# ---- frame_trailer_inserter ----
File: config.mk
export PLATFORM = sky130hd
export DESIGN_NAME = frame_trailer_inserter
export DESIGN_NICKNAME = d
export VERILOG_FILES = /design/src/rtl/frame_trailer_inserter.sv
export SDC_FILE = /design/constraint.sdc
export NUM_CORES = 1
export LEC_CHECK = 0
export ABC_AREA = 1
export ABC_CLOCK_PERIOD_IN_PS = 2800
export CAP_MARGIN = 10
export CORE_AREA = 2 2 172 174
export CTS_BUF_LIST = sky130_fd_sc_hd__clkbuf_16
export DETAILED_ROUTE_END_ITERATION = 7
export DIE_AREA = 0 0 174 176
export GPL_ROUTABILITY_DRIVEN = 0
export SLEW_MARGIN = 5
export SYNTH_ARGS = -nofsm -noshare
export SYNTH_HDL_FRONTEND = slang
export SYNTH_SLANG_ARGS = --single-unit
File: constraint.sdc
create_clock -name clk -period 2.8 [get_ports clk]
set_input_delay 0.56 -clock clk [delete_from_list [all_inputs] [get_ports clk]]
set_output_delay 0.56 -clock clk [all_outputs]
set_load 0.01 [all_outputs]
File: src/rtl/frame_trailer_inserter.sv
// Frame trailer inserter: passes FRAME_BEATS payload beats, then META_BEATS metadata beats,
// then an optional sequence-number beat, as a zero-latency mux with no data storage.
//
// state   | meaning
// --------+------------------------------------------------
// ST_DATA | forwarding payload beats from s_data
// ST_META | forwarding metadata beats from s_meta
// ST_SEQ  | emitting frame_count as the closing beat
module frame_trailer_inserter #(
    parameter int DW          = 128,
    parameter int FRAME_BEATS = 128,
    parameter int META_BEATS  = 1,
    parameter int SEQ_EN      = 1,
    parameter int SEQ_W       = 32
) (
    input  logic              clk,
    input  logic              reset,
    input  logic [DW-1:0]     s_data_tdata,
    input  logic              s_data_tvalid,
    output logic              s_data_tready,
    input  logic [DW-1:0]     s_meta_tdata,
    input  logic              s_meta_tvalid,
    output logic              s_meta_tready,
    output logic [DW-1:0]     m_tdata,
    output logic              m_tvalid,
    input  logic              m_tready,
    output logic              m_tlast,
    output logic [DW/8-1:0]   m_tkeep,
    output logic [1:0]        fsm_state,
    output logic [SEQ_W-1:0]  frame_count
);

    typedef enum logic [1:0] {
        ST_DATA = 2'd0,
        ST_META = 2'd1,
        ST_SEQ  = 2'd2
    } state_t;

    localparam logic [15:0] BEAT_LAST = 16'(FRAME_BEATS - 1);
    localparam logic [3:0]  META_LAST = 4'(META_BEATS - 1);
    localparam state_t AFTER_DATA = (META_BEATS > 0) ? ST_META :
                                    ((SEQ_EN != 0) ? ST_SEQ : ST_DATA);
    localparam state_t AFTER_META = (SEQ_EN != 0) ? ST_SEQ : ST_DATA;

    state_t            state, state_nxt;
    logic [15:0]       beat_cnt, beat_cnt_nxt;
    logic [3:0]        meta_cnt, meta_cnt_nxt;
    logic [SEQ_W-1:0]  frame_count_nxt;
    logic              beat_last, meta_last;

    assign beat_last = (beat_cnt == BEAT_LAST);
    assign meta_last = (meta_cnt == META_LAST);

    always_ff @(posedge clk) begin
        if (reset) begin
            state       <= ST_DATA;
            beat_cnt    <= '0;
            meta_cnt    <= '0;
            frame_count <= '0;
        end else begin
            state       <= state_nxt;
            beat_cnt    <= beat_cnt_nxt;
            meta_cnt    <= meta_cnt_nxt;
            frame_count <= frame_count_nxt;
        end
    end

    always_comb begin
        state_nxt       = state;
        beat_cnt_nxt    = beat_cnt;
        meta_cnt_nxt    = meta_cnt;
        frame_count_nxt = frame_count;
        m_tdata         = '0;
        m_tvalid        = 1'b0;
        m_tlast         = 1'b0;
        s_data_tready   = 1'b0;
        s_meta_tready   = 1'b0;

        case (state)
            ST_DATA: begin
                m_tdata       = s_data_tdata;
                m_tvalid      = s_data_tvalid;
                s_data_tready = m_tready;
                m_tlast       = s_data_tvalid && beat_last && (AFTER_DATA == ST_DATA);
                if (s_data_tvalid && m_tready) begin
                    if (beat_last) begin
                        beat_cnt_nxt = '0;
                        state_nxt    = AFTER_DATA;
                    end else begin
                        beat_cnt_nxt = beat_cnt + 16'd1;
                    end
                end
            end
            ST_META: begin
                m_tdata       = s_meta_tdata;
                m_tvalid      = s_meta_tvalid;
                s_meta_tready = m_tready;
                m_tlast       = s_meta_tvalid && meta_last && (AFTER_META == ST_DATA);
                if (s_meta_tvalid && m_tready) begin
                    if (meta_last) begin
                        meta_cnt_nxt = '0;
                        state_nxt    = AFTER_META;
                    end else begin
                        meta_cnt_nxt = meta_cnt + 4'd1;
                    end
                end
            end
            ST_SEQ: begin
                m_tdata[SEQ_W-1:0] = frame_count;
                m_tvalid           = 1'b1;
                m_tlast            = 1'b1;
                if (m_tready) begin
                    state_nxt = ST_DATA;
                end
            end
            default: begin
                state_nxt = ST_DATA;
            end
        endcase

        // the frame number advances on whichever beat closes the frame
        if (m_tvalid && m_tready && m_tlast) begin
            frame_count_nxt = frame_count + 1'b1;
        end
    end

    assign m_tkeep   = m_tvalid ? '1 : '0;
    assign fsm_state = state;

endmodule

frame_trailer_inserter, wiring by layer:
The bar under the picture is 50 um long. Only two layers are drawn.
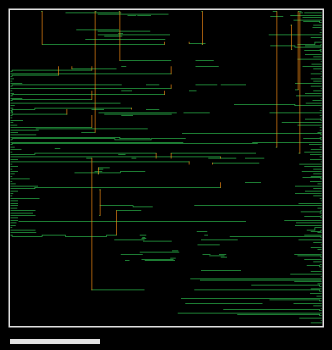
layer	colour	wire length
met3	green	4670 um
met4	orange	491 um

==> flow_summary_export.csv <==
group,metric,value,unit
die,fp.coreArea,28500,um^2
critical_path,ff2ff_path_depth,9,
synth,synthMostInstantiatedCell,"nand2_1",
cells_and_area,n_fill_cell,3129,
routing,viasPerCell,4.46,
routing,vias,6817,
cells_and_area,top_regs,"frame_count: 32 flops, beat_cnt: 16 flops, meta_cnt: 4 flops",
pwr,pg_seq,0.770,mW
global_route,grtUsageMet2,33.3,%
synth,numSynthFlops,54,
cells_and_area,flop_area,1090,um^2
synth,compound_area_share,29.4,%
global_route,grt_overflow,0,
status,status,"completed",
synth,top_area_cell,"dfxtp_1",

# ---- uart_frame_sender ----
$ cat config.mk
export PLATFORM = sky130hd
export DESIGN_NAME = uart_frame_sender
export DESIGN_NICKNAME = d
export VERILOG_FILES = /design/src/rtl/uart_frame_sender.sv
export SDC_FILE = /design/constraint.sdc
export NUM_CORES = 1
export LEC_CHECK = 0
export CELL_PAD_IN_SITES_DETAIL_PLACEMENT = 0
export CELL_PAD_IN_SITES_GLOBAL_PLACEMENT = 1
export CORE_MARGIN = 2
export CORE_UTILIZATION = 39
export DETAILED_ROUTE_END_ITERATION = 10
export PLACE_DENSITY = 0.84
export SYNTH_ARGS = -nofsm -noshare
export SYNTH_HDL_FRONTEND = slang
export SYNTH_SLANG_ARGS = --single-unit
$ cat constraint.sdc
create_clock -name clk -period 2.9 [get_ports clk]
set_input_delay 0.58 -clock clk [delete_from_list [all_inputs] [get_ports clk]]
set_output_delay 0.58 -clock clk [all_outputs]
set_load 0.1 [all_outputs]
$ cat src/rtl/uart_frame_sender.sv
// uart_frame_sender
// Periodic telemetry frame transmitter feeding a UART TX byte interface.
// Frame layout: HEADER, sample[15:8], sample[7:0], status, and an optional
// checksum byte (byte1 ^ byte2 ^ byte3) when FRAME_CHECKSUM_EN is defined.
// Status byte: bit0 = sample > thr_hi, bit1 = sample < thr_lo (unsigned),
// computed once per frame from the snapshot taken in LOAD.
// All outputs are registered; tx_start is a one-cycle pulse issued only
// after tx_busy has been observed low.
module uart_frame_sender #(
  parameter int unsigned PERIOD_CYCLES = 1000000,
  parameter int unsigned CNT_W         = 24,
  parameter logic [7:0]  HEADER        = 8'hA5
) (
  input  logic        clk,
  input  logic        reset,
  input  logic        en_send,
  input  logic        stop_send,
  input  logic [15:0] sample_data,
  input  logic [15:0] thr_hi,
  input  logic [15:0] thr_lo,
  input  logic        tx_busy,
  output logic        tx_start,
  output logic [7:0]  tx_data,
  output logic        armed,
  output logic        frame_done
);

`ifdef FRAME_CHECKSUM_EN
  localparam logic [2:0] LAST_IDX = 3'd4;
`else
  localparam logic [2:0] LAST_IDX = 3'd3;
`endif

  // Counter reload gives PERIOD_CYCLES cycles from one LOAD to the next.
  localparam logic [CNT_W-1:0] CNT_RELOAD = CNT_W'(PERIOD_CYCLES - 1);
  localparam logic [CNT_W-1:0] CNT_ONE    = CNT_W'(1);

  typedef enum logic [2:0] {
    IDLE,
    WAIT_PERIOD,
    LOAD,
    SEND,
    WAIT_ACK,
    WAIT_DONE
  } state_t;

  state_t            state_q, state_d;
  logic [CNT_W-1:0]  cnt_q, cnt_d;
  logic [2:0]        idx_q, idx_d;
  logic [15:0]       sample_q, sample_d;
  logic [7:0]        status_q, status_d;
  logic              armed_q, armed_d;
  logic              tx_start_q, tx_start_d;
  logic [7:0]        tx_data_q, tx_data_d;
  logic              frame_done_q, frame_done_d;
  logic [7:0]        status_now;
  logic [7:0]        cur_byte;
  logic              period_up;

`ifdef FRAME_CHECKSUM_EN
  logic [7:0]        csum_q, csum_d;
  logic [7:0]        csum_now;
`endif

  // Status byte derived from the live sample; only latched during LOAD.
  assign status_now = {6'b000000, (sample_data < thr_lo), (sample_data > thr_hi)};

`ifdef FRAME_CHECKSUM_EN
  assign csum_now = sample_data[15:8] ^ sample_data[7:0] ^ status_now;
`endif

  // Armed flag: stop_send dominates en_send; re-arming while armed is a no-op.
  always_comb begin
    armed_d = armed_q;
    if (stop_send) begin
      armed_d = 1'b0;
    end else if (en_send) begin
      armed_d = 1'b1;
    end
  end

  // Period counter: reloaded in LOAD, otherwise counts down and sticks at 0.
  always_comb begin
    if (state_q == LOAD) begin
      cnt_d = CNT_RELOAD;
    end else if (cnt_q == '0) begin
      cnt_d = '0;
    end else begin
      cnt_d = cnt_q - CNT_ONE;
    end
  end

  // The counter reaches 0 on this edge, so the next LOAD lands exactly
  // PERIOD_CYCLES after the previous one (or immediately if already overdue).
  assign period_up = (cnt_d == '0);

  // Byte selected by the current index from the frame snapshot.
  always_comb begin
    cur_byte = 8'h00;
    case (idx_q)
      3'd0:    cur_byte = HEADER;
      3'd1:    cur_byte = sample_q[15:8];
      3'd2:    cur_byte = sample_q[7:0];
      3'd3:    cur_byte = status_q;
`ifdef FRAME_CHECKSUM_EN
      3'd4:    cur_byte = csum_q;
`endif
      default: cur_byte = 8'h00;
    endcase
  end

  // Frame sequencer: next state and next values of the registered outputs.
  always_comb begin
    state_d      = state_q;
    idx_d        = idx_q;
    sample_d     = sample_q;
    status_d     = status_q;
    tx_start_d   = 1'b0;
    tx_data_d    = tx_data_q;
    frame_done_d = 1'b0;
`ifdef FRAME_CHECKSUM_EN
    csum_d       = csum_q;
`endif
    case (state_q)
      IDLE: begin
        if (armed_d) begin
          state_d = LOAD;
        end
      end
      WAIT_PERIOD: begin
        if (!armed_q) begin
          state_d = IDLE;
        end else if (period_up) begin
          state_d = LOAD;
        end
      end
      LOAD: begin
        sample_d = sample_data;
        status_d = status_now;
`ifdef FRAME_CHECKSUM_EN
        csum_d   = csum_now;
`endif
        idx_d    = 3'd0;
        state_d  = SEND;
      end
      SEND: begin
        if (!tx_busy) begin
          tx_start_d = 1'b1;
          tx_data_d  = cur_byte;
          state_d    = WAIT_ACK;
        end
      end
      WAIT_ACK: begin
        if (tx_busy) begin
          state_d = WAIT_DONE;
        end
      end
      WAIT_DONE: begin
        if (!tx_busy) begin
          if (idx_q < LAST_IDX) begin
            idx_d   = idx_q + 3'd1;
            state_d = SEND;
          end else begin
            frame_done_d = 1'b1;
            state_d      = WAIT_PERIOD;
          end
        end
      end
      default: begin
        state_d = IDLE;
      end
    endcase
  end

  // State and output registers; reset aborts any frame in progress.
  always_ff @(posedge clk) begin
    if (reset) begin
      state_q      <= IDLE;
      cnt_q        <= '0;
      idx_q        <= 3'd0;
      sample_q     <= 16'h0000;
      status_q     <= 8'h00;
      armed_q      <= 1'b0;
      tx_start_q   <= 1'b0;
      tx_data_q    <= 8'h00;
      frame_done_q <= 1'b0;
`ifdef FRAME_CHECKSUM_EN
      csum_q       <= 8'h00;
`endif
    end else begin
      state_q      <= state_d;
      cnt_q        <= cnt_d;
      idx_q        <= idx_d;
      sample_q     <= sample_d;
      status_q     <= status_d;
      armed_q      <= armed_d;
      tx_start_q   <= tx_start_d;
      tx_data_q    <= tx_data_d;
      frame_done_q <= frame_done_d;
`ifdef FRAME_CHECKSUM_EN
      csum_q       <= csum_d;
`endif
    end
  end

  assign tx_start   = tx_start_q;
  assign tx_data    = tx_data_q;
  assign armed      = armed_q;
  assign frame_done = frame_done_q;

endmodule
uart_frame_sender, wiring by layer:
The bar under the picture is 20 um long. Only two layers are drawn.
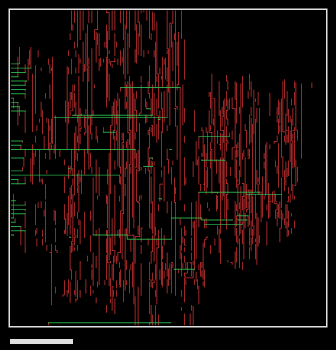
layer	colour	wire length
met2	red	4570 um
met3	green	408 um

==> flow_summary_export.csv <==
group,metric,value,unit
cells_and_area,final_nets,606,
placement,hpwlAfterDp,6950,um
pwr,power_clock,0.738,mW
status,status,"completed",
placement,placed_cells_incl_taps,615,
global_route,grt_antenna_before_repair,0,
critical_path,worst-path-buf-inv,0,
routing,top_layer,"met4",
critical_path,path_cells,"or4_1 -> nor4_1 -> xnor2_1 -> nand4_1 -> o41ai_1 -> and3_1 -> a41oi_1",
pwr,top_power_group,"combinational cells",
routing,viasPerCell,5.30,
synth,async_flop_share,0,%
timing,finalHoldViolCount,0,
cts,cts_hold_buf,0,
pwr,sequentialPowerShare,35.9,%
global_route,grt_max_degree,43,
critical_path,critPathCapture,"state_q[0]",
uart_frame_sender, local utilization:
The die is cut into 10 by 10 equal tiles; black is low, pale yellow is high, 0 to 100% covered.
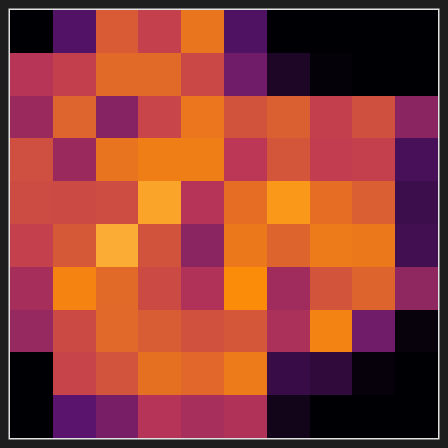
fullest tile	82%
nearly empty tiles	15%
mean over tiles	44%
tiles over 75% full	4.0%


# ---- moore_seq_detector_param ----
$ cat src/rtl/moore_seq_detector_param.sv
// Parametrised Moore serial-pattern detector.
// A PAT_W-bit history window is compared against a run-time reloadable pattern once
// enough valid bits have been seen. Overlapping or non-overlapping detection is selected
// per stream bit, and a saturating counter tallies matches.
module moore_seq_detector_param #(
   parameter int unsigned      PAT_W   = 4,
   parameter logic [PAT_W-1:0] PAT_RST = PAT_W'(4'b1001),
   parameter int unsigned      CNT_W   = 8
) (
   input  logic                         clk,
   input  logic                         rst,
   input  logic                         en,
   input  logic                         x,
   input  logic                         overlap,
   input  logic                         pat_load,
   input  logic [PAT_W-1:0]             pat_in,
   input  logic                         cnt_clr,
   output logic                         y,
   output logic [CNT_W-1:0]             match_count,
   output logic [$clog2(PAT_W+1)-1:0]   fill
);

   localparam int unsigned FILL_W = $clog2(PAT_W + 1);
   localparam logic [FILL_W-1:0] FILL_FULL = FILL_W'(PAT_W);

   // Architectural state: {r_shreg, r_fill} forms the detector state, r_fill being
   // the number of history bits that may take part in a match.
   logic [PAT_W-1:0]  r_pat,   w_pat_d;
   logic [PAT_W-1:0]  r_shreg, w_shreg_d;
   logic [FILL_W-1:0] r_fill,  w_fill_d;
   logic              r_y,     w_y_d;
   logic [CNT_W-1:0]  r_cnt,   w_cnt_d;

   // Datapath helpers for the current stream bit.
   logic [PAT_W-1:0]  w_win;
   logic [FILL_W-1:0] w_nfill;
   logic              w_hit;

   // Window/fill candidates and the match decision; a pattern load masks any hit.
   always_comb begin
      w_win   = {r_shreg[PAT_W-2:0], x};
      w_nfill = (r_fill == FILL_FULL) ? FILL_FULL : r_fill + FILL_W'(1);
      w_hit   = en && !pat_load && (w_nfill == FILL_FULL) && (w_win == r_pat);
   end

   // Next-state logic in priority order: pattern load, valid bit, idle.
   always_comb begin
      w_pat_d   = r_pat;
      w_shreg_d = r_shreg;
      w_fill_d  = r_fill;
      w_y_d     = 1'b0;
      if (pat_load) begin
         w_pat_d   = pat_in;
         w_shreg_d = '0;
         w_fill_d  = '0;
      end else if (en) begin
         w_shreg_d = w_win;
         w_y_d     = w_hit;
         // Non-overlapping mode discards history after a match.
         w_fill_d  = (w_hit && !overlap) ? '0 : w_nfill;
      end
   end

   // Match counter: clear takes effect first, so a coincident hit leaves it at one.
   always_comb begin
      w_cnt_d = r_cnt;
      if (cnt_clr) begin
         w_cnt_d = w_hit ? CNT_W'(1) : '0;
      end else if (w_hit && (r_cnt != '1)) begin
         w_cnt_d = r_cnt + CNT_W'(1);
      end
   end

   // State registers with asynchronous active-low reset.
   always_ff @(posedge clk or negedge rst) begin
      if (!rst) begin
         r_pat   <= PAT_RST;
         r_shreg <= '0;
         r_fill  <= '0;
         r_y     <= 1'b0;
         r_cnt   <= '0;
      end else begin
         r_pat   <= w_pat_d;
         r_shreg <= w_shreg_d;
         r_fill  <= w_fill_d;
         r_y     <= w_y_d;
         r_cnt   <= w_cnt_d;
      end
   end

   assign y           = r_y;
   assign match_count = r_cnt;
   assign fill        = r_fill;

endmodule

$ cat config.mk
export PLATFORM = sky130hd
export DESIGN_NAME = moore_seq_detector_param
export DESIGN_NICKNAME = d
export VERILOG_FILES = /design/src/rtl/moore_seq_detector_param.sv
export SDC_FILE = /design/constraint.sdc
export NUM_CORES = 1
export LEC_CHECK = 0
export ABC_AREA = 1
export CAP_MARGIN = 20
export CORE_ASPECT_RATIO = 1.2
export CORE_MARGIN = 2
export CORE_UTILIZATION = 25
export DETAILED_ROUTE_END_ITERATION = 12
export HOLD_SLACK_MARGIN = 0.05
export PLACE_DENSITY_LB_ADDON = 0.05
export SKIP_LAST_GASP = 1
export SLEW_MARGIN = 20
export SYNTH_ARGS = -nofsm -noshare
export SYNTH_HDL_FRONTEND = slang
export SYNTH_SLANG_ARGS = --single-unit
$ cat constraint.sdc
create_clock -name clk -period 2 [get_ports clk]
set_input_delay 0.4 -clock clk [delete_from_list [all_inputs] [get_ports clk]]
set_output_delay 0.4 -clock clk [all_outputs]
set_load 0.005 [all_outputs]
moore_seq_detector_param, placement by cell class:
The bar under the picture is 20 um long. Fill, decap, tap and diode cells in grey.
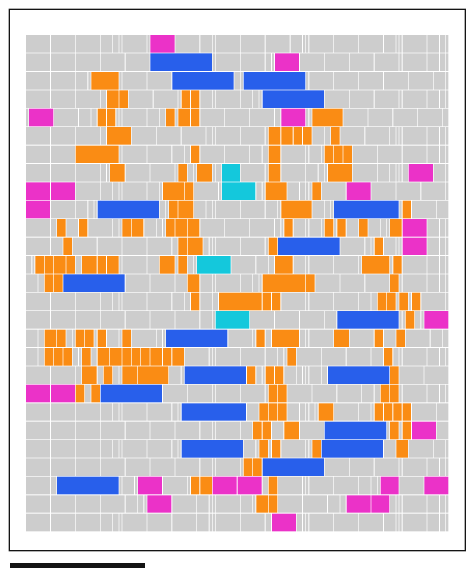
class	colour	cells
clock drivers and dummy loads	cyan	4
flip-flops	blue	19
all other logic	orange	143
other buffers and delay cells	magenta	24

==> flow_summary_export.csv <==
group,metric,value,unit
cells_and_area,sh_comb_area,39.0,%
cts,cts_hold_buf,0,
cts,worstSkewPairLatency,260,ps
status,status,"completed",
critical_path,ff2ff_path_depth,7,
critical_path,slowest_delay,570,ps
global_route,grt.met3_usage,1.83,%
timing,slew_headroom,69.1,%
placement,hpwlAfterDp,2300,um
timing,whs,484,ps
cells_and_area,clkbuf_count,3,
synth,synth.avg_cell_area,7.30,um^2
die,fp.dieH,79.8,um
timing,rsz0062_at_grt,"no",
die,rows,27,
critical_path,critPathCapture,"match_count[3]",
cts,cts_buffers,3,
critical_path,crit_path_start,"match_count[3]",
timing,finalClockSkew,7.14,ps
synth,compound_area_share,5.43,%
synth,top_area_cell,"dfrtp_1",
synth,ys_sh_xor,0.731,%
cells_and_area,flops,19,
global_route,grt_overflow,0,
global_route,grtUsageMet2,22.5,%

# ---- stopwatch_ctrl ----
--- src/rtl/stopwatch_pkg.sv ---
// Shared types and constants for the stopwatch controller.
package stopwatch_pkg;

    typedef enum logic [1:0] {
        IDLE  = 2'd0,
        RUN   = 2'd1,
        PAUSE = 2'd2
    } state_t;

    typedef logic [3:0] bcd_t;

    localparam int DVSR_DEFAULT = 5000000;

    function automatic bcd_t bcd_next(input bcd_t q, input bcd_t max);
        return (q == max) ? 4'd0 : q + 4'd1;
    endfunction

endpackage

--- src/rtl/bcd_cnt.sv ---
// Single BCD digit counter with synchronous clear and carry-out on wrap.
module bcd_cnt
    import stopwatch_pkg::*;
#(
    parameter bcd_t MAX = 4'd9
)
(
    input  logic clk,
    input  logic reset,
    input  logic clr,
    input  logic inc,
    output bcd_t q,
    output logic carry
);

    // Carry is combinational so the whole chain ripples within the tick cycle.
    assign carry = inc && (q == MAX);

    always_ff @(posedge clk or posedge reset) begin
        if (reset) begin
            q <= 4'd0;
        end else if (clr) begin
            q <= 4'd0;
        end else if (inc) begin
            q <= bcd_next(q, MAX);
        end
    end

endmodule

--- src/rtl/stopwatch_ctrl.sv ---
// Stopwatch controller: run/pause/clear FSM, 0.1 s prescaler, M:SS.T digit
// chain and a lap-freeze display stage.
module stopwatch_ctrl
    import stopwatch_pkg::*;
#(
    parameter int DVSR = DVSR_DEFAULT
)
(
    input  logic       clk,
    input  logic       reset,
    input  logic       start_stop,
    input  logic       clear,
    input  logic       lap,
    output logic [3:0] d_tenth,
    output logic [3:0] d_sec_lo,
    output logic [3:0] d_sec_hi,
    output logic [3:0] d_min,
    output logic       running,
    output logic       lap_hold,
    output logic       max_tick
);

    localparam int            PW         = (DVSR > 1) ? $clog2(DVSR) : 1;
    localparam logic [PW-1:0] PRESC_LAST = PW'(DVSR - 1);
    localparam logic [PW-1:0] PRESC_ONE  = PW'(1);

    state_t        state;
    logic [PW-1:0] presc;
    logic          tick;
    logic          clr_act;

    bcd_t tenth, sec_lo, sec_hi, min_q;
    logic c_tenth, c_sec_lo, c_sec_hi, c_min;

    assign tick    = (state == RUN) && (presc == PRESC_LAST);
    // Clear only acts outside RUN, and there it overrides start_stop.
    assign clr_act = clear && (state != RUN);

    always_ff @(posedge clk or posedge reset) begin
        if (reset) begin
            state   <= IDLE;
            running <= 1'b0;
        end else begin
            case (state)
                IDLE: begin
                    if (!clear && start_stop) begin
                        state   <= RUN;
                        running <= 1'b1;
                    end
                end
                RUN: begin
                    if (start_stop) begin
                        state   <= PAUSE;
                        running <= 1'b0;
                    end
                end
                PAUSE: begin
                    if (clear) begin
                        state <= IDLE;
                    end else if (start_stop) begin
                        state   <= RUN;
                        running <= 1'b1;
                    end
                end
                default: begin
                    state   <= IDLE;
                    running <= 1'b0;
                end
            endcase
        end
    end

    always_ff @(posedge clk or posedge reset) begin
        if (reset) begin
            presc <= '0;
        end else if (clr_act) begin
            presc <= '0;
        end else begin
            case (state)
                RUN:     presc <= tick ? '0 : presc + PRESC_ONE;
                PAUSE:   presc <= presc;
                default: presc <= '0;
            endcase
        end
    end

    bcd_cnt #(.MAX(4'd9)) u_tenth (
        .clk   (clk),
        .reset (reset),
        .clr   (clr_act),
        .inc   (tick),
        .q     (tenth),
        .carry (c_tenth)
    );

    bcd_cnt #(.MAX(4'd9)) u_sec_lo (
        .clk   (clk),
        .reset (reset),
        .clr   (clr_act),
        .inc   (c_tenth),
        .q     (sec_lo),
        .carry (c_sec_lo)
    );

    bcd_cnt #(.MAX(4'd5)) u_sec_hi (
        .clk   (clk),
        .reset (reset),
        .clr   (clr_act),
        .inc   (c_sec_lo),
        .q     (sec_hi),
        .carry (c_sec_hi)
    );

    bcd_cnt #(.MAX(4'd9)) u_min (
        .clk   (clk),
        .reset (reset),
        .clr   (clr_act),
        .inc   (c_sec_hi),
        .q     (min_q),
        .carry (c_min)
    );

    // Display stage: follows the live digits one cycle late unless frozen by lap.
    // Loading on a lap edge captures the pre-increment value when a tick coincides.
    always_ff @(posedge clk or posedge reset) begin
        if (reset) begin
            lap_hold <= 1'b0;
            max_tick <= 1'b0;
            d_tenth  <= 4'd0;
            d_sec_lo <= 4'd0;
            d_sec_hi <= 4'd0;
            d_min    <= 4'd0;
        end else begin
            max_tick <= c_min;
            if (clr_act) begin
                lap_hold <= 1'b0;
                d_tenth  <= 4'd0;
                d_sec_lo <= 4'd0;
                d_sec_hi <= 4'd0;
                d_min    <= 4'd0;
            end else begin
                if (lap && lap_hold) begin
                    lap_hold <= 1'b0;
                end else if (lap && (state == RUN)) begin
                    lap_hold <= 1'b1;
                end
                if (!lap_hold || lap) begin
                    d_tenth  <= tenth;
                    d_sec_lo <= sec_lo;
                    d_sec_hi <= sec_hi;
                    d_min    <= min_q;
                end
            end
        end
    end

endmodule

--- config.mk ---
export PLATFORM = sky130hd
export DESIGN_NAME = stopwatch_ctrl
export DESIGN_NICKNAME = d
export VERILOG_FILES = /design/src/rtl/stopwatch_pkg.sv /design/src/rtl/bcd_cnt.sv /design/src/rtl/stopwatch_ctrl.sv
export SDC_FILE = /design/constraint.sdc
export NUM_CORES = 1
export LEC_CHECK = 0
export ABC_AREA = 1
export CORE_MARGIN = 2
export CORE_UTILIZATION = 35
export CTS_CLUSTER_SIZE = 12
export DETAILED_ROUTE_END_ITERATION = 16
export GPL_TIMING_DRIVEN = 0
export PLACE_DENSITY = 0.63
export SYNTH_ARGS = -nofsm -noshare
export SYNTH_HDL_FRONTEND = slang
export SYNTH_HIERARCHICAL = 1
export SYNTH_SLANG_ARGS = --single-unit
--- constraint.sdc ---
create_clock -name clk -period 3 [get_ports clk]
set_clock_uncertainty 0.1 [all_clocks]
set_input_delay 0.3 -clock clk [delete_from_list [all_inputs] [get_ports clk]]
set_output_delay 0.3 -clock clk [all_outputs]
set_load 0.02 [all_outputs]
stopwatch_ctrl, placement by cell class:
The bar under the picture is 20 um long. Fill, decap, tap and diode cells in grey.
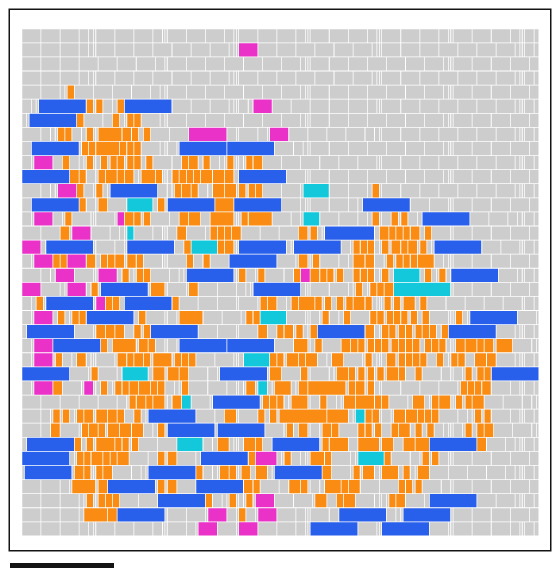
class	colour	cells
flip-flops	blue	60
other buffers and delay cells	magenta	29
clock drivers and dummy loads	cyan	15
all other logic	orange	425

==> flow_summary_export.csv <==
group,metric,value,unit
synth,top_area_cell,"dfrtp_1",
cells_and_area,clkbuf_count,10,
global_route,grt_use_total,17.0,%
cells_and_area,final_nets,539,
critical_path,start_kind,"register",
routing,ant_nets,0,
routing,drc_errors,0,
pwr,p_leak,1.86,nW
run,cap_violations,0,
synth,netlist_area,3520,um^2
status,status,"completed",
synth,postSynthCellCount,490,
cells_and_area,area_growth,17.6,%
global_route,met1_usage,20.9,%
global_route,grt.met3_usage,4.82,%
critical_path,slowest_delay,480,ps
die,fp.coreArea,9770,um^2
critical_path,cp_common_cell,"nor2_1",
placement,io_buffers,23,
cells_and_area,logic_area,1770,um^2

# ---- pci_bus_arbiter_flat ----
pci_bus_arbiter_flat, where the registers sit:
The bar under the picture is 10 um long. Other sequential cells in the stronger grey, the rest of the logic in the fainter grey.
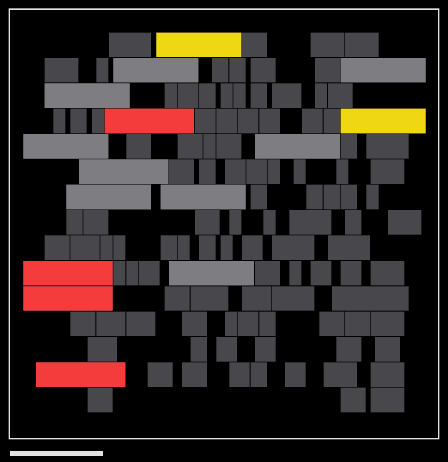
pci_bus_arbiter_flat, local utilization:
The die is cut into 9 by 9 equal tiles; black is low, pale yellow is high, 0 to 100% covered.
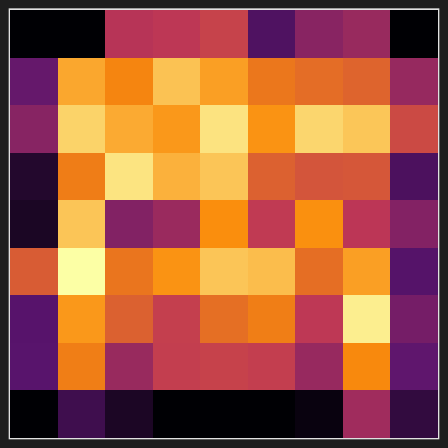
pci_bus_arbiter_flat, placement by cell class:
The bar under the picture is 10 um long. Fill, decap, tap and diode cells in grey.
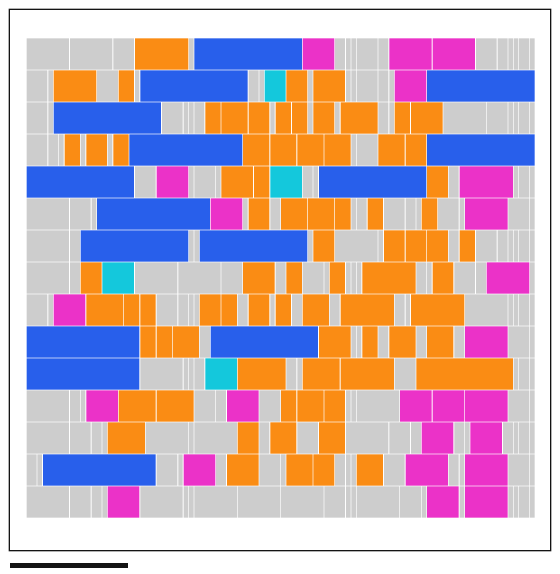
**src/rtl/pci_bus_arbiter_if.sv**
```systemverilog
// Arbiter-facing bundle of the shared PCI bus: per-device REQ#/GNT#, FRAME#/IRDY# and arbiter status.
// The master modport is the arbiter's view; the slave modport is the device/bus-model view.
interface pci_bus_arbiter_if #(
   parameter int NUM_DEV = 4
);
   logic [NUM_DEV-1:0]         req;
   logic                       frame;
   logic                       irdy;
   logic [NUM_DEV-1:0]         gnt;
   logic [$clog2(NUM_DEV)-1:0] owner;
   logic                       bus_busy;

   modport master (
      input  req,
      input  frame,
      input  irdy,
      output gnt,
      output owner,
      output bus_busy
   );

   modport slave (
      output req,
      output frame,
      output irdy,
      input  gnt,
      input  owner,
      input  bus_busy
   );
endinterface

```
**src/rtl/pci_bus_arbiter.sv**
```systemverilog
// Central round-robin PCI bus arbiter with unused-grant timeout and a forced idle gap between owners.
// NUM_DEV must be a power of two so the pointer and owner arithmetic wrap naturally.
module pci_bus_arbiter #(
   parameter int NUM_DEV = 4,
   parameter int TIMEOUT = 16
) (
   input  logic               clk,
   input  logic               reset_n,
   pci_bus_arbiter_if.master  bus
);

   localparam int             IW    = $clog2(NUM_DEV);
   localparam logic [3:0]     TLAST = 4'(TIMEOUT - 1);

   typedef enum logic [1:0] {
      IDLE,
      GRANT,
      BUSY
   } state_t;

   state_t             state_q, state_d;
   logic [NUM_DEV-1:0] gnt_q, gnt_d;
   logic [IW-1:0]      owner_q, owner_d;
   logic [IW-1:0]      ptr_q, ptr_d;
   logic [3:0]         tcnt_q, tcnt_d;
   logic               busy_q, busy_d;

   logic [IW-1:0]      sel;
   logic [IW-1:0]      cand;
   logic               found;
   logic               any_req;
   logic               bus_idle;
   logic [IW-1:0]      owner_inc;
   logic               owner_req;
   logic               other_req;
   logic [NUM_DEV-1:0] owner_mask;
   logic [NUM_DEV-1:0] sel_gnt;

   assign any_req   = ~&bus.req;
   assign bus_idle  = bus.frame & bus.irdy;
   assign owner_inc = owner_q + 1'b1;
   assign owner_req = ~bus.req[owner_q];

   // Round-robin search starting at the pointer; the first low req wins.
   always_comb begin
      sel   = '0;
      cand  = '0;
      found = 1'b0;
      for (int i = 0; i < NUM_DEV; i++) begin
         cand = ptr_q + IW'(i);
         if (!found && !bus.req[cand]) begin
            sel   = cand;
            found = 1'b1;
         end
      end
   end

   always_comb begin
      owner_mask          = '0;
      owner_mask[owner_q] = 1'b1;
      sel_gnt             = '1;
      sel_gnt[sel]        = 1'b0;
   end

   assign other_req = ~&(bus.req | owner_mask);

   // Next-state logic; every register defaults to holding its value.
   always_comb begin
      state_d = state_q;
      gnt_d   = gnt_q;
      owner_d = owner_q;
      ptr_d   = ptr_q;
      tcnt_d  = tcnt_q;
      busy_d  = busy_q;

      case (state_q)
         IDLE: begin
            gnt_d  = '1;
            busy_d = 1'b0;
            // A FRAME# seen in IDLE belongs to nobody we granted, so wait for a quiet bus.
            if (any_req && bus_idle) begin
               gnt_d   = sel_gnt;
               owner_d = sel;
               tcnt_d  = '0;
               state_d = GRANT;
            end
         end

         GRANT: begin
            if (!bus.frame) begin
               state_d = BUSY;
               busy_d  = 1'b1;
               ptr_d   = owner_inc;
            end else if (!owner_req) begin
               gnt_d   = '1;
               state_d = IDLE;
            end else if (tcnt_q == TLAST) begin
               gnt_d   = '1;
               ptr_d   = owner_inc;
               state_d = IDLE;
            end else if (tcnt_q != 4'hF) begin
               tcnt_d  = tcnt_q + 4'd1;
            end
         end

         BUSY: begin
            // Once released, gnt stays high; the owner completes its transaction without it.
            if (bus_idle) begin
               gnt_d   = '1;
               busy_d  = 1'b0;
               state_d = IDLE;
            end else if (!owner_req || other_req) begin
               gnt_d   = '1;
            end
         end

         default: begin
            gnt_d   = '1;
            busy_d  = 1'b0;
            state_d = IDLE;
         end
      endcase
   end

   always_ff @(posedge clk or negedge reset_n) begin
      if (!reset_n) begin
         state_q <= IDLE;
         gnt_q   <= '1;
         owner_q <= '0;
         ptr_q   <= '0;
         tcnt_q  <= '0;
         busy_q  <= 1'b0;
      end else begin
         state_q <= state_d;
         gnt_q   <= gnt_d;
         owner_q <= owner_d;
         ptr_q   <= ptr_d;
         tcnt_q  <= tcnt_d;
         busy_q  <= busy_d;
      end
   end

   assign bus.gnt      = gnt_q;
   assign bus.owner    = owner_q;
   assign bus.bus_busy = busy_q;

   a_gnt_exclusive: assert property (@(posedge clk) disable iff (!reset_n)
      $countones(~gnt_q) <= 1);

   a_busy_tracks_state: assert property (@(posedge clk) disable iff (!reset_n)
      busy_q == (state_q == BUSY));

   a_idle_no_grant: assert property (@(posedge clk) disable iff (!reset_n)
      (state_q == IDLE) |-> (gnt_q == '1));

endmodule

```
**src/flat_wrapper.sv**
```systemverilog
// flat-port wrapper written by rule: the top's interface ports become plain ports
module pci_bus_arbiter_flat 
#(
   parameter int NUM_DEV = 4,
   parameter int TIMEOUT = 16
)
  (clk, reset_n, bus_req, bus_frame, bus_irdy, bus_gnt, bus_owner, bus_bus_busy);
  pci_bus_arbiter_if #(.NUM_DEV(NUM_DEV)) bus_i ();
  input  logic clk;
  input  logic reset_n;
  input wire logic [$bits(bus_i.req)-1:0] bus_req;
  input wire logic [$bits(bus_i.frame)-1:0] bus_frame;
  input wire logic [$bits(bus_i.irdy)-1:0] bus_irdy;
  output wire logic [$bits(bus_i.gnt)-1:0] bus_gnt;
  output wire logic [$bits(bus_i.owner)-1:0] bus_owner;
  output wire logic [$bits(bus_i.bus_busy)-1:0] bus_bus_busy;
  assign bus_i.req = bus_req;
  assign bus_i.frame = bus_frame;
  assign bus_i.irdy = bus_irdy;
  assign bus_gnt = bus_i.gnt;
  assign bus_owner = bus_i.owner;
  assign bus_bus_busy = bus_i.bus_busy;
  pci_bus_arbiter #(.NUM_DEV(NUM_DEV), .TIMEOUT(TIMEOUT)) u_core (.clk(clk), .reset_n(reset_n), .bus(bus_i));
endmodule
```
**config.mk**
```make
export PLATFORM = sky130hd
export DESIGN_NAME = pci_bus_arbiter_flat
export DESIGN_NICKNAME = d
export VERILOG_FILES = /design/src/rtl/pci_bus_arbiter_if.sv /design/src/rtl/pci_bus_arbiter.sv /design/src/flat_wrapper.sv
export SDC_FILE = /design/constraint.sdc
export NUM_CORES = 1
export LEC_CHECK = 0
export CAP_MARGIN = 20
export CORE_UTILIZATION = 45
export CTS_BUF_LIST = sky130_fd_sc_hd__clkbuf_4
export DETAILED_ROUTE_END_ITERATION = 8
export MAX_ROUTING_LAYER = met4
export PLACE_DENSITY_LB_ADDON = 0.05
export SLEW_MARGIN = 20
export SYNTH_ARGS = -nofsm -noshare
export SYNTH_HDL_FRONTEND = slang
export SYNTH_SLANG_ARGS = --single-unit
export TNS_END_PERCENT = 20
```
**constraint.sdc**
```tcl
create_clock -name clk -period 2 [get_ports clk]
set_clock_uncertainty 0.15 [all_clocks]
set_input_delay 0.2 -clock clk [delete_from_list [all_inputs] [get_ports clk]]
set_output_delay 0.2 -clock clk [all_outputs]
set_load 0.05 [all_outputs]
```
==> flow_summary_export.csv <==
group,metric,value,unit
status,status,"completed",
synth,yosys_area,867,um^2
synth,netlist.area_leader.share,31.7,%
die,io_pins,15,
die,tap_cells,25,
timing,fin_crit,1910,ps
global_route,grt_pass1_wl,3290,um
cells_and_area,inv_count,4,
cells_and_area,drive_above_1_share,24.2,%
routing,drc_errors,0,
global_route,met1_usage,28.7,%
global_route,busiest_layer,"met2",
critical_path,ff2ff_path_depth,4,
cells_and_area,sh_comb_area,41.4,%
pwr,p_int,0.708,mW
cells_and_area,clkbuf_count,3,
cts,cts_tree,"done",
critical_path,r2r_start,"u_core.bus.owner[0]",
synth,top_area_cell,"dfrtp_1",
cells_and_area,largestClassByArea,"multi-input combinational cells",
synth,ys_types,32,
## Picture notes: 'where the registers sit' of pci_bus_arbiter_flat
netlist name	colour	flops
u_core.bus.gnt	red	4
u_core.state_q	yellow	2

## Picture notes: 'local utilization' of pci_bus_arbiter_flat
tiles over 75% full	28%
fullest tile	100%
nearly empty tiles	8.6%
mean over tiles	52%

## Picture notes: 'placement by cell class' of pci_bus_arbiter_flat
class	colour	cells
clock drivers and dummy loads	cyan	4
other buffers and delay cells	magenta	24
all other logic	orange	77
flip-flops	blue	15


# ---- uart_apb_arbiter_flat ----
uart_apb_arbiter_flat, placement by cell class:
The bar under the picture is 20 um long. Fill, decap, tap and diode cells in grey.
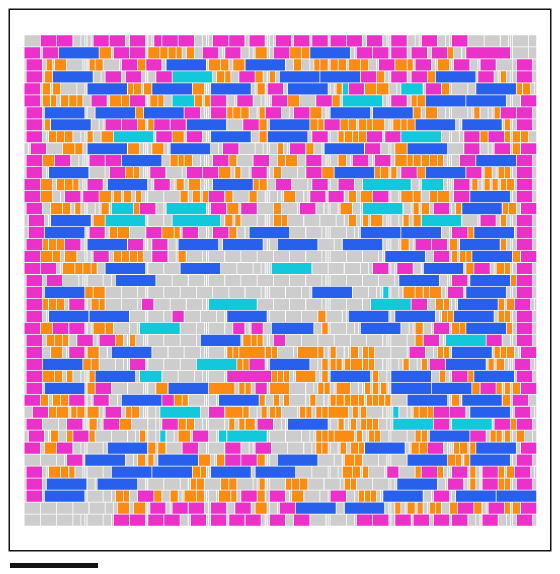
**src/rtl/uart_apb_arbiter_if.sv**
```systemverilog
// Requester handshake plus APB master port of uart_apb_arbiter.
// The arbiter connects through the master modport; the slave modport is the environment side.
interface uart_apb_arbiter_if #(
  parameter int NREQ   = 2,
  parameter int ADDR_W = 32,
  parameter int DATA_W = 32
);
  logic [NREQ-1:0]          req;
  logic [NREQ-1:0]          req_we;
  logic [NREQ*ADDR_W-1:0]   req_addr;
  logic [NREQ*DATA_W-1:0]   req_wdata;
  logic [NREQ*DATA_W/8-1:0] req_strb;
  logic [NREQ-1:0]          ack;
  logic [DATA_W-1:0]        rdata;
  logic                     err;
  logic                     psel;
  logic                     penable;
  logic                     pwrite;
  logic [ADDR_W-1:0]        paddr;
  logic [DATA_W-1:0]        pwdata;
  logic [DATA_W/8-1:0]      pstrb;
  logic [DATA_W-1:0]        prdata;
  logic                     pready;
  logic                     pslverr;

  modport master (
    input  req, req_we, req_addr, req_wdata, req_strb, prdata, pready, pslverr,
    output ack, rdata, err, psel, penable, pwrite, paddr, pwdata, pstrb
  );

  modport slave (
    output req, req_we, req_addr, req_wdata, req_strb, prdata, pready, pslverr,
    input  ack, rdata, err, psel, penable, pwrite, paddr, pwdata, pstrb
  );
endinterface

```
**src/rtl/uart_apb_arbiter.sv**
```systemverilog
// Round-robin arbiter that sequences one requester at a time onto the APB port
// of the UART register block, with a wait-state timeout and a one-cycle ack.
module uart_apb_arbiter #(
  parameter int NREQ     = 2,
  parameter int ADDR_W   = 32,
  parameter int DATA_W   = 32,
  parameter int MAX_WAIT = 16
) (
  input logic                pclk,
  input logic                preset,
  uart_apb_arbiter_if.master bus
);
  localparam int IDX_W  = (NREQ > 1) ? $clog2(NREQ) : 1;
  localparam int STRB_W = DATA_W / 8;
  localparam int CNT_W  = (MAX_WAIT > 0) ? $clog2(MAX_WAIT + 1) : 1;
  localparam logic [IDX_W-1:0] LAST_IDX   = IDX_W'(NREQ - 1);
  localparam logic [CNT_W-1:0] WAIT_LIMIT = CNT_W'(MAX_WAIT);

  typedef enum logic [1:0] {IDLE, SETUP, ACCESS, DONE} state_t;

  state_t            state;
  logic [IDX_W-1:0]  grant;
  logic [IDX_W-1:0]  last_grant;
  logic [CNT_W-1:0]  wait_cnt;
  logic [NREQ-1:0]   ack_q;
  logic [DATA_W-1:0] rdata_q;
  logic              err_q;
  logic              psel_q;
  logic              penable_q;
  logic              pwrite_q;
  logic [ADDR_W-1:0] paddr_q;
  logic [DATA_W-1:0] pwdata_q;
  logic [STRB_W-1:0] pstrb_q;

  logic [ADDR_W-1:0] addr_arr  [NREQ];
  logic [DATA_W-1:0] wdata_arr [NREQ];
  logic [STRB_W-1:0] strb_arr  [NREQ];

  logic [IDX_W-1:0]  winner;
  logic [IDX_W-1:0]  cand;
  logic              found;

  for (genvar i = 0; i < NREQ; i++) begin : g_unpack
    assign addr_arr[i]  = bus.req_addr[i*ADDR_W +: ADDR_W];
    assign wdata_arr[i] = bus.req_wdata[i*DATA_W +: DATA_W];
    assign strb_arr[i]  = bus.req_strb[i*STRB_W +: STRB_W];
  end

  // Scan starts one past the last granted index and wraps at NREQ-1.
  always_comb begin
    winner = last_grant;
    found  = 1'b0;
    cand   = last_grant;
    for (int k = 0; k < NREQ; k++) begin
      cand = (cand == LAST_IDX) ? '0 : cand + 1'b1;
      if (!found && bus.req[cand]) begin
        winner = cand;
        found  = 1'b1;
      end
    end
  end

  always_ff @(posedge pclk or posedge preset) begin
    if (preset) begin
      state      <= IDLE;
      grant      <= '0;
      last_grant <= LAST_IDX;
      wait_cnt   <= '0;
      ack_q      <= '0;
      rdata_q    <= '0;
      err_q      <= 1'b0;
      psel_q     <= 1'b0;
      penable_q  <= 1'b0;
      pwrite_q   <= 1'b0;
      paddr_q    <= '0;
      pwdata_q   <= '0;
      pstrb_q    <= '0;
    end else begin
      case (state)
        IDLE: begin
          if (|bus.req) begin
            grant    <= winner;
            pwrite_q <= bus.req_we[winner];
            paddr_q  <= addr_arr[winner];
            pwdata_q <= wdata_arr[winner];
            pstrb_q  <= strb_arr[winner];
            psel_q   <= 1'b1;
            wait_cnt <= '0;
            state    <= SETUP;
          end
        end
        SETUP: begin
          penable_q <= 1'b1;
          state     <= ACCESS;
        end
        ACCESS: begin
          // wait_cnt counts the pready-low cycles already spent; pready wins on the limit cycle.
          if (bus.pready) begin
            rdata_q   <= pwrite_q ? '0 : bus.prdata;
            err_q     <= bus.pslverr;
            ack_q     <= NREQ'(1) << grant;
            psel_q    <= 1'b0;
            penable_q <= 1'b0;
            state     <= DONE;
          end else if (MAX_WAIT != 0 && wait_cnt == WAIT_LIMIT) begin
            rdata_q   <= '0;
            err_q     <= 1'b1;
            ack_q     <= NREQ'(1) << grant;
            psel_q    <= 1'b0;
            penable_q <= 1'b0;
            state     <= DONE;
          end else begin
            wait_cnt <= wait_cnt + 1'b1;
          end
        end
        DONE: begin
          ack_q      <= '0;
          last_grant <= grant;
          state      <= IDLE;
        end
        default: state <= IDLE;
      endcase
    end
  end

  assign bus.ack     = ack_q;
  assign bus.rdata   = rdata_q;
  assign bus.err     = err_q;
  assign bus.psel    = psel_q;
  assign bus.penable = penable_q;
  assign bus.pwrite  = pwrite_q;
  assign bus.paddr   = paddr_q;
  assign bus.pwdata  = pwdata_q;
  assign bus.pstrb   = pstrb_q;
endmodule
```
**src/flat_wrapper.sv**
```systemverilog
// flat-port wrapper written by rule: the top's interface ports become plain ports
module uart_apb_arbiter_flat 
#(
  parameter int NREQ     = 2,
  parameter int ADDR_W   = 32,
  parameter int DATA_W   = 32,
  parameter int MAX_WAIT = 16
)
  (pclk, preset, bus_req, bus_req_we, bus_req_addr, bus_req_wdata, bus_req_strb, bus_prdata, bus_pready, bus_pslverr, bus_ack, bus_rdata, bus_err, bus_psel, bus_penable, bus_pwrite, bus_paddr, bus_pwdata, bus_pstrb);
  uart_apb_arbiter_if #(.NREQ(NREQ), .ADDR_W(ADDR_W), .DATA_W(DATA_W)) bus_i ();
  input logic pclk;
  input logic preset;
  input wire logic [$bits(bus_i.req)-1:0] bus_req;
  input wire logic [$bits(bus_i.req_we)-1:0] bus_req_we;
  input wire logic [$bits(bus_i.req_addr)-1:0] bus_req_addr;
  input wire logic [$bits(bus_i.req_wdata)-1:0] bus_req_wdata;
  input wire logic [$bits(bus_i.req_strb)-1:0] bus_req_strb;
  input wire logic [$bits(bus_i.prdata)-1:0] bus_prdata;
  input wire logic [$bits(bus_i.pready)-1:0] bus_pready;
  input wire logic [$bits(bus_i.pslverr)-1:0] bus_pslverr;
  output wire logic [$bits(bus_i.ack)-1:0] bus_ack;
  output wire logic [$bits(bus_i.rdata)-1:0] bus_rdata;
  output wire logic [$bits(bus_i.err)-1:0] bus_err;
  output wire logic [$bits(bus_i.psel)-1:0] bus_psel;
  output wire logic [$bits(bus_i.penable)-1:0] bus_penable;
  output wire logic [$bits(bus_i.pwrite)-1:0] bus_pwrite;
  output wire logic [$bits(bus_i.paddr)-1:0] bus_paddr;
  output wire logic [$bits(bus_i.pwdata)-1:0] bus_pwdata;
  output wire logic [$bits(bus_i.pstrb)-1:0] bus_pstrb;
  assign bus_i.req = bus_req;
  assign bus_i.req_we = bus_req_we;
  assign bus_i.req_addr = bus_req_addr;
  assign bus_i.req_wdata = bus_req_wdata;
  assign bus_i.req_strb = bus_req_strb;
  assign bus_i.prdata = bus_prdata;
  assign bus_i.pready = bus_pready;
  assign bus_i.pslverr = bus_pslverr;
  assign bus_ack = bus_i.ack;
  assign bus_rdata = bus_i.rdata;
  assign bus_err = bus_i.err;
  assign bus_psel = bus_i.psel;
  assign bus_penable = bus_i.penable;
  assign bus_pwrite = bus_i.pwrite;
  assign bus_paddr = bus_i.paddr;
  assign bus_pwdata = bus_i.pwdata;
  assign bus_pstrb = bus_i.pstrb;
  uart_apb_arbiter #(.NREQ(NREQ), .ADDR_W(ADDR_W), .DATA_W(DATA_W), .MAX_WAIT(MAX_WAIT)) u_core (.pclk(pclk), .preset(preset), .bus(bus_i));
endmodule
```
**config.mk**
```make
export PLATFORM = sky130hd
export DESIGN_NAME = uart_apb_arbiter_flat
export DESIGN_NICKNAME = d
export VERILOG_FILES = /design/src/rtl/uart_apb_arbiter_if.sv /design/src/rtl/uart_apb_arbiter.sv /design/src/flat_wrapper.sv
export SDC_FILE = /design/constraint.sdc
export NUM_CORES = 1
export LEC_CHECK = 0
export ABC_AREA = 1
export CAP_MARGIN = 20
export CORE_MARGIN = 3
export CORE_UTILIZATION = 40
export DETAILED_ROUTE_END_ITERATION = 16
export PLACE_DENSITY = 0.82
export RECOVER_POWER = 25
export SYNTH_ARGS = -nofsm -noshare
export SYNTH_HDL_FRONTEND = slang
export SYNTH_SLANG_ARGS = --single-unit
```
**constraint.sdc**
```tcl
create_clock -name pclk -period 5.15 [get_ports pclk]
set_input_delay 0.7725 -clock pclk [delete_from_list [all_inputs] [get_ports pclk]]
set_output_delay 0.7725 -clock pclk [all_outputs]
set_load 0.1 [all_outputs]
```
==> flow_summary_export.csv <==
group,metric,value,unit
synth,top_cells_by_count,"a21oi_1 (138), dfrtp_1 (114), nand2_1 (112), nor2_1 (84), o211ai_1 (69)",
cells_and_area,logic_area,2280,um^2
timing,finalClockSkew,4.21,ps
critical_path,worstPathMaxFanout,2,
status,status,"completed",
cells_and_area,mostFrequentLayoutCell,"clkdlybuf4s50_1",
cells_and_area,flops,115,
cts,clock_path_buffers,2,
synth,netlist.area_leader.share,52.4,%
die,tap_cells,172,
timing,post-route-period-util,53.4,%
cts,clock-sinks,115,
routing,wirelength_met1,7710,um
critical_path,crit_path_end_kind,"output pin",
timing,fin_crit,2750,ps
timing,slew_violations,0,
die,io_pins,282,
cells_and_area,stdcell_count,1078,
cells_and_area,clkbuf_count,26,
Notes on 'placement by cell class' of uart_apb_arbiter_flat above:
class	colour	cells
other buffers and delay cells	magenta	291
all other logic	orange	470
flip-flops	blue	115
clock drivers and dummy loads	cyan	30


# ---- axi_lite_fifo_sub ----
**config.mk**
```make
export PLATFORM = sky130hd
export DESIGN_NAME = axi_lite_fifo_sub
export DESIGN_NICKNAME = d
export VERILOG_FILES = /design/src/rtl/axi_fifo_pkg.sv /design/src/rtl/axi_lite_fifo_sub.sv
export SDC_FILE = /design/constraint.sdc
export NUM_CORES = 1
export LEC_CHECK = 0
export ABC_AREA = 1
export CORE_MARGIN = 5
export CORE_UTILIZATION = 45
export CTS_CLUSTER_SIZE = 16
export DETAILED_ROUTE_END_ITERATION = 16
export PLACE_DENSITY = 0.84
export SYNTH_ARGS = -nofsm -noshare
export SYNTH_HDL_FRONTEND = slang
export SYNTH_SLANG_ARGS = --single-unit
```
**constraint.sdc**
```tcl
create_clock -name clk -period 2.49 [get_ports clk]
set_input_delay 0.747 -clock clk [delete_from_list [all_inputs] [get_ports clk]]
set_output_delay 0.747 -clock clk [all_outputs]
set_load 0.05 [all_outputs]
```
**src/rtl/axi_fifo_pkg.sv**
```systemverilog
// rtl/axi_fifo_pkg.sv - shared types and register map for the AXI-Lite FIFO subordinate
//
// Purpose : response codes, register indices, CTRL bit positions and the
//           write/read channel FSM state types used by axi_lite_fifo_sub.
// Ports   : none (package).

package axi_fifo_pkg;

   // AXI response codes returned on B and R
   typedef enum logic [1:0] {
      OKAY   = 2'b00,
      SLVERR = 2'b10
   } resp_t;

   // Register indices, decoded from address bits [4:2]
   localparam logic [2:0] REG_CTRL   = 3'd0;
   localparam logic [2:0] REG_STATUS = 3'd1;
   localparam logic [2:0] REG_TXDATA = 3'd2;
   localparam logic [2:0] REG_RXDATA = 3'd3;
   localparam logic [2:0] REG_IRQ    = 3'd4;

   // CTRL bit positions
   localparam int CTRL_FIFO_EN         = 0;
   localparam int CTRL_FLUSH           = 1;
   localparam int CTRL_IRQ_FULL_EN     = 2;
   localparam int CTRL_IRQ_NONEMPTY_EN = 3;

   // IRQ_STAT bit positions
   localparam int IRQ_FULL_SEEN     = 0;
   localparam int IRQ_NONEMPTY_SEEN = 1;

   typedef enum logic {
      W_IDLE = 1'b0,
      W_RESP = 1'b1
   } w_state_t;

   typedef enum logic {
      R_IDLE = 1'b0,
      R_DATA = 1'b1
   } r_state_t;

endpackage

```
**src/rtl/axi_lite_fifo_sub.sv**
```systemverilog
// rtl/axi_lite_fifo_sub.sv - AXI4-Lite subordinate mapping bus accesses onto FIFO push/pop strobes
//
// Purpose : accepts AW/W/AR, returns B/R with OKAY or SLVERR, and turns
//           TXDATA writes / RXDATA reads into one-cycle FIFO push/pop
//           strobes. Exposes CTRL (fifo_en, flush hint) and STATUS.
// Ports   : clk, rst                  - clock, synchronous active-high reset
//           aw*/w*/b*                 - AXI-Lite write address/data/response
//           ar*/r*                    - AXI-Lite read address/data
//           write_enable, write_data  - FIFO push strobe and data
//           read_enable, read_data    - FIFO pop strobe and FWFT head data
//           full, empty               - FIFO status flags
//           irq                       - interrupt (only with AXI_FIFO_SUB_IRQ_EN)
// Option  : define AXI_FIFO_SUB_IRQ_EN to add the irq output, CTRL bits [3:2]
//           and the W1C IRQ_STAT register at index 4.

module axi_lite_fifo_sub
   import axi_fifo_pkg::*;
#(
   parameter int ADDR_W = 8,
   parameter int DATA_W = 8
)
(
   input  logic              clk,
   input  logic              rst,
   input  logic [ADDR_W-1:0] awaddr,
   input  logic              awvalid,
   output logic              awready,
   input  logic [DATA_W-1:0] wdata,
   input  logic              wvalid,
   output logic              wready,
   output logic [1:0]        bresp,
   output logic              bvalid,
   input  logic              bready,
   input  logic [ADDR_W-1:0] araddr,
   input  logic              arvalid,
   output logic              arready,
   output logic [DATA_W-1:0] rdata,
   output logic [1:0]        rresp,
   output logic              rvalid,
   input  logic              rready,
   output logic              write_enable,
   output logic [DATA_W-1:0] write_data,
   output logic              read_enable,
   input  logic [DATA_W-1:0] read_data,
   input  logic              full,
   input  logic              empty
`ifdef AXI_FIFO_SUB_IRQ_EN
   ,
   output logic              irq
`endif
);

   // ---------------- write channel state ----------------
   w_state_t          r_w_state;
   logic              r_awready;
   logic              r_wready;
   logic              r_aw_held;
   logic              r_w_held;
   logic [2:0]        r_aw_idx;
   logic [DATA_W-1:0] r_wdata;
   logic              r_bvalid;
   resp_t             r_bresp;
   logic              r_write_enable;
   logic [DATA_W-1:0] r_write_data;

   // ---------------- read channel state ----------------
   r_state_t          r_r_state;
   logic              r_arready;
   logic              r_rvalid;
   resp_t             r_rresp;
   logic [DATA_W-1:0] r_rdata;
   logic              r_read_enable;

   // ---------------- control registers ----------------
   logic              r_fifo_en;
`ifdef AXI_FIFO_SUB_IRQ_EN
   logic              r_irq_full_en;
   logic              r_irq_nonempty_en;
   logic              r_full_seen;
   logic              r_nonempty_seen;
   logic              r_full_d;
   logic              r_empty_d;
   logic              r_irq;
`endif

   // ---------------- combinational decode ----------------
   logic              w_aw_hs;
   logic              w_w_hs;
   logic              w_ar_hs;
   logic              w_wr_fire;
   logic              w_flush;
   logic [2:0]        w_ar_idx;
   resp_t             w_wr_resp;
   logic              w_wr_push;
   resp_t             w_rd_resp;
   logic              w_rd_pop;
   logic [DATA_W-1:0] w_rd_data;

   assign w_aw_hs  = awvalid & r_awready;
   assign w_w_hs   = wvalid  & r_wready;
   assign w_ar_hs  = arvalid & r_arready;
   assign w_ar_idx = araddr[4:2];

   // The write executes on the cycle both halves are held, never on the
   // handshake cycle itself, so a write always costs at least two cycles.
   assign w_wr_fire = (r_w_state == W_IDLE) & r_aw_held & r_w_held;

   // A flush request blocks any pop that would be decided in the same cycle.
   assign w_flush = w_wr_fire & (r_aw_idx == REG_CTRL) & r_wdata[CTRL_FLUSH];

   always_comb begin
      w_wr_resp = SLVERR;
      w_wr_push = 1'b0;
      case (r_aw_idx)
         REG_CTRL: begin
            w_wr_resp = OKAY;
         end
         REG_TXDATA: begin
            if (r_fifo_en && !full) begin
               w_wr_push = 1'b1;
               w_wr_resp = OKAY;
            end
         end
`ifdef AXI_FIFO_SUB_IRQ_EN
         REG_IRQ: begin
            w_wr_resp = OKAY;
         end
`endif
         default: begin
            w_wr_resp = SLVERR;
         end
      endcase
   end

   always_comb begin
      w_rd_data = '0;
      w_rd_resp = SLVERR;
      w_rd_pop  = 1'b0;
      case (w_ar_idx)
         REG_CTRL: begin
            w_rd_data[CTRL_FIFO_EN] = r_fifo_en;
`ifdef AXI_FIFO_SUB_IRQ_EN
            w_rd_data[CTRL_IRQ_FULL_EN]     = r_irq_full_en;
            w_rd_data[CTRL_IRQ_NONEMPTY_EN] = r_irq_nonempty_en;
`endif
            w_rd_resp = OKAY;
         end
         REG_STATUS: begin
            // Raw input flags: a push in flight this cycle is not yet visible.
            w_rd_data[1] = full;
            w_rd_data[0] = empty;
            w_rd_resp    = OKAY;
         end
         REG_RXDATA: begin
            if (r_fifo_en && !empty && !w_flush) begin
               w_rd_data = read_data;
               w_rd_pop  = 1'b1;
               w_rd_resp = OKAY;
            end
         end
`ifdef AXI_FIFO_SUB_IRQ_EN
         REG_IRQ: begin
            w_rd_data[IRQ_FULL_SEEN]     = r_full_seen;
            w_rd_data[IRQ_NONEMPTY_SEEN] = r_nonempty_seen;
            w_rd_resp = OKAY;
         end
`endif
         default: begin
            w_rd_resp = SLVERR;
         end
      endcase
   end

   // ---------------- write FSM ----------------
   always_ff @(posedge clk) begin
      if (rst) begin
         r_w_state      <= W_IDLE;
         r_awready      <= 1'b0;
         r_wready       <= 1'b0;
         r_aw_held      <= 1'b0;
         r_w_held       <= 1'b0;
         r_aw_idx       <= '0;
         r_wdata        <= '0;
         r_bvalid       <= 1'b0;
         r_bresp        <= OKAY;
         r_write_enable <= 1'b0;
         r_write_data   <= '0;
      end else begin
         r_write_enable <= 1'b0;
         case (r_w_state)
            W_IDLE: begin
               if (w_wr_fire) begin
                  r_aw_held      <= 1'b0;
                  r_w_held       <= 1'b0;
                  r_bvalid       <= 1'b1;
                  r_bresp        <= w_wr_resp;
                  r_write_enable <= w_wr_push;
                  if (w_wr_push) begin
                     r_write_data <= r_wdata;
                  end
                  r_w_state      <= W_RESP;
               end else begin
                  if (w_aw_hs) begin
                     r_aw_idx  <= awaddr[4:2];
                     r_aw_held <= 1'b1;
                  end
                  if (w_w_hs) begin
                     r_wdata  <= wdata;
                     r_w_held <= 1'b1;
                  end
                  // Each channel drops its ready once its half is captured.
                  r_awready <= ~(r_aw_held | w_aw_hs);
                  r_wready  <= ~(r_w_held  | w_w_hs);
               end
            end
            W_RESP: begin
               if (bready) begin
                  r_bvalid  <= 1'b0;
                  r_awready <= 1'b1;
                  r_wready  <= 1'b1;
                  r_w_state <= W_IDLE;
               end
            end
            default: begin
               r_w_state <= W_IDLE;
            end
         endcase
      end
   end

   // ---------------- read FSM ----------------
   always_ff @(posedge clk) begin
      if (rst) begin
         r_r_state     <= R_IDLE;
         r_arready     <= 1'b0;
         r_rvalid      <= 1'b0;
         r_rresp       <= OKAY;
         r_rdata       <= '0;
         r_read_enable <= 1'b0;
      end else begin
         r_read_enable <= 1'b0;
         case (r_r_state)
            R_IDLE: begin
               if (w_ar_hs) begin
                  // Head data is captured in the same cycle the pop is issued.
                  r_rdata       <= w_rd_data;
                  r_rresp       <= w_rd_resp;
                  r_read_enable <= w_rd_pop;
                  r_rvalid      <= 1'b1;
                  r_arready     <= 1'b0;
                  r_r_state     <= R_DATA;
               end else begin
                  r_arready <= 1'b1;
               end
            end
            R_DATA: begin
               if (rready) begin
                  r_rvalid  <= 1'b0;
                  r_arready <= 1'b1;
                  r_r_state <= R_IDLE;
               end
            end
            default: begin
               r_r_state <= R_IDLE;
            end
         endcase
      end
   end

   // ---------------- CTRL register ----------------
   always_ff @(posedge clk) begin
      if (rst) begin
         r_fifo_en <= 1'b0;
`ifdef AXI_FIFO_SUB_IRQ_EN
         r_irq_full_en     <= 1'b0;
         r_irq_nonempty_en <= 1'b0;
`endif
      end else if (w_wr_fire && (r_aw_idx == REG_CTRL)) begin
         // The flush bit is a one-shot hint and is never stored.
         r_fifo_en <= r_wdata[CTRL_FIFO_EN];
`ifdef AXI_FIFO_SUB_IRQ_EN
         r_irq_full_en     <= r_wdata[CTRL_IRQ_FULL_EN];
         r_irq_nonempty_en <= r_wdata[CTRL_IRQ_NONEMPTY_EN];
`endif
      end
   end

`ifdef AXI_FIFO_SUB_IRQ_EN
   // ---------------- interrupt status ----------------
   logic       w_full_rise;
   logic       w_empty_fall;
   logic [1:0] w_irq_clr;

   assign w_full_rise  = full & ~r_full_d;
   assign w_empty_fall = ~empty & r_empty_d;
   assign w_irq_clr    = (w_wr_fire && (r_aw_idx == REG_IRQ)) ? r_wdata[1:0] : 2'b00;

   always_ff @(posedge clk) begin
      if (rst) begin
         // Edge history loads the live flags so reset never fakes an edge.
         r_full_d        <= full;
         r_empty_d       <= empty;
         r_full_seen     <= 1'b0;
         r_nonempty_seen <= 1'b0;
         r_irq           <= 1'b0;
      end else begin
         r_full_d        <= full;
         r_empty_d       <= empty;
         // A new edge wins over a simultaneous W1C.
         r_full_seen     <= w_full_rise  | (r_full_seen     & ~w_irq_clr[IRQ_FULL_SEEN]);
         r_nonempty_seen <= w_empty_fall | (r_nonempty_seen & ~w_irq_clr[IRQ_NONEMPTY_SEEN]);
         r_irq           <= (r_full_seen & r_irq_full_en) | (r_nonempty_seen & r_irq_nonempty_en);
      end
   end

   assign irq = r_irq;
`endif

   // Address bits outside [4:2] are intentionally ignored.
   logic w_unused;
   assign w_unused = &{1'b0, awaddr[ADDR_W-1:5], awaddr[1:0], araddr[ADDR_W-1:5], araddr[1:0]};

   assign awready      = r_awready;
   assign wready       = r_wready;
   assign bvalid       = r_bvalid;
   assign bresp        = r_bresp;
   assign arready      = r_arready;
   assign rvalid       = r_rvalid;
   assign rresp        = r_rresp;
   assign rdata        = r_rdata;
   assign write_enable = r_write_enable;
   assign write_data   = r_write_data;
   assign read_enable  = r_read_enable;

endmodule

```
axi_lite_fifo_sub, congestion heat map:
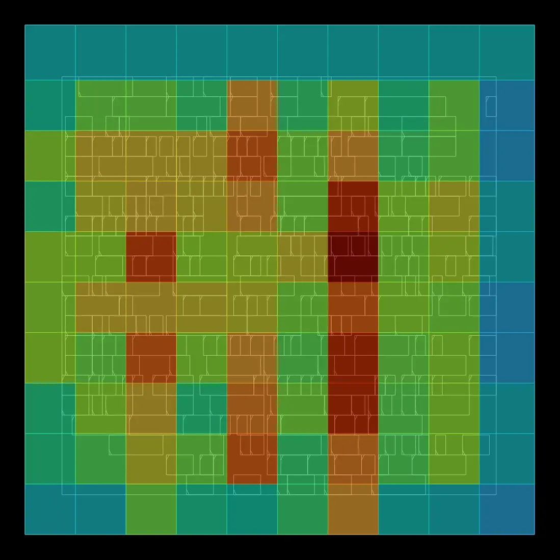
WL/cell: 11.5 um
fin util: 67.9%
met2 Resource Use GR: 26.5%
grt met3 use: 6.52%
Total GRT Usage: 15.2%

axi_lite_fifo_sub, wiring by layer:
The bar under the picture is 20 um long. Only two layers are drawn.
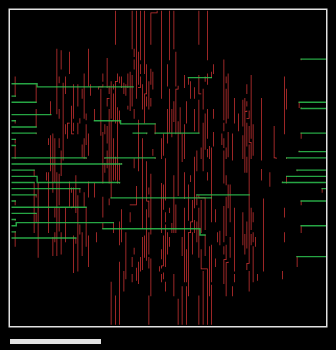
layer	colour	wire length
met3	green	388 um
met2	red	1770 um

axi_lite_fifo_sub, where the registers sit:
The bar under the picture is 20 um long. Other sequential cells in the stronger grey, the rest of the logic in the fainter grey.
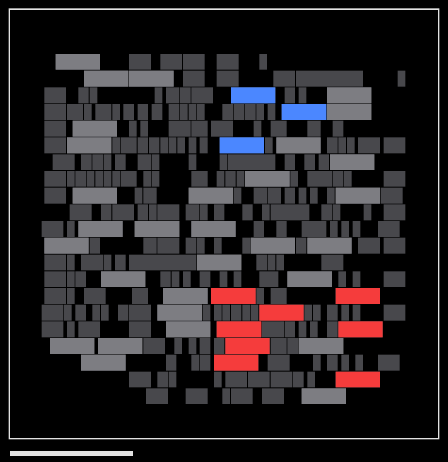
netlist name	colour	flops
r_aw_idx	blue	3
write_data	red	8

==> flow_summary_export.csv <==
group,metric,value,unit
timing,rsz0062_at_grt,"no",
placement,place.gp.congestion,0.755,
cells_and_area,final_nets,308,
pwr,pg_seq,0.706,mW
pwr,p_sw_share,24.5,%
global_route,grt_pass1_vias,1442,
critical_path,crit_path_start,"arready",
hold_path,hp-start,"rdata[7]",
global_route,grt_antenna_before_repair,0,
pwr,power,1.44,mW
timing,tightest_slew,523,ps
synth,ys_sh_xor,0,%
routing,wirelength_met1,1460,um
cells_and_area,sh_comb_area,29.1,%
run,cap_violations,0,
cells_and_area,comb_cells,142,
synth,netlist.area_leader.share,51.3,%
die,initCoreUtil,47.2,%
synth,ys_sh_simple,27.2,%
cells_and_area,final_area,2300,um^2
status,status,"completed",
die,io_pins,68,
timing,slew_headroom,65.0,%
cts,cts_root_buf,"clkbuf_4",
global_route,grt_pass1_wl,6050,um
die,fp.coreArea,3390,um^2
cells_and_area,clkCellAreaFrac,4.46,%
synth,yosysWarnings,0,

# ---- imem_fill ----
**src/rtl/rv6_mem_pkg.sv**
```systemverilog
// Shared definitions for the instruction-side memory refill path.
// Contents:
//   state_t     - refill FSM states (PF_* are only reached when the
//                 IMEM_FILL_PREFETCH_EN build option is enabled)
//   LINE_BITS   - cache line width in bits
//   BEAT_BITS   - memory beat width in bits
//   LINE_OFF_W  - byte-offset width inside one line
//   LINE_BYTES  - bytes per line
//   line_align  - clears the byte offset of an address
package rv6_mem_pkg;

    localparam int LINE_BITS  = 1024;
    localparam int BEAT_BITS  = 64;
    localparam int LINE_BYTES = LINE_BITS / 8;
    localparam int LINE_OFF_W = $clog2(LINE_BYTES);

    typedef enum logic [2:0] {
        IDLE,
        REQ,
        FILL,
        DLVR,
        PF_REQ,
        PF_FILL
    } state_t;

    function automatic logic [63:0] line_align(input logic [63:0] addr);
        return {addr[63:LINE_OFF_W], {LINE_OFF_W{1'b0}}};
    endfunction

endpackage

```
**src/rtl/imem_fill_lbuf.sv**
```systemverilog
// Beat-indexed line assembler. Each accepted beat is written at the slot
// selected by the beat counter; beat 0 lands in the least significant
// bits, so the line is little-endian by byte.
// Ports:
//   clk, clr - clock and synchronous active-high reset
//   start    - restart the beat counter for a new burst
//   wr       - write data into the current slot and advance
//   data     - beat data
//   line     - assembled line (registered)
//   last     - high when the current write fills the final slot
module imem_fill_lbuf #(
    parameter int  LINE_BITS = 1024,
    parameter int  BEAT_BITS = 64,
    localparam int BEATS     = LINE_BITS / BEAT_BITS,
    localparam int CNT_W     = $clog2(BEATS)
) (
    input  logic                 clk,
    input  logic                 clr,
    input  logic                 start,
    input  logic                 wr,
    input  logic [BEAT_BITS-1:0] data,
    output logic [LINE_BITS-1:0] line,
    output logic                 last
);
    import rv6_mem_pkg::*;

    logic [CNT_W-1:0] cnt;

    // The counter is compared against the final slot and never wraps
    // through arithmetic overflow; it is returned to zero explicitly.
    assign last = wr && (cnt == CNT_W'(BEATS - 1));

    always_ff @(posedge clk) begin
        if (clr) begin
            cnt  <= '0;
            line <= '0;
        end else if (start) begin
            cnt <= '0;
        end else if (wr) begin
            line[int'(cnt) * BEAT_BITS +: BEAT_BITS] <= data;
            cnt <= last ? '0 : cnt + 1'b1;
        end
    end

endmodule

```
**src/rtl/imem_fill.sv**
```systemverilog
// Instruction cache line-refill engine. A level miss request (b_rd)
// fetches the 128-byte line holding pc as a burst of 64-bit beats and
// returns the assembled line with a one-cycle b_dv strobe.
// If the fetch address leaves the requested line (or b_rd drops) while a
// burst is outstanding, the burst is drained and the line is discarded.
// Build option IMEM_FILL_PREFETCH_EN: after each delivery, the next line
// is fetched into a separate prefetch buffer that can satisfy a later miss.
// Ports:
//   clk, clr           - clock and synchronous active-high reset
//   pc, b_rd           - fetch address and cache miss request
//   b_data, b_dv       - returned line and its valid strobe
//   m_addr, m_req      - burst address and request (held until m_gnt)
//   m_gnt              - burst accepted
//   m_data, m_dv       - beat data and beat valid
//   busy               - engine is not idle
module imem_fill #(
    parameter int XLEN      = 64,
    parameter int LINE_BITS = 1024,
    parameter int BEAT_BITS = 64
) (
    input  logic                 clk,
    input  logic                 clr,
    input  logic [XLEN-1:0]      pc,
    input  logic                 b_rd,
    output logic [LINE_BITS-1:0] b_data,
    output logic                 b_dv,
    output logic [XLEN-1:0]      m_addr,
    output logic                 m_req,
    input  logic                 m_gnt,
    input  logic [BEAT_BITS-1:0] m_data,
    input  logic                 m_dv,
    output logic                 busy
);
    import rv6_mem_pkg::*;

    state_t               state_q, state_d;
    logic [XLEN-1:0]      line_addr_q, line_addr_d;
    logic [XLEN-1:0]      pc_line;
    logic                 stale_q, stale_d;
    logic                 redirect;
    logic                 dem_start, dem_wr, dem_last;
    logic [LINE_BITS-1:0] dem_line;

    assign pc_line  = line_align(pc);
    // The request no longer wants the line being fetched.
    assign redirect = !b_rd || (pc_line != line_addr_q);
    assign dem_wr   = (state_q == FILL) && m_dv;
    assign busy     = (state_q != IDLE);

    imem_fill_lbuf #(
        .LINE_BITS(LINE_BITS),
        .BEAT_BITS(BEAT_BITS)
    ) u_dem_buf (
        .clk  (clk),
        .clr  (clr),
        .start(dem_start),
        .wr   (dem_wr),
        .data (m_data),
        .line (dem_line),
        .last (dem_last)
    );

`ifdef IMEM_FILL_PREFETCH_EN
    logic [XLEN-1:0]      pf_addr_q, pf_addr_d;
    logic                 pf_valid_q, pf_valid_d;
    logic                 src_pf_q, src_pf_d;
    logic                 pf_start, pf_wr, pf_last, pf_match;
    logic [LINE_BITS-1:0] pf_line;

    assign pf_match = b_rd && (pc_line == pf_addr_q);
    assign pf_wr    = (state_q == PF_FILL) && m_dv;

    imem_fill_lbuf #(
        .LINE_BITS(LINE_BITS),
        .BEAT_BITS(BEAT_BITS)
    ) u_pf_buf (
        .clk  (clk),
        .clr  (clr),
        .start(pf_start),
        .wr   (pf_wr),
        .data (m_data),
        .line (pf_line),
        .last (pf_last)
    );

    // Both sources are registers; src_pf_q picks the one being delivered.
    assign b_data = src_pf_q ? pf_line : dem_line;
    assign m_addr = (state_q == PF_REQ || state_q == PF_FILL) ? pf_addr_q : line_addr_q;
`else
    assign b_data = dem_line;
    assign m_addr = line_addr_q;
`endif

    always_ff @(posedge clk) begin
        if (clr) begin
            state_q     <= IDLE;
            line_addr_q <= '0;
            stale_q     <= 1'b0;
`ifdef IMEM_FILL_PREFETCH_EN
            pf_addr_q   <= '0;
            pf_valid_q  <= 1'b0;
            src_pf_q    <= 1'b0;
`endif
        end else begin
            state_q     <= state_d;
            line_addr_q <= line_addr_d;
            stale_q     <= stale_d;
`ifdef IMEM_FILL_PREFETCH_EN
            pf_addr_q   <= pf_addr_d;
            pf_valid_q  <= pf_valid_d;
            src_pf_q    <= src_pf_d;
`endif
        end
    end

    always_comb begin
        state_d     = state_q;
        line_addr_d = line_addr_q;
        stale_d     = stale_q;
        dem_start   = 1'b0;
        m_req       = 1'b0;
        b_dv        = 1'b0;
`ifdef IMEM_FILL_PREFETCH_EN
        pf_addr_d   = pf_addr_q;
        pf_valid_d  = pf_valid_q;
        src_pf_d    = src_pf_q;
        pf_start    = 1'b0;
`endif
        case (state_q)
            IDLE: begin
                stale_d = 1'b0;
                if (b_rd) begin
`ifdef IMEM_FILL_PREFETCH_EN
                    if (pf_valid_q && (pc_line == pf_addr_q)) begin
                        line_addr_d = pf_addr_q;
                        pf_valid_d  = 1'b0;
                        src_pf_d    = 1'b1;
                        state_d     = DLVR;
                    end else
`endif
                    begin
                        line_addr_d = pc_line;
                        state_d     = REQ;
                    end
                end
            end
            REQ: begin
                m_req   = 1'b1;
                stale_d = stale_q || redirect;
                if (m_gnt) begin
                    dem_start = 1'b1;
                    state_d   = FILL;
                end
            end
            FILL: begin
                // Stale bursts are still drained so the memory side stays in step.
                stale_d = stale_q || redirect;
                if (dem_last) begin
                    if (stale_q || redirect) begin
                        state_d = IDLE;
                    end else begin
                        state_d = DLVR;
`ifdef IMEM_FILL_PREFETCH_EN
                        src_pf_d = 1'b0;
`endif
                    end
                end
            end
            DLVR: begin
                b_dv = 1'b1;
`ifdef IMEM_FILL_PREFETCH_EN
                pf_addr_d  = line_addr_q + XLEN'(LINE_BYTES);
                pf_valid_d = 1'b0;
                state_d    = PF_REQ;
`else
                state_d    = IDLE;
`endif
            end
`ifdef IMEM_FILL_PREFETCH_EN
            PF_REQ: begin
                m_req = 1'b1;
                if (m_gnt) begin
                    pf_start = 1'b1;
                    state_d  = PF_FILL;
                end
            end
            PF_FILL: begin
                // A miss arriving mid-prefetch is resolved only once the burst drains.
                if (pf_last) begin
                    if (pf_match) begin
                        line_addr_d = pf_addr_q;
                        src_pf_d    = 1'b1;
                        pf_valid_d  = 1'b0;
                        state_d     = DLVR;
                    end else if (b_rd) begin
                        line_addr_d = pc_line;
                        pf_valid_d  = 1'b0;
                        state_d     = REQ;
                    end else begin
                        pf_valid_d  = 1'b1;
                        state_d     = IDLE;
                    end
                end
            end
`endif
            default: state_d = IDLE;
        endcase
    end

endmodule

```
**config.mk**
```make
export PLATFORM = sky130hd
export DESIGN_NAME = imem_fill
export DESIGN_NICKNAME = d
export VERILOG_FILES = /design/src/rtl/rv6_mem_pkg.sv /design/src/rtl/imem_fill_lbuf.sv /design/src/rtl/imem_fill.sv
export SDC_FILE = /design/constraint.sdc
export NUM_CORES = 2
export LEC_CHECK = 0
export ABC_AREA = 1
export CORE_AREA = 5 5 480 482
export CTS_BUF_LIST = sky130_fd_sc_hd__clkbuf_16
export DETAILED_ROUTE_END_ITERATION = 10
export DIE_AREA = 0 0 485 487
export PLACE_DENSITY = 0.52
export SLEW_MARGIN = 0
export SYNTH_ARGS = -nofsm -noshare
export SYNTH_HDL_FRONTEND = slang
export SYNTH_SLANG_ARGS = --single-unit
```
**constraint.sdc**
```tcl
create_clock -name clk -period 3.75 [get_ports clk]
set_clock_uncertainty 0.15 [all_clocks]
set_input_delay 0.75 -clock clk [delete_from_list [all_inputs] [get_ports clk]]
set_output_delay 0.75 -clock clk [all_outputs]
set_load 0.05 [all_outputs]
```
imem_fill, placement by cell class:
The bar under the picture is 100 um long. Fill, decap, tap and diode cells in grey.
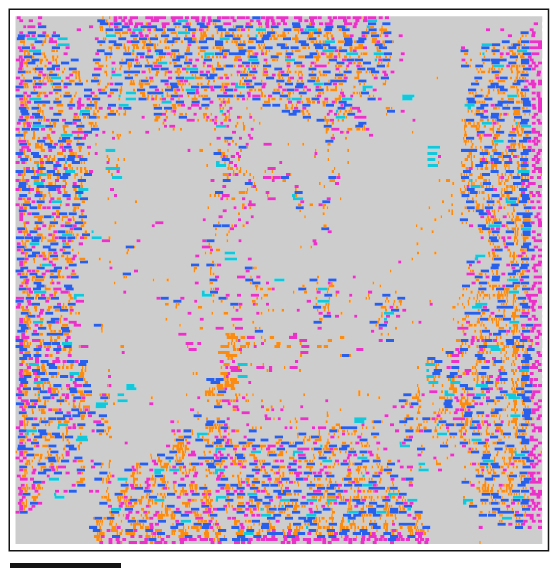
class	colour	cells
clock drivers and dummy loads	cyan	235
flip-flops	blue	1088
all other logic	orange	4361
other buffers and delay cells	magenta	1465

==> flow_summary_export.csv <==
group,metric,value,unit
status,status,"finished, violations left",
status,violations,"max-slew violations",
critical_path,worst-path-buf-inv,3,
routing,ant_nets,0,
pwr,p_leak,23.0,nW
global_route,grt_max_degree,198,
cts,path_clk_slew,60,ps
placement,place_ws,73.1,ps
die,die_w,485,um
routing,wl_met3,27700,um
placement,placed_cell_area,60600,um^2
critical_path,path_cells,"inv_1 -> ha_1 -> inv_1 -> clkdlybuf4s50_1",
synth,postSynthCellCount,6026,
timing,post-route-period-util,94.4,%
timing,slew_violations,55,
critical_path,ff2ff_path_depth,9,
cts,post-cts-setup-buffers,0,
critical_path,slowest_delay,940,ps
cts,cts_tree,"done",
die,rows,175,
placement,place.gp.congestion,0.878,
pwr,combPwrFrac,20.0,%
critical_path,start_kind,"register",
global_route,busiest_layer,"met2",
synth,ys_seq_share,49.1,%
timing,finalHoldViolCount,0,
cells_and_area,logic_area,19300,um^2
timing,whs,131,ps

# ---- merger_tree_lw ----
merger_tree_lw, placement by RTL instance:
Other cells in grey.
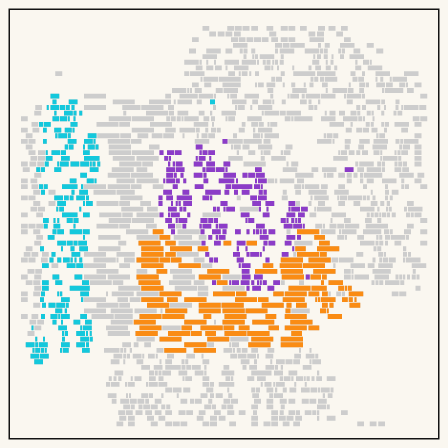
merger_tree_lw, placement by cell class:
The bar under the picture is 50 um long. Fill, decap, tap and diode cells in grey.
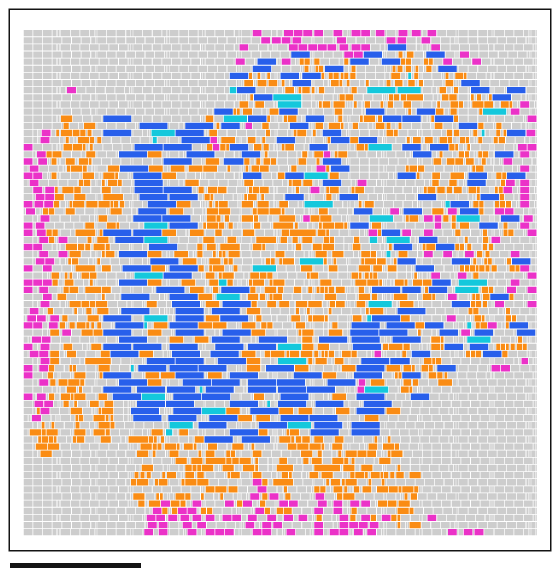
merger_tree_lw, congestion heat map:
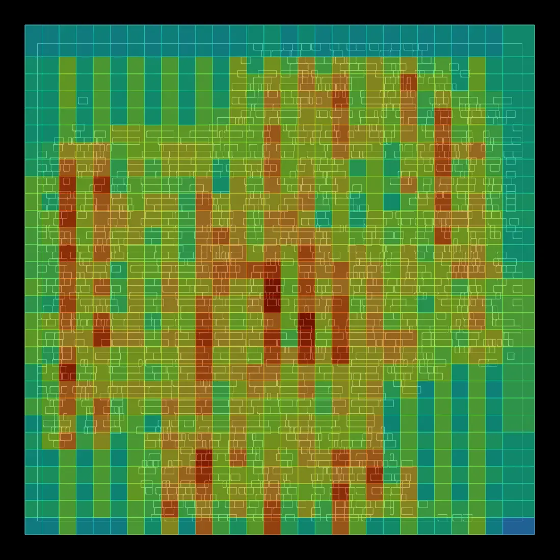
[src/rtl/merger_tree_lw.sv]
// merger_tree_lw: L-leaf binary merge tree. Each leaf streams sorted runs of
// records terminated by an all-zero record; the root emits the merged runs,
// one terminal per run, through a registered write port.

// One 2-to-1 merge node: picks the smaller head, terminals rank above data.
module merger_tree_lw_node #(
    parameter int W = 32
) (
    input  logic [W-1:0] a,
    input  logic [W-1:0] b,
    input  logic         a_empty,
    input  logic         b_empty,
    input  logic         out_ok,
    output logic         fire,
    output logic         pop_a,
    output logic         pop_b,
    output logic [W-1:0] rec
);
    logic a_term;
    logic b_term;
    logic both_term;
    logic take_a;

    assign a_term    = (a == '0);
    assign b_term    = (b == '0);
    assign both_term = a_term && b_term;

    // Choose the input to emit; ties and the double-terminal case go to A.
    always_comb begin
        take_a = 1'b0;
        if (b_term)
            take_a = 1'b1;
        else if (a_term)
            take_a = 1'b0;
        else
            take_a = (a <= b);
    end

    assign fire  = !a_empty && !b_empty && out_ok;
    assign pop_a = fire && (take_a || both_term);
    assign pop_b = fire && (!take_a || both_term);
    assign rec   = take_a ? a : b;
endmodule

// Inter-level FIFO: head visible the cycle after a push; push+pop while full is legal.
module merger_tree_lw_fifo #(
    parameter int W = 32,
    parameter int D = 2
) (
    input  logic         clk,
    input  logic         rst,
    input  logic         push,
    input  logic         pop,
    input  logic [W-1:0] din,
    output logic [W-1:0] head,
    output logic         empty,
    output logic         full
);
    localparam int AW = (D > 1) ? $clog2(D) : 1;

    logic [W-1:0] mem [D];
    logic [AW:0]  wr_ptr;
    logic [AW:0]  rd_ptr;

    assign empty = (wr_ptr == rd_ptr);
    assign full  = (wr_ptr[AW] != rd_ptr[AW]) && (wr_ptr[AW-1:0] == rd_ptr[AW-1:0]);
    assign head  = mem[rd_ptr[AW-1:0]];

    // Storage write; when full, the slot written is the one being popped this cycle.
    always_ff @(posedge clk) begin
        if (push)
            mem[wr_ptr[AW-1:0]] <= din;
    end

    // Pointer update; reset empties the FIFO and discards its contents.
    always_ff @(posedge clk) begin
        if (rst) begin
            wr_ptr <= '0;
            rd_ptr <= '0;
        end else begin
            if (push)
                wr_ptr <= wr_ptr + 1'b1;
            if (pop)
                rd_ptr <= rd_ptr + 1'b1;
        end
    end
endmodule

module merger_tree_lw #(
    parameter int L = 4,
    parameter int W = 32,
    parameter int D = 2
) (
    input  logic           i_clk,
    input  logic           i_rst,
    input  logic [W*L-1:0] i_fifo,
    input  logic [L-1:0]   i_fifo_empty,
    input  logic           i_fifo_out_ready,
    output logic [L-1:0]   o_fifo_read,
    output logic           o_out_fifo_write,
    output logic [W-1:0]   o_data,
    output logic [31:0]    o_rec_count,
    output logic [15:0]    o_run_count
);
    // Nodes are numbered heap style: 1 is the root, children of n are 2n and 2n+1.
    // Nodes n >= L/2 read leaves 2n-L and 2n-L+1. Node n>1 owns FIFO n.
    logic [W-1:0] n_a       [1:L-1];
    logic [W-1:0] n_b       [1:L-1];
    logic [W-1:0] n_rec     [1:L-1];
    logic         n_a_empty [1:L-1];
    logic         n_b_empty [1:L-1];
    logic         n_ok      [1:L-1];
    logic         n_fire    [1:L-1];
    logic         n_pop_a   [1:L-1];
    logic         n_pop_b   [1:L-1];

    logic [W-1:0] f_head    [1:L-1];
    logic         f_empty   [1:L-1];
    logic         f_full    [1:L-1];
    logic         f_pop     [1:L-1];

    for (genvar n = 1; n < L; n++) begin : g_node
        merger_tree_lw_node #(.W(W)) u_node (
            .a       (n_a[n]),
            .b       (n_b[n]),
            .a_empty (n_a_empty[n]),
            .b_empty (n_b_empty[n]),
            .out_ok  (n_ok[n]),
            .fire    (n_fire[n]),
            .pop_a   (n_pop_a[n]),
            .pop_b   (n_pop_b[n]),
            .rec     (n_rec[n])
        );

        if (n >= L/2) begin : g_leaf
            localparam int KA = 2*n - L;
            localparam int KB = 2*n - L + 1;
            assign n_a[n]         = i_fifo[W*KA +: W];
            assign n_b[n]         = i_fifo[W*KB +: W];
            assign n_a_empty[n]   = i_fifo_empty[KA];
            assign n_b_empty[n]   = i_fifo_empty[KB];
            assign o_fifo_read[KA] = n_pop_a[n];
            assign o_fifo_read[KB] = n_pop_b[n];
        end else begin : g_inner
            assign n_a[n]       = f_head[2*n];
            assign n_b[n]       = f_head[2*n+1];
            assign n_a_empty[n] = f_empty[2*n];
            assign n_b_empty[n] = f_empty[2*n+1];
            assign f_pop[2*n]   = n_pop_a[n];
            assign f_pop[2*n+1] = n_pop_b[n];
        end

        if (n == 1) begin : g_root
            // Root has no FIFO; it is throttled only by downstream ready.
            assign n_ok[n]    = i_fifo_out_ready && !i_rst;
            assign f_head[n]  = '0;
            assign f_empty[n] = 1'b1;
            assign f_full[n]  = 1'b0;
            assign f_pop[n]   = 1'b0;
        end else begin : g_fifo
            // A full FIFO still accepts when its parent drains it this cycle.
            assign n_ok[n] = (!f_full[n] || f_pop[n]) && !i_rst;
            merger_tree_lw_fifo #(.W(W), .D(D)) u_fifo (
                .clk   (i_clk),
                .rst   (i_rst),
                .push  (n_fire[n]),
                .pop   (f_pop[n]),
                .din   (n_rec[n]),
                .head  (f_head[n]),
                .empty (f_empty[n]),
                .full  (f_full[n])
            );
        end
    end

    // Register the root output and count records/terminals as they are emitted.
    always_ff @(posedge i_clk) begin
        if (i_rst) begin
            o_out_fifo_write <= 1'b0;
            o_data           <= '0;
            o_rec_count      <= '0;
            o_run_count      <= '0;
        end else begin
            o_out_fifo_write <= n_fire[1];
            if (n_fire[1]) begin
                o_data <= n_rec[1];
                if (n_rec[1] == '0)
                    o_run_count <= o_run_count + 16'd1;
                else
                    o_rec_count <= o_rec_count + 32'd1;
            end
        end
    end
endmodule

[config.mk]
export PLATFORM = sky130hd
export DESIGN_NAME = merger_tree_lw
export DESIGN_NICKNAME = d
export VERILOG_FILES = /design/src/rtl/merger_tree_lw.sv
export SDC_FILE = /design/constraint.sdc
export NUM_CORES = 1
export LEC_CHECK = 0
export ABC_CLOCK_PERIOD_IN_PS = 8710
export CELL_PAD_IN_SITES_DETAIL_PLACEMENT = 0
export CELL_PAD_IN_SITES_GLOBAL_PLACEMENT = 2
export CORE_MARGIN = 5
export CORE_UTILIZATION = 35
export CTS_CLUSTER_SIZE = 30
export DETAILED_ROUTE_END_ITERATION = 7
export PLACE_DENSITY = 0.81
export SETUP_SLACK_MARGIN = 0.2
export SYNTH_ARGS = -nofsm -noshare
export SYNTH_HDL_FRONTEND = slang
export SYNTH_HIERARCHICAL = 1
export SYNTH_SLANG_ARGS = --single-unit
[constraint.sdc]
create_clock -name i_clk -period 8.71 [get_ports i_clk]
set_clock_uncertainty 0.05 [all_clocks]
set_input_delay 1.742 -clock i_clk [delete_from_list [all_inputs] [get_ports i_clk]]
set_output_delay 1.742 -clock i_clk [all_outputs]
set_load 0.05 [all_outputs]
==> flow_summary_export.csv <==
group,metric,value,unit
cts,path_clk_slew,60,ps
synth,top_cells_by_count,"edfxtp_1 (128), inv_1 (107), ha_1 (98), a32o_1 (96), dfxtp_1 (91)",
critical_path,worstPathMaxFanout,33,
critical_path,ff2ff_path_depth,13,
placement,placed_cell_area,15900,um^2
synth,ys_seq_share,42.1,%
pwr,top_power_group,"registers",
die,fp.dieH,206,um
timing,whs,432,ps
cells_and_area,area_growth,24.8,%
status,status,"completed",
global_route,grt_antenna_before_repair,0,
timing,slew_headroom,25.8,%
synth,netlist_area,13500,um^2
cells_and_area,flop_area,5670,um^2
synth,synth.avg_cell_area,11.3,um^2
synth,yosys_area,13500,um^2
routing,drt_iter0_markers,586,
synth,edf_count,128,
pwr,sequentialPowerShare,43.0,%
routing,drc_errors,0,
pwr,peakVddDrop,0.000120,V
critical_path,criticalPathCategory,"register to output pin",
synth,ys_sh_mux,9.71,%
routing,viasPerCell,5.45,
pwr,power_clock,1.12,mW
critical_path,path_cells,"mux2_2 -> ha_1 -> a21o_1 -> nand3_1 -> a2111oi_1 -> nor4_2 -> a31o_4 -> and2_1 -> inv_1 -> a21oi_1 -> nor3b_1 -> a21boi_1 -> clkdlybuf4s50_1",
pwr,clockPowerShare,42.4,%
timing,setup_ws,910,ps
## Picture notes: 'placement by RTL instance' of merger_tree_lw
instance	colour	cells
g_node[3].u_node	cyan	172
g_node[1].u_node	purple	173
g_node[2].g_fifo.u_fifo	orange	120
not coloured	943

## Picture notes: 'placement by cell class' of merger_tree_lw
class	colour	cells
clock drivers and dummy loads	cyan	46
all other logic	orange	914
other buffers and delay cells	magenta	229
flip-flops	blue	219

## Picture notes: 'congestion heat map' of merger_tree_lw
WL/cell: 20.0 um
GR peak layer: met2
grt met3 use: 2.01%
Total GRT Usage: 17.4%


# ---- trap_reservation_station ----
trap_reservation_station, where the registers sit:
The bar under the picture is 100 um long. Other sequential cells in the stronger grey, the rest of the logic in the fainter grey.
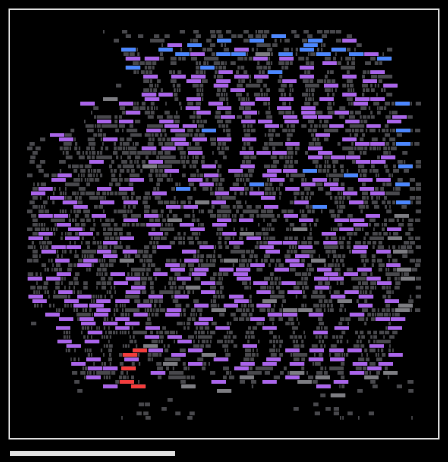
trap_reservation_station, local utilization:
The die is cut into 26 by 26 equal tiles; black is low, pale yellow is high, 0 to 100% covered.
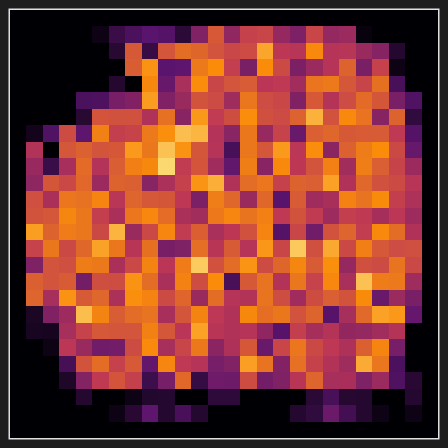
==> src/rtl/ppc_types_pkg.sv <==
// Shared types for the trap path: decoded TO field and reservation-station entries.
package ppc_types;

    // Decoded TO field of tw/twi. Bit order follows TO[0..4]: lt, gt, eq, ltu, gtu.
    typedef struct packed {
        logic lt;
        logic gt;
        logic eq;
        logic ltu;
        logic gtu;
    } trap_decode_t;

    typedef enum logic [1:0] {
        RS_FREE    = 2'd0,
        RS_WAITING = 2'd1,
        RS_ISSUED  = 2'd2
    } rs_entry_state_t;

    // Tags are stored at this fixed width; station ID widths up to this are supported.
    localparam int RS_TAG_MAX_W = 8;

    typedef struct packed {
        rs_entry_state_t         state;
        logic                    op1_valid;
        logic                    op2_valid;
        logic [31:0]             op1_value;
        logic [31:0]             op2_value;
        logic [RS_TAG_MAX_W-1:0] op1_tag;
        logic [RS_TAG_MAX_W-1:0] op2_tag;
        trap_decode_t            control;
    } trap_rs_entry_t;

    localparam trap_rs_entry_t RS_ENTRY_RESET = '{
        state:     RS_FREE,
        op1_valid: 1'b0,
        op2_valid: 1'b0,
        op1_value: 32'd0,
        op2_value: 32'd0,
        op1_tag:   '0,
        op2_tag:   '0,
        control:   '0
    };

endpackage

==> src/rtl/trap_reservation_station_rs_priority_select.sv <==
// Lowest-index set-bit finder: one-hot grant, binary index and any-set flag.
module rs_priority_select #(
    parameter int WIDTH = 4,
    parameter int IDX_W = 2
) (
    input  logic [WIDTH-1:0] i_req,
    output logic [WIDTH-1:0] o_onehot,
    output logic [IDX_W-1:0] o_index,
    output logic             o_any
);

    // Scan from the top down so the lowest set bit is the last one written.
    always_comb begin
        o_onehot = '0;
        o_index  = '0;
        o_any    = 1'b0;
        for (int i = WIDTH - 1; i >= 0; i--) begin
            if (i_req[i]) begin
                o_onehot    = '0;
                o_onehot[i] = 1'b1;
                o_index     = IDX_W'(i);
                o_any       = 1'b1;
            end
        end
    end

endmodule

==> src/rtl/trap_reservation_station.sv <==
// Reservation station feeding the trap unit. Entries wait for operands (from
// dispatch or CDB snoop), issue through a one-deep registered slot, and hold
// their ID until the trap unit hands it back on release.
module trap_reservation_station
    import ppc_types::*;
#(
    parameter int ENTRIES     = 4,
    parameter int RS_ID_WIDTH = 5,
    parameter int RS_OFFSET   = 0
) (
    input  logic                   clk,
    input  logic                   rst,
    input  logic                   flush,
    input  logic                   dispatch_valid,
    output logic                   dispatch_ready,
    input  logic                   dispatch_op1_valid,
    input  logic [31:0]            dispatch_op1_value,
    input  logic [RS_ID_WIDTH-1:0] dispatch_op1_tag,
    input  logic                   dispatch_op2_valid,
    input  logic [31:0]            dispatch_op2_value,
    input  logic [RS_ID_WIDTH-1:0] dispatch_op2_tag,
    input  trap_decode_t           dispatch_control,
    output logic [RS_ID_WIDTH-1:0] dispatch_rs_id,
    input  logic                   cdb_valid,
    input  logic [RS_ID_WIDTH-1:0] cdb_rs_id,
    input  logic [31:0]            cdb_value,
    output logic                   issue_valid,
    input  logic                   issue_ready,
    output logic [RS_ID_WIDTH-1:0] issue_rs_id,
    output logic [31:0]            issue_op1,
    output logic [31:0]            issue_op2,
    output trap_decode_t           issue_control,
    input  logic                   release_valid,
    input  logic [RS_ID_WIDTH-1:0] release_rs_id
);

    localparam int IDX_W = (ENTRIES > 1) ? $clog2(ENTRIES) : 1;

    trap_rs_entry_t r_entry     [ENTRIES];
    trap_rs_entry_t w_entry_nxt [ENTRIES];
    trap_rs_entry_t w_disp_entry;
    trap_rs_entry_t w_iss_entry;

    logic [ENTRIES-1:0][RS_ID_WIDTH-1:0] w_entry_id;
    logic [ENTRIES-1:0] w_free;
    logic [ENTRIES-1:0] w_ready;
    logic [ENTRIES-1:0] w_rel_hit;
    logic [ENTRIES-1:0] w_alloc_oh;
    logic [ENTRIES-1:0] w_iss_oh;
    logic [IDX_W-1:0]   w_alloc_idx;
    logic [IDX_W-1:0]   w_iss_idx;
    logic               w_alloc_any;
    logic               w_iss_any;
    logic               w_disp_fire;
    logic               w_slot_open;
    logic               w_load;
    logic [RS_TAG_MAX_W-1:0] w_cdb_tag;

    logic                   r_issue_valid;
    logic [RS_ID_WIDTH-1:0] r_issue_rs_id;
    logic [31:0]            r_issue_op1;
    logic [31:0]            r_issue_op2;
    trap_decode_t           r_issue_control;

    assign w_cdb_tag = RS_TAG_MAX_W'(cdb_rs_id);

    // Per-entry status decoded from registered state only.
    for (genvar g = 0; g < ENTRIES; g++) begin : g_ent
        assign w_entry_id[g] = RS_ID_WIDTH'(RS_OFFSET + g);
        assign w_free[g]     = (r_entry[g].state == RS_FREE);
        assign w_ready[g]    = (r_entry[g].state == RS_WAITING) &&
                               r_entry[g].op1_valid && r_entry[g].op2_valid;
        assign w_rel_hit[g]  = release_valid && (release_rs_id == w_entry_id[g]) &&
                               (r_entry[g].state == RS_ISSUED);
    end

    rs_priority_select #(.WIDTH(ENTRIES), .IDX_W(IDX_W)) u_alloc_sel (
        .i_req    (w_free),
        .o_onehot (w_alloc_oh),
        .o_index  (w_alloc_idx),
        .o_any    (w_alloc_any)
    );

    rs_priority_select #(.WIDTH(ENTRIES), .IDX_W(IDX_W)) u_issue_sel (
        .i_req    (w_ready),
        .o_onehot (w_iss_oh),
        .o_index  (w_iss_idx),
        .o_any    (w_iss_any)
    );

    assign dispatch_ready = w_alloc_any;
    assign dispatch_rs_id = RS_ID_WIDTH'(RS_OFFSET) + RS_ID_WIDTH'(w_alloc_idx);
    assign w_disp_fire    = dispatch_valid && w_alloc_any;
    assign w_slot_open    = !r_issue_valid || issue_ready;
    assign w_load         = w_slot_open && w_iss_any;

    // New entry image; a same-cycle CDB broadcast fills a missing operand.
    always_comb begin
        w_disp_entry         = RS_ENTRY_RESET;
        w_disp_entry.state   = RS_WAITING;
        w_disp_entry.op1_tag = RS_TAG_MAX_W'(dispatch_op1_tag);
        w_disp_entry.op2_tag = RS_TAG_MAX_W'(dispatch_op2_tag);
        w_disp_entry.control = dispatch_control;
        if (dispatch_op1_valid) begin
            w_disp_entry.op1_valid = 1'b1;
            w_disp_entry.op1_value = dispatch_op1_value;
        end else if (cdb_valid && (cdb_rs_id == dispatch_op1_tag)) begin
            w_disp_entry.op1_valid = 1'b1;
            w_disp_entry.op1_value = cdb_value;
        end
        if (dispatch_op2_valid) begin
            w_disp_entry.op2_valid = 1'b1;
            w_disp_entry.op2_value = dispatch_op2_value;
        end else if (cdb_valid && (cdb_rs_id == dispatch_op2_tag)) begin
            w_disp_entry.op2_valid = 1'b1;
            w_disp_entry.op2_value = cdb_value;
        end
    end

    // Entry FSM next state. Dispatch, issue-load and release act on entries in
    // different states, so they never collide on one entry.
    always_comb begin
        for (int i = 0; i < ENTRIES; i++) begin
            w_entry_nxt[i] = r_entry[i];
            if (flush) begin
                w_entry_nxt[i].state = RS_FREE;
            end else begin
                case (r_entry[i].state)
                    RS_FREE: begin
                        if (w_disp_fire && w_alloc_oh[i])
                            w_entry_nxt[i] = w_disp_entry;
                    end
                    RS_WAITING: begin
                        if (w_load && w_iss_oh[i]) begin
                            w_entry_nxt[i].state = RS_ISSUED;
                        end else if (cdb_valid) begin
                            if (!r_entry[i].op1_valid && (r_entry[i].op1_tag == w_cdb_tag)) begin
                                w_entry_nxt[i].op1_valid = 1'b1;
                                w_entry_nxt[i].op1_value = cdb_value;
                            end
                            if (!r_entry[i].op2_valid && (r_entry[i].op2_tag == w_cdb_tag)) begin
                                w_entry_nxt[i].op2_valid = 1'b1;
                                w_entry_nxt[i].op2_value = cdb_value;
                            end
                        end
                    end
                    RS_ISSUED: begin
                        if (w_rel_hit[i])
                            w_entry_nxt[i].state = RS_FREE;
                    end
                    default: w_entry_nxt[i] = RS_ENTRY_RESET;
                endcase
            end
        end
    end

    // Entry state register.
    always_ff @(posedge clk or posedge rst) begin
        if (rst) begin
            for (int i = 0; i < ENTRIES; i++) r_entry[i] <= RS_ENTRY_RESET;
        end else begin
            for (int i = 0; i < ENTRIES; i++) r_entry[i] <= w_entry_nxt[i];
        end
    end

    // Mux the selected ready entry toward the issue slot.
    always_comb begin
        w_iss_entry = RS_ENTRY_RESET;
        for (int i = 0; i < ENTRIES; i++) begin
            if (w_iss_oh[i]) w_iss_entry = r_entry[i];
        end
    end

    // Issue slot: refills when empty or consumed, otherwise holds steady.
    always_ff @(posedge clk or posedge rst) begin
        if (rst) begin
            r_issue_valid   <= 1'b0;
            r_issue_rs_id   <= '0;
            r_issue_op1     <= 32'd0;
            r_issue_op2     <= 32'd0;
            r_issue_control <= '0;
        end else if (flush) begin
            r_issue_valid <= 1'b0;
        end else if (w_slot_open) begin
            r_issue_valid <= w_iss_any;
            if (w_iss_any) begin
                r_issue_rs_id   <= RS_ID_WIDTH'(RS_OFFSET) + RS_ID_WIDTH'(w_iss_idx);
                r_issue_op1     <= w_iss_entry.op1_value;
                r_issue_op2     <= w_iss_entry.op2_value;
                r_issue_control <= w_iss_entry.control;
            end
        end
    end

    assign issue_valid   = r_issue_valid;
    assign issue_rs_id   = r_issue_rs_id;
    assign issue_op1     = r_issue_op1;
    assign issue_op2     = r_issue_op2;
    assign issue_control = r_issue_control;

endmodule

==> config.mk <==
export PLATFORM = sky130hd
export DESIGN_NAME = trap_reservation_station
export DESIGN_NICKNAME = d
export VERILOG_FILES = /design/src/rtl/ppc_types_pkg.sv /design/src/rtl/trap_reservation_station_rs_priority_select.sv /design/src/rtl/trap_reservation_station.sv
export SDC_FILE = /design/constraint.sdc
export NUM_CORES = 1
export LEC_CHECK = 0
export CAP_MARGIN = 30
export CORE_MARGIN = 10
export CORE_UTILIZATION = 40
export CTS_BUF_LIST = sky130_fd_sc_hd__clkbuf_16
export CTS_CLUSTER_DIAMETER = 100
export DETAILED_ROUTE_END_ITERATION = 8
export SYNTH_ARGS = -nofsm -noshare
export SYNTH_HDL_FRONTEND = slang
export SYNTH_SLANG_ARGS = --single-unit
export TNS_END_PERCENT = 1
==> constraint.sdc <==
create_clock -name clk -period 19.9 [get_ports clk]
set_input_delay 4.975 -clock clk [delete_from_list [all_inputs] [get_ports clk]]
set_output_delay 4.975 -clock clk [all_outputs]
set_load 0.005 [all_outputs]
==> flow_summary_export.csv <==
group,metric,value,unit
cts,post-cts-setup-buffers,0,
critical_path,criticalPathCategory,"input pin to register",
pwr,sequentialPowerShare,36.0,%
timing,whs,475,ps
cts,cts-resized-gates,0,
routing,wl_met3,8650,um
cts,cts_tree,"done",
synth,ys_seq_share,44.1,%
routing,vias,20600,
status,status,"completed",
routing,viasPerCell,6.34,
routing,wire_per_inst,27.3,um
cells_and_area,clkbuf_count,48,
timing,tns,0,ps
global_route,grt_antenna_before_repair,12,
## Picture notes: 'where the registers sit' of trap_reservation_station
netlist name	colour	flops
issue_op2	blue	32
issue_control	red	5
r_entry	purple	332
not coloured	35

## Picture notes: 'local utilization' of trap_reservation_station
mean over tiles	39%
fullest tile	92%
densest ninth of the die	centre
tiles over 75% full	5.6%
nearly empty tiles	25%


# ---- alu_arbiter ----
alu_arbiter, local utilization:
The die is cut into 12 by 12 equal tiles; black is low, pale yellow is high, 0 to 100% covered.
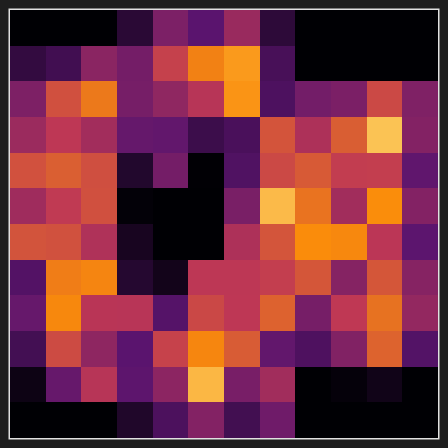
==> config.mk <==
export PLATFORM = sky130hd
export DESIGN_NAME = alu_arbiter
export DESIGN_NICKNAME = d
export VERILOG_FILES = /design/src/rtl/alu_arbiter.sv
export SDC_FILE = /design/constraint.sdc
export NUM_CORES = 1
export LEC_CHECK = 0
export CORE_MARGIN = 3
export CORE_UTILIZATION = 25
export DETAILED_ROUTE_END_ITERATION = 7
export SLEW_MARGIN = 20
export SYNTH_ARGS = -nofsm -noshare
export SYNTH_HDL_FRONTEND = slang
export SYNTH_SLANG_ARGS = --single-unit
==> constraint.sdc <==
create_clock -name clk -period 5.25 [get_ports clk]
set_clock_uncertainty 0.2 [all_clocks]
set_input_delay 0.525 -clock clk [delete_from_list [all_inputs] [get_ports clk]]
set_output_delay 0.525 -clock clk [all_outputs]
set_load 0.02 [all_outputs]
==> src/rtl/alu_arbiter.sv <==
// Two-requester front end for a shared, registered ALU: round-robin grant,
// one operation in flight, illegal/divide-by-zero rejection and a held response.
module alu_arbiter #(
  parameter int DW = 16,
  parameter int FW = 4
) (
  input  logic          clk,
  input  logic          rst,

  input  logic          req0_valid,
  output logic          req0_ready,
  input  logic [DW-1:0] req0_a,
  input  logic [DW-1:0] req0_b,
  input  logic [FW-1:0] req0_fun,

  input  logic          req1_valid,
  output logic          req1_ready,
  input  logic [DW-1:0] req1_a,
  input  logic [DW-1:0] req1_b,
  input  logic [FW-1:0] req1_fun,

  output logic [DW-1:0] alu_a,
  output logic [DW-1:0] alu_b,
  output logic [FW-1:0] alu_fun,
  input  logic [DW-1:0] alu_out,
  input  logic [3:0]    alu_flags,

  output logic          rsp_valid,
  input  logic          rsp_ready,
  output logic          rsp_id,
  output logic [DW-1:0] rsp_data,
  output logic [3:0]    rsp_flags,
  output logic          rsp_err
);

  localparam logic [FW-1:0] FUN_NOP = '1;
  localparam logic [FW-1:0] FUN_DIV = FW'(3);

  typedef enum logic [1:0] {IDLE, EXEC, WAIT, RESP} state_t;

  state_t        state;
  logic          rr;          // requester that wins the next conflict
  logic          acc;
  logic          acc_id;
  logic          acc_reject;
  logic [DW-1:0] acc_a;
  logic [DW-1:0] acc_b;
  logic [FW-1:0] acc_fun;

  // NOTE: every output of an always_comb gets a default first, so no path
  // through the block can leave a value unassigned and infer a latch.
  always_comb begin
    req0_ready = 1'b0;
    req1_ready = 1'b0;
    if (!rst && state == IDLE) begin
      if (req0_valid && req1_valid) begin
        req0_ready = !rr;
        req1_ready = rr;
      end else begin
        req0_ready = req0_valid;
        req1_ready = req1_valid;
      end
    end
  end

  assign acc        = (req0_valid && req0_ready) || (req1_valid && req1_ready);
  assign acc_id     = req1_ready;
  assign acc_a      = acc_id ? req1_a   : req0_a;
  assign acc_b      = acc_id ? req1_b   : req0_b;
  assign acc_fun    = acc_id ? req1_fun : req0_fun;
  assign acc_reject = (acc_fun == FUN_NOP) || ((acc_fun == FUN_DIV) && (acc_b == '0));

  // NOTE: state registers use non-blocking assignments so every register
  // samples pre-edge values regardless of statement order.
  always_ff @(posedge clk) begin
    if (rst) begin
      state     <= IDLE;
      rr        <= 1'b0;
      alu_a     <= '0;
      alu_b     <= '0;
      alu_fun   <= FUN_NOP;
      rsp_valid <= 1'b0;
      rsp_id    <= 1'b0;
      rsp_data  <= '0;
      rsp_flags <= '0;
      rsp_err   <= 1'b0;
    end else begin
      case (state)
        IDLE: begin
          if (acc) begin
            rr     <= !acc_id;
            rsp_id <= acc_id;
            if (acc_reject) begin
              rsp_data  <= '0;
              rsp_flags <= '0;
              rsp_err   <= 1'b1;
              rsp_valid <= 1'b1;
              state     <= RESP;
            end else begin
              alu_a   <= acc_a;
              alu_b   <= acc_b;
              alu_fun <= acc_fun;
              rsp_err <= 1'b0;
              state   <= EXEC;
            end
          end
        end
        EXEC: begin
          rsp_flags <= alu_flags;
          state     <= WAIT;
        end
        WAIT: begin
          // The ALU registered its result at the end of EXEC; release it afterwards.
          rsp_data  <= alu_out;
          rsp_valid <= 1'b1;
          alu_a     <= '0;
          alu_b     <= '0;
          alu_fun   <= FUN_NOP;
          state     <= RESP;
        end
        RESP: begin
          if (rsp_ready) begin
            rsp_valid <= 1'b0;
            state     <= IDLE;
          end
        end
        default: state <= IDLE;
      endcase
    end
  end

endmodule

==> flow_summary_export.csv <==
group,metric,value,unit
synth,compound_area_share,22.8,%
critical_path,criticalPathCategory,"register to register",
cells_and_area,diodes,0,
critical_path,ff2ff_path_depth,8,
status,status,"completed",
synth,top_cells_by_count,"dfxtp_1 (62), nor4_1 (44), mux2i_1 (34), a21oi_1 (23), clkbuf_1 (21)",
cts,h-tree-depth,3,
cts,path_clk_slew,50,ps
cts,post-cts-setup-buffers,0,
cells_and_area,nonClkBufAreaFrac,31.5,%
timing,finalHoldViolCount,0,
timing,max_freq,0.280,GHz
run,warnings,30,
hold_path,hold_depth,2,
timing,whs,267,ps
pwr,switchingPower,0.670,mW
placement,placed_cells_incl_taps,630,
critical_path,start_kind,"register",
routing,drc_errors,0,
Notes on 'local utilization' of alu_arbiter above:
fullest tile	87%
emptiest ninth of the die	lower right
tiles over 75% full	4.9%
mean over tiles	35%
nearly empty tiles	19%


# ---- midi_poly_rx ----
midi_poly_rx, where the registers sit:
The bar under the picture is 20 um long. Other sequential cells in the stronger grey, the rest of the logic in the fainter grey.
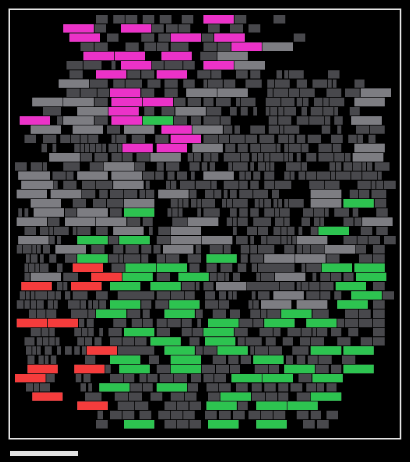
midi_poly_rx, placement by cell class:
The bar under the picture is 20 um long. Fill, decap, tap and diode cells in grey.
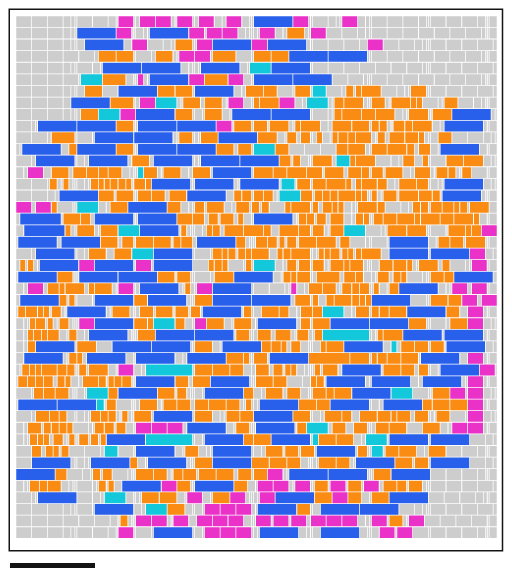
### config.mk
export PLATFORM = sky130hd
export DESIGN_NAME = midi_poly_rx
export DESIGN_NICKNAME = d
export VERILOG_FILES = /design/src/rtl/midi_pkg.sv /design/src/rtl/midi_uart_rx.sv /design/src/rtl/midi_poly_rx.sv
export SDC_FILE = /design/constraint.sdc
export NUM_CORES = 1
export LEC_CHECK = 0
export CAP_MARGIN = 15
export CORE_ASPECT_RATIO = 1.1
export CORE_UTILIZATION = 59
export CTS_BUF_LIST = sky130_fd_sc_hd__clkbuf_8
export CTS_CLUSTER_SIZE = 16
export DETAILED_ROUTE_END_ITERATION = 8
export GPL_ROUTABILITY_DRIVEN = 0
export PLACE_DENSITY = 0.86
export RECOVER_POWER = 100
export SYNTH_ARGS = -nofsm -noshare
export SYNTH_HDL_FRONTEND = slang
export SYNTH_SLANG_ARGS = --single-unit
### constraint.sdc
create_clock -name clk -period 11.3 [get_ports clk]
set_clock_uncertainty 0.05 [all_clocks]
set_input_delay 1.13 -clock clk [delete_from_list [all_inputs] [get_ports clk]]
set_output_delay 1.13 -clock clk [all_outputs]
set_load 0.05 [all_outputs]
### src/rtl/midi_pkg.sv
// Shared MIDI constants and receiver state encoding for the polyphonic MIDI receiver.
package midi_pkg;

    localparam logic [3:0] ST_NOTE_OFF      = 4'h8;
    localparam logic [3:0] ST_NOTE_ON       = 4'h9;
    localparam logic [3:0] ST_CC            = 4'hB;

    localparam logic [6:0] CC_SUSTAIN       = 7'd64;
    localparam logic [6:0] CC_ALL_NOTES_OFF = 7'd123;

    typedef enum logic [1:0] {
        IDLE,
        START,
        DATA,
        STOP
    } rx_state_t;

endpackage

### src/rtl/midi_uart_rx.sv
// MIDI serial receiver: 2-FF input synchroniser, mid-bit sampling, 8N1 LSB-first framing.
module midi_uart_rx
    import midi_pkg::*;
#(
    parameter int INPUT_CLOCK_FREQ = 100_000_000,
    parameter int BAUD_RATE        = 31_250
) (
    input  logic       clk,
    input  logic       rst,
    input  logic       data_in,
    output logic [7:0] byte_o,
    output logic       byte_valid_o,
    output logic       framing_err_o
);

    localparam int PERIOD = INPUT_CLOCK_FREQ / BAUD_RATE;
    localparam int HALF   = PERIOD / 2;
    localparam int CW     = (PERIOD > 2) ? $clog2(PERIOD) : 1;
    localparam logic [CW-1:0] HALF_LAST = CW'(HALF - 1);
    localparam logic [CW-1:0] FULL_LAST = CW'(PERIOD - 1);

    logic            sync1_q, sync2_q;
    rx_state_t       state_q, state_d;
    logic [CW-1:0]   cnt_q, cnt_d;
    logic [2:0]      bit_q, bit_d;
    logic [7:0]      shift_q, shift_d;
    logic            valid_q, valid_d;
    logic            ferr_q, ferr_d;

    // Synchroniser flops reset to the idle-high line level so reset release never looks like a start bit.
    always_ff @(posedge clk or posedge rst) begin
        if (rst) begin
            sync1_q <= 1'b1;
            sync2_q <= 1'b1;
            state_q <= IDLE;
            cnt_q   <= '0;
            bit_q   <= '0;
            shift_q <= '0;
            valid_q <= 1'b0;
            ferr_q  <= 1'b0;
        end else begin
            sync1_q <= data_in;
            sync2_q <= sync1_q;
            state_q <= state_d;
            cnt_q   <= cnt_d;
            bit_q   <= bit_d;
            shift_q <= shift_d;
            valid_q <= valid_d;
            ferr_q  <= ferr_d;
        end
    end

    always_comb begin
        state_d = state_q;
        cnt_d   = cnt_q;
        bit_d   = bit_q;
        shift_d = shift_q;
        valid_d = 1'b0;
        ferr_d  = 1'b0;
        case (state_q)
            IDLE: begin
                if (!sync2_q) begin
                    state_d = START;
                    cnt_d   = '0;
                end
            end
            START: begin
                if (cnt_q == HALF_LAST) begin
                    cnt_d   = '0;
                    bit_d   = '0;
                    state_d = sync2_q ? IDLE : DATA;
                end else begin
                    cnt_d = cnt_q + 1'b1;
                end
            end
            DATA: begin
                if (cnt_q == FULL_LAST) begin
                    cnt_d   = '0;
                    shift_d = {sync2_q, shift_q[7:1]};
                    if (bit_q == 3'd7) begin
                        state_d = STOP;
                    end else begin
                        bit_d = bit_q + 1'b1;
                    end
                end else begin
                    cnt_d = cnt_q + 1'b1;
                end
            end
            STOP: begin
                if (cnt_q == FULL_LAST) begin
                    cnt_d   = '0;
                    state_d = IDLE;
                    valid_d = sync2_q;
                    ferr_d  = !sync2_q;
                end else begin
                    cnt_d = cnt_q + 1'b1;
                end
            end
            default: state_d = IDLE;
        endcase
    end

    assign byte_o        = shift_q;
    assign byte_valid_o  = valid_q;
    assign framing_err_o = ferr_q;

endmodule

### src/rtl/midi_poly_rx.sv
// MIDI receiver with running-status parser and polyphonic voice allocator (retrigger, oldest-steal).
// Optional sustain pedal (CC64) handling is enabled by defining SUSTAIN_PEDAL_EN.
module midi_poly_rx
    import midi_pkg::*;
#(
    parameter int INPUT_CLOCK_FREQ = 100_000_000,
    parameter int BAUD_RATE        = 31_250,
    parameter int NUM_VOICES       = 8,
    parameter int VEL_WIDTH        = 3,
    parameter int MIDI_CHANNEL     = 16
) (
    input  logic                              clk,
    input  logic                              rst,
    input  logic                              data_in,
    output logic [NUM_VOICES-1:0]             on_out,
    output logic [NUM_VOICES*7-1:0]           note_out,
    output logic [NUM_VOICES*VEL_WIDTH-1:0]   velocity_out,
    output logic                              byte_valid,
    output logic                              framing_err
);

    localparam int AW = $clog2(NUM_VOICES);
    localparam logic [AW-1:0] AGE_MAX = AW'(NUM_VOICES - 1);
    localparam bit            OMNI    = (MIDI_CHANNEL > 15);
    localparam logic [3:0]    CHAN    = 4'(MIDI_CHANNEL % 16);

    logic [7:0] rx_byte;
    logic       rx_valid;

    midi_uart_rx #(
        .INPUT_CLOCK_FREQ (INPUT_CLOCK_FREQ),
        .BAUD_RATE        (BAUD_RATE)
    ) u_uart (
        .clk           (clk),
        .rst           (rst),
        .data_in       (data_in),
        .byte_o        (rx_byte),
        .byte_valid_o  (rx_valid),
        .framing_err_o (framing_err)
    );

    assign byte_valid = rx_valid;

    logic [7:0]            status_q, status_d;
    logic                  idx_q, idx_d;
    logic [6:0]            data0_q, data0_d;
    logic [NUM_VOICES-1:0] on_q, on_d;
    logic [6:0]            note_q [NUM_VOICES];
    logic [6:0]            note_d [NUM_VOICES];
    logic [VEL_WIDTH-1:0]  vel_q  [NUM_VOICES];
    logic [VEL_WIDTH-1:0]  vel_d  [NUM_VOICES];
    logic [AW-1:0]         age_q  [NUM_VOICES];
    logic [AW-1:0]         age_d  [NUM_VOICES];
`ifdef SUSTAIN_PEDAL_EN
    logic [NUM_VOICES-1:0] held_q, held_d;
    logic                  sustain_q, sustain_d;
`endif

    logic                 fire;
    logic                 chan_ok;
    logic                 is_note_on, is_note_off, is_cc;
    logic [VEL_WIDTH-1:0] vel_quant;

    assign chan_ok = OMNI || (status_q[3:0] == CHAN);

    // Status/running-status tracking; fire marks the second data byte of a message.
    always_comb begin
        status_d = status_q;
        idx_d    = idx_q;
        data0_d  = data0_q;
        fire     = 1'b0;
        if (rx_valid) begin
            if (rx_byte[7]) begin
                if (rx_byte[7:4] != 4'hF) begin
                    status_d = rx_byte;
                    idx_d    = 1'b0;
                end else if (!rx_byte[3]) begin
                    status_d = '0;
                    idx_d    = 1'b0;
                end
            end else if (status_q[7]) begin
                if (!idx_q) begin
                    data0_d = rx_byte[6:0];
                    idx_d   = 1'b1;
                end else begin
                    idx_d = 1'b0;
                    fire  = chan_ok;
                end
            end
        end
    end

    assign is_note_on  = fire && (status_q[7:4] == ST_NOTE_ON) && (rx_byte[6:0] != 7'd0);
    assign is_note_off = fire && ((status_q[7:4] == ST_NOTE_OFF) ||
                                  ((status_q[7:4] == ST_NOTE_ON) && (rx_byte[6:0] == 7'd0)));
    assign is_cc       = fire && (status_q[7:4] == ST_CC);

    always_comb begin
        vel_quant = rx_byte[6 -: VEL_WIDTH];
        if ((vel_quant == '0) && (rx_byte[6:0] != 7'd0)) begin
            vel_quant = VEL_WIDTH'(1);
        end
    end

    logic          hit_found, free_found;
    logic [AW-1:0] hit_idx, free_idx, steal_idx, steal_age, sel_idx;

    // Priority: retrigger a held-on copy of the note, else lowest free, else oldest (lowest index on ties).
    always_comb begin
        hit_found  = 1'b0;
        free_found = 1'b0;
        hit_idx    = '0;
        free_idx   = '0;
        steal_idx  = '0;
        steal_age  = '0;
        for (int i = 0; i < NUM_VOICES; i++) begin
            if (on_q[i] && (note_q[i] == data0_q) && !hit_found) begin
                hit_found = 1'b1;
                hit_idx   = AW'(i);
            end
            if (!on_q[i] && !free_found) begin
                free_found = 1'b1;
                free_idx   = AW'(i);
            end
            if (age_q[i] > steal_age) begin
                steal_age = age_q[i];
                steal_idx = AW'(i);
            end
        end
        sel_idx = hit_found ? hit_idx : (free_found ? free_idx : steal_idx);
    end

    always_comb begin
        on_d   = on_q;
        note_d = note_q;
        vel_d  = vel_q;
        age_d  = age_q;
`ifdef SUSTAIN_PEDAL_EN
        held_d    = held_q;
        sustain_d = sustain_q;
`endif
        if (is_note_on) begin
            for (int i = 0; i < NUM_VOICES; i++) begin
                if (AW'(i) == sel_idx) begin
                    on_d[i]   = 1'b1;
                    note_d[i] = data0_q;
                    vel_d[i]  = vel_quant;
                    age_d[i]  = '0;
`ifdef SUSTAIN_PEDAL_EN
                    held_d[i] = 1'b0;
`endif
                end else if (on_q[i] && (age_q[i] != AGE_MAX)) begin
                    age_d[i] = age_q[i] + 1'b1;
                end
            end
        end
        if (is_note_off) begin
            for (int i = 0; i < NUM_VOICES; i++) begin
                if (on_q[i] && (note_q[i] == data0_q)) begin
`ifdef SUSTAIN_PEDAL_EN
                    if (sustain_q) begin
                        held_d[i] = 1'b1;
                    end else begin
                        on_d[i] = 1'b0;
                    end
`else
                    on_d[i] = 1'b0;
`endif
                end
            end
        end
        if (is_cc) begin
            case (data0_q)
                CC_ALL_NOTES_OFF: begin
                    on_d = '0;
`ifdef SUSTAIN_PEDAL_EN
                    held_d = '0;
`endif
                end
                CC_SUSTAIN: begin
`ifdef SUSTAIN_PEDAL_EN
                    sustain_d = rx_byte[6];
                    if (!rx_byte[6]) begin
                        on_d   = on_q & ~held_q;
                        held_d = '0;
                    end
`endif
                end
                default: ;
            endcase
        end
    end

    always_ff @(posedge clk or posedge rst) begin
        if (rst) begin
            status_q <= '0;
            idx_q    <= 1'b0;
            data0_q  <= '0;
            on_q     <= '0;
            for (int i = 0; i < NUM_VOICES; i++) begin
                note_q[i] <= '0;
                vel_q[i]  <= '0;
                age_q[i]  <= '0;
            end
`ifdef SUSTAIN_PEDAL_EN
            held_q    <= '0;
            sustain_q <= 1'b0;
`endif
        end else begin
            status_q <= status_d;
            idx_q    <= idx_d;
            data0_q  <= data0_d;
            on_q     <= on_d;
            note_q   <= note_d;
            vel_q    <= vel_d;
            age_q    <= age_d;
`ifdef SUSTAIN_PEDAL_EN
            held_q    <= held_d;
            sustain_q <= sustain_d;
`endif
        end
    end

    assign on_out = on_q;

    for (genvar gi = 0; gi < NUM_VOICES; gi++) begin : g_out
        assign note_out[gi*7 +: 7]                 = note_q[gi];
        assign velocity_out[gi*VEL_WIDTH +: VEL_WIDTH] = vel_q[gi];
    end

endmodule

==> flow_summary_export.csv <==
group,metric,value,unit
global_route,grt_use_total,29.6,%
timing,slew_violations,156,
critical_path,r2r_start,"age_q[21]",
status,status,"finished, violations left",
synth,adder_share,6.17,%
cts,worstSkewPairLatency,460,ps
critical_path,worst-path-buf-inv,2,
die,rows,45,
critical_path,slowest_delay,520,ps
routing,viasPerCell,6.09,
pwr,power_clock,0.443,mW
pwr,clockPowerShare,44.2,%
run,cap_violations,2,
critical_path,reg2reg_to,"velocity_out[15]",
die,io_pins,93,
cts,h-tree-depth,4,
synth,synth_nets,769,
status,violations,"max-capacitance violations, max-slew violations",
die,fp.coreArea,13800,um^2
synth,netlist_area,8310,um^2
critical_path,rrSetupSlack,700,ps
cells_and_area,fin_util,70.4,%
timing,slew_headroom,-181,%
pwr,top_power_group,"registers",
cts,cts-resized-gates,0,
synth,edf_count,0,
synth,top_cells_by_count,"dfrtp_1 (151), mux2_2 (96), o21ai_0 (44), ha_1 (41), nand2_1 (41)",
pwr,combPwrFrac,1.1,%
global_route,grt.met3_usage,5.49,%
routing,wirelength,20000,um
About 'where the registers sit' of midi_poly_rx:
netlist name	colour	flops
u_uart.cnt_q	red	12
velocity_out	magenta	24
note_out	green	56
not coloured	61

About 'placement by cell class' of midi_poly_rx:
class	colour	cells
clock drivers and dummy loads	cyan	32
other buffers and delay cells	magenta	95
all other logic	orange	541
flip-flops	blue	153



==> screenshots <==
Placement by cell class.
panel A
The bar under the picture is 20 um long. Fill, decap, tap and diode cells in grey.
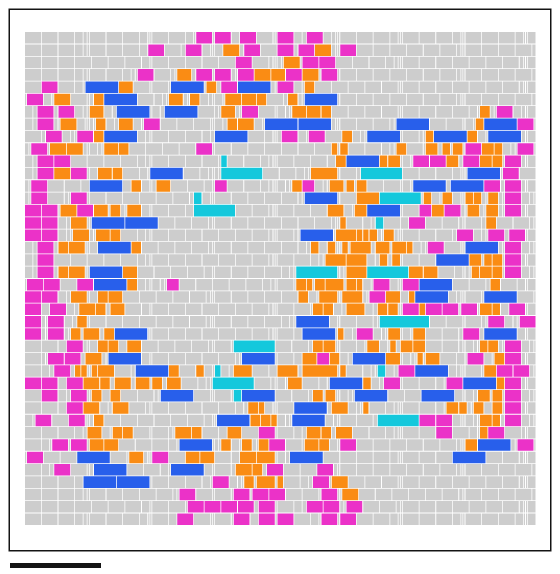
panel B
The bar under the picture is 20 um long. Fill, decap, tap and diode cells in grey.
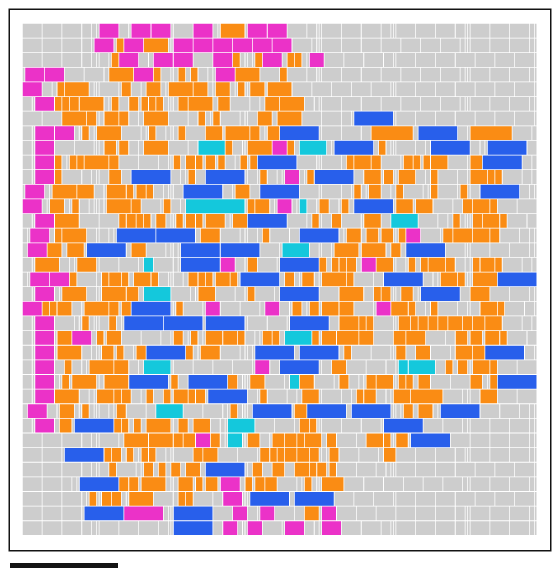
panel C
The bar under the picture is 50 um long. Fill, decap, tap and diode cells in grey.
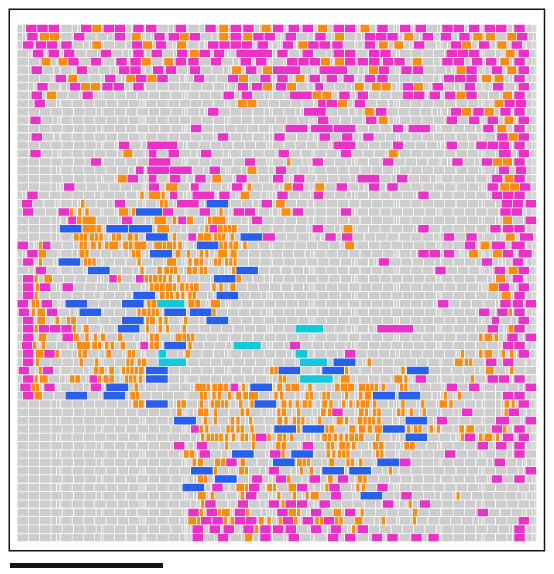
panel D
The bar under the picture is 100 um long. Fill, decap, tap and diode cells in grey.
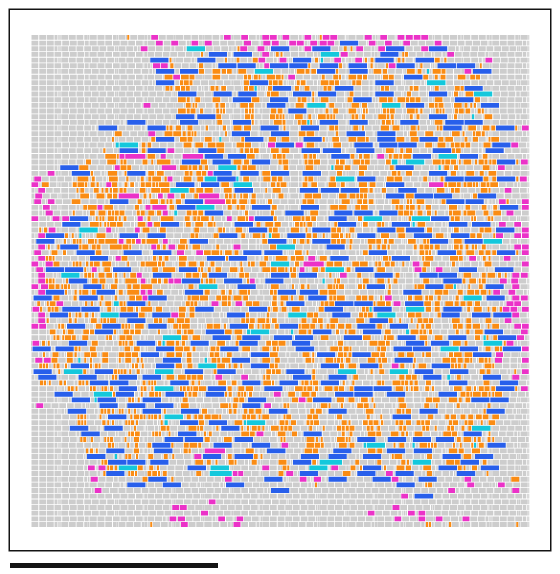
panel E
The bar under the picture is 20 um long. Fill, decap, tap and diode cells in grey.
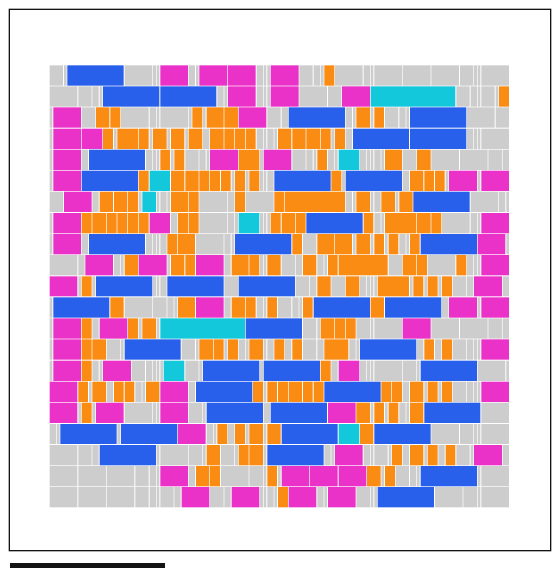
panel B: uart_frame_sender
panel A: alu_arbiter
panel E: axi_lite_fifo_sub
panel D: trap_reservation_station
panel C: frame_trailer_inserter


## Gallery

Wiring by layer.
shot_01.png
The bar under the picture is 20 um long. Only two layers are drawn.
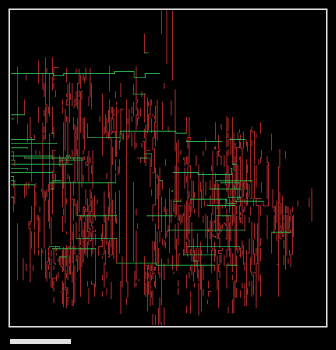
shot_02.png
The bar under the picture is 50 um long. Only two layers are drawn.
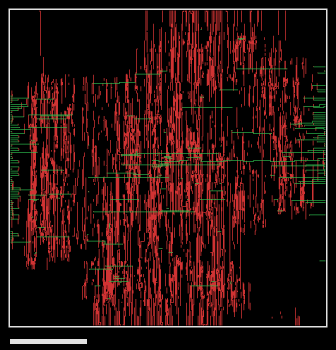
shot_03.png
The bar under the picture is 100 um long. Only two layers are drawn.
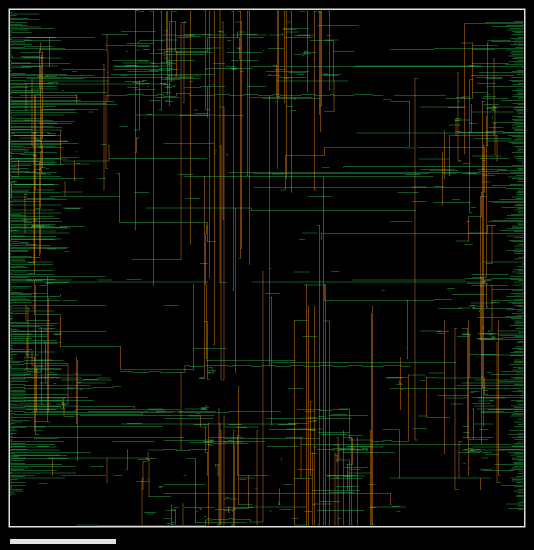
shot_04.png
The bar under the picture is 20 um long. Only two layers are drawn.
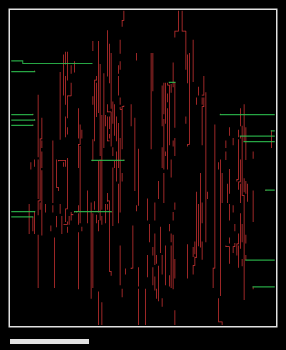
shot_05.png
The bar under the picture is 20 um long. Only two layers are drawn.
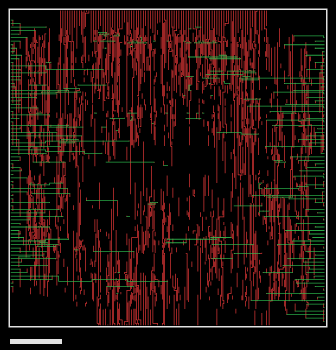
shot_06.png
The bar under the picture is 10 um long. Only two layers are drawn.
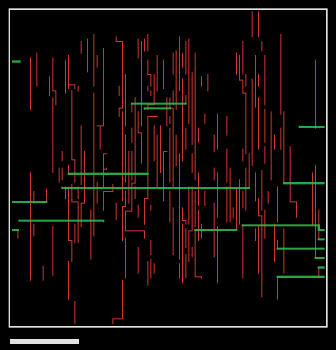
shot_05.png is uart_apb_arbiter_flat.
shot_04.png is moore_seq_detector_param.
shot_06.png is pci_bus_arbiter_flat.
shot_02.png is merger_tree_lw.
shot_01.png is stopwatch_ctrl.
shot_03.png is imem_fill.
Of these, smallest die: shot_06.png
Of these, most wire: shot_03.png

No activity file was given, so power comes from the tool's default toggle rates.
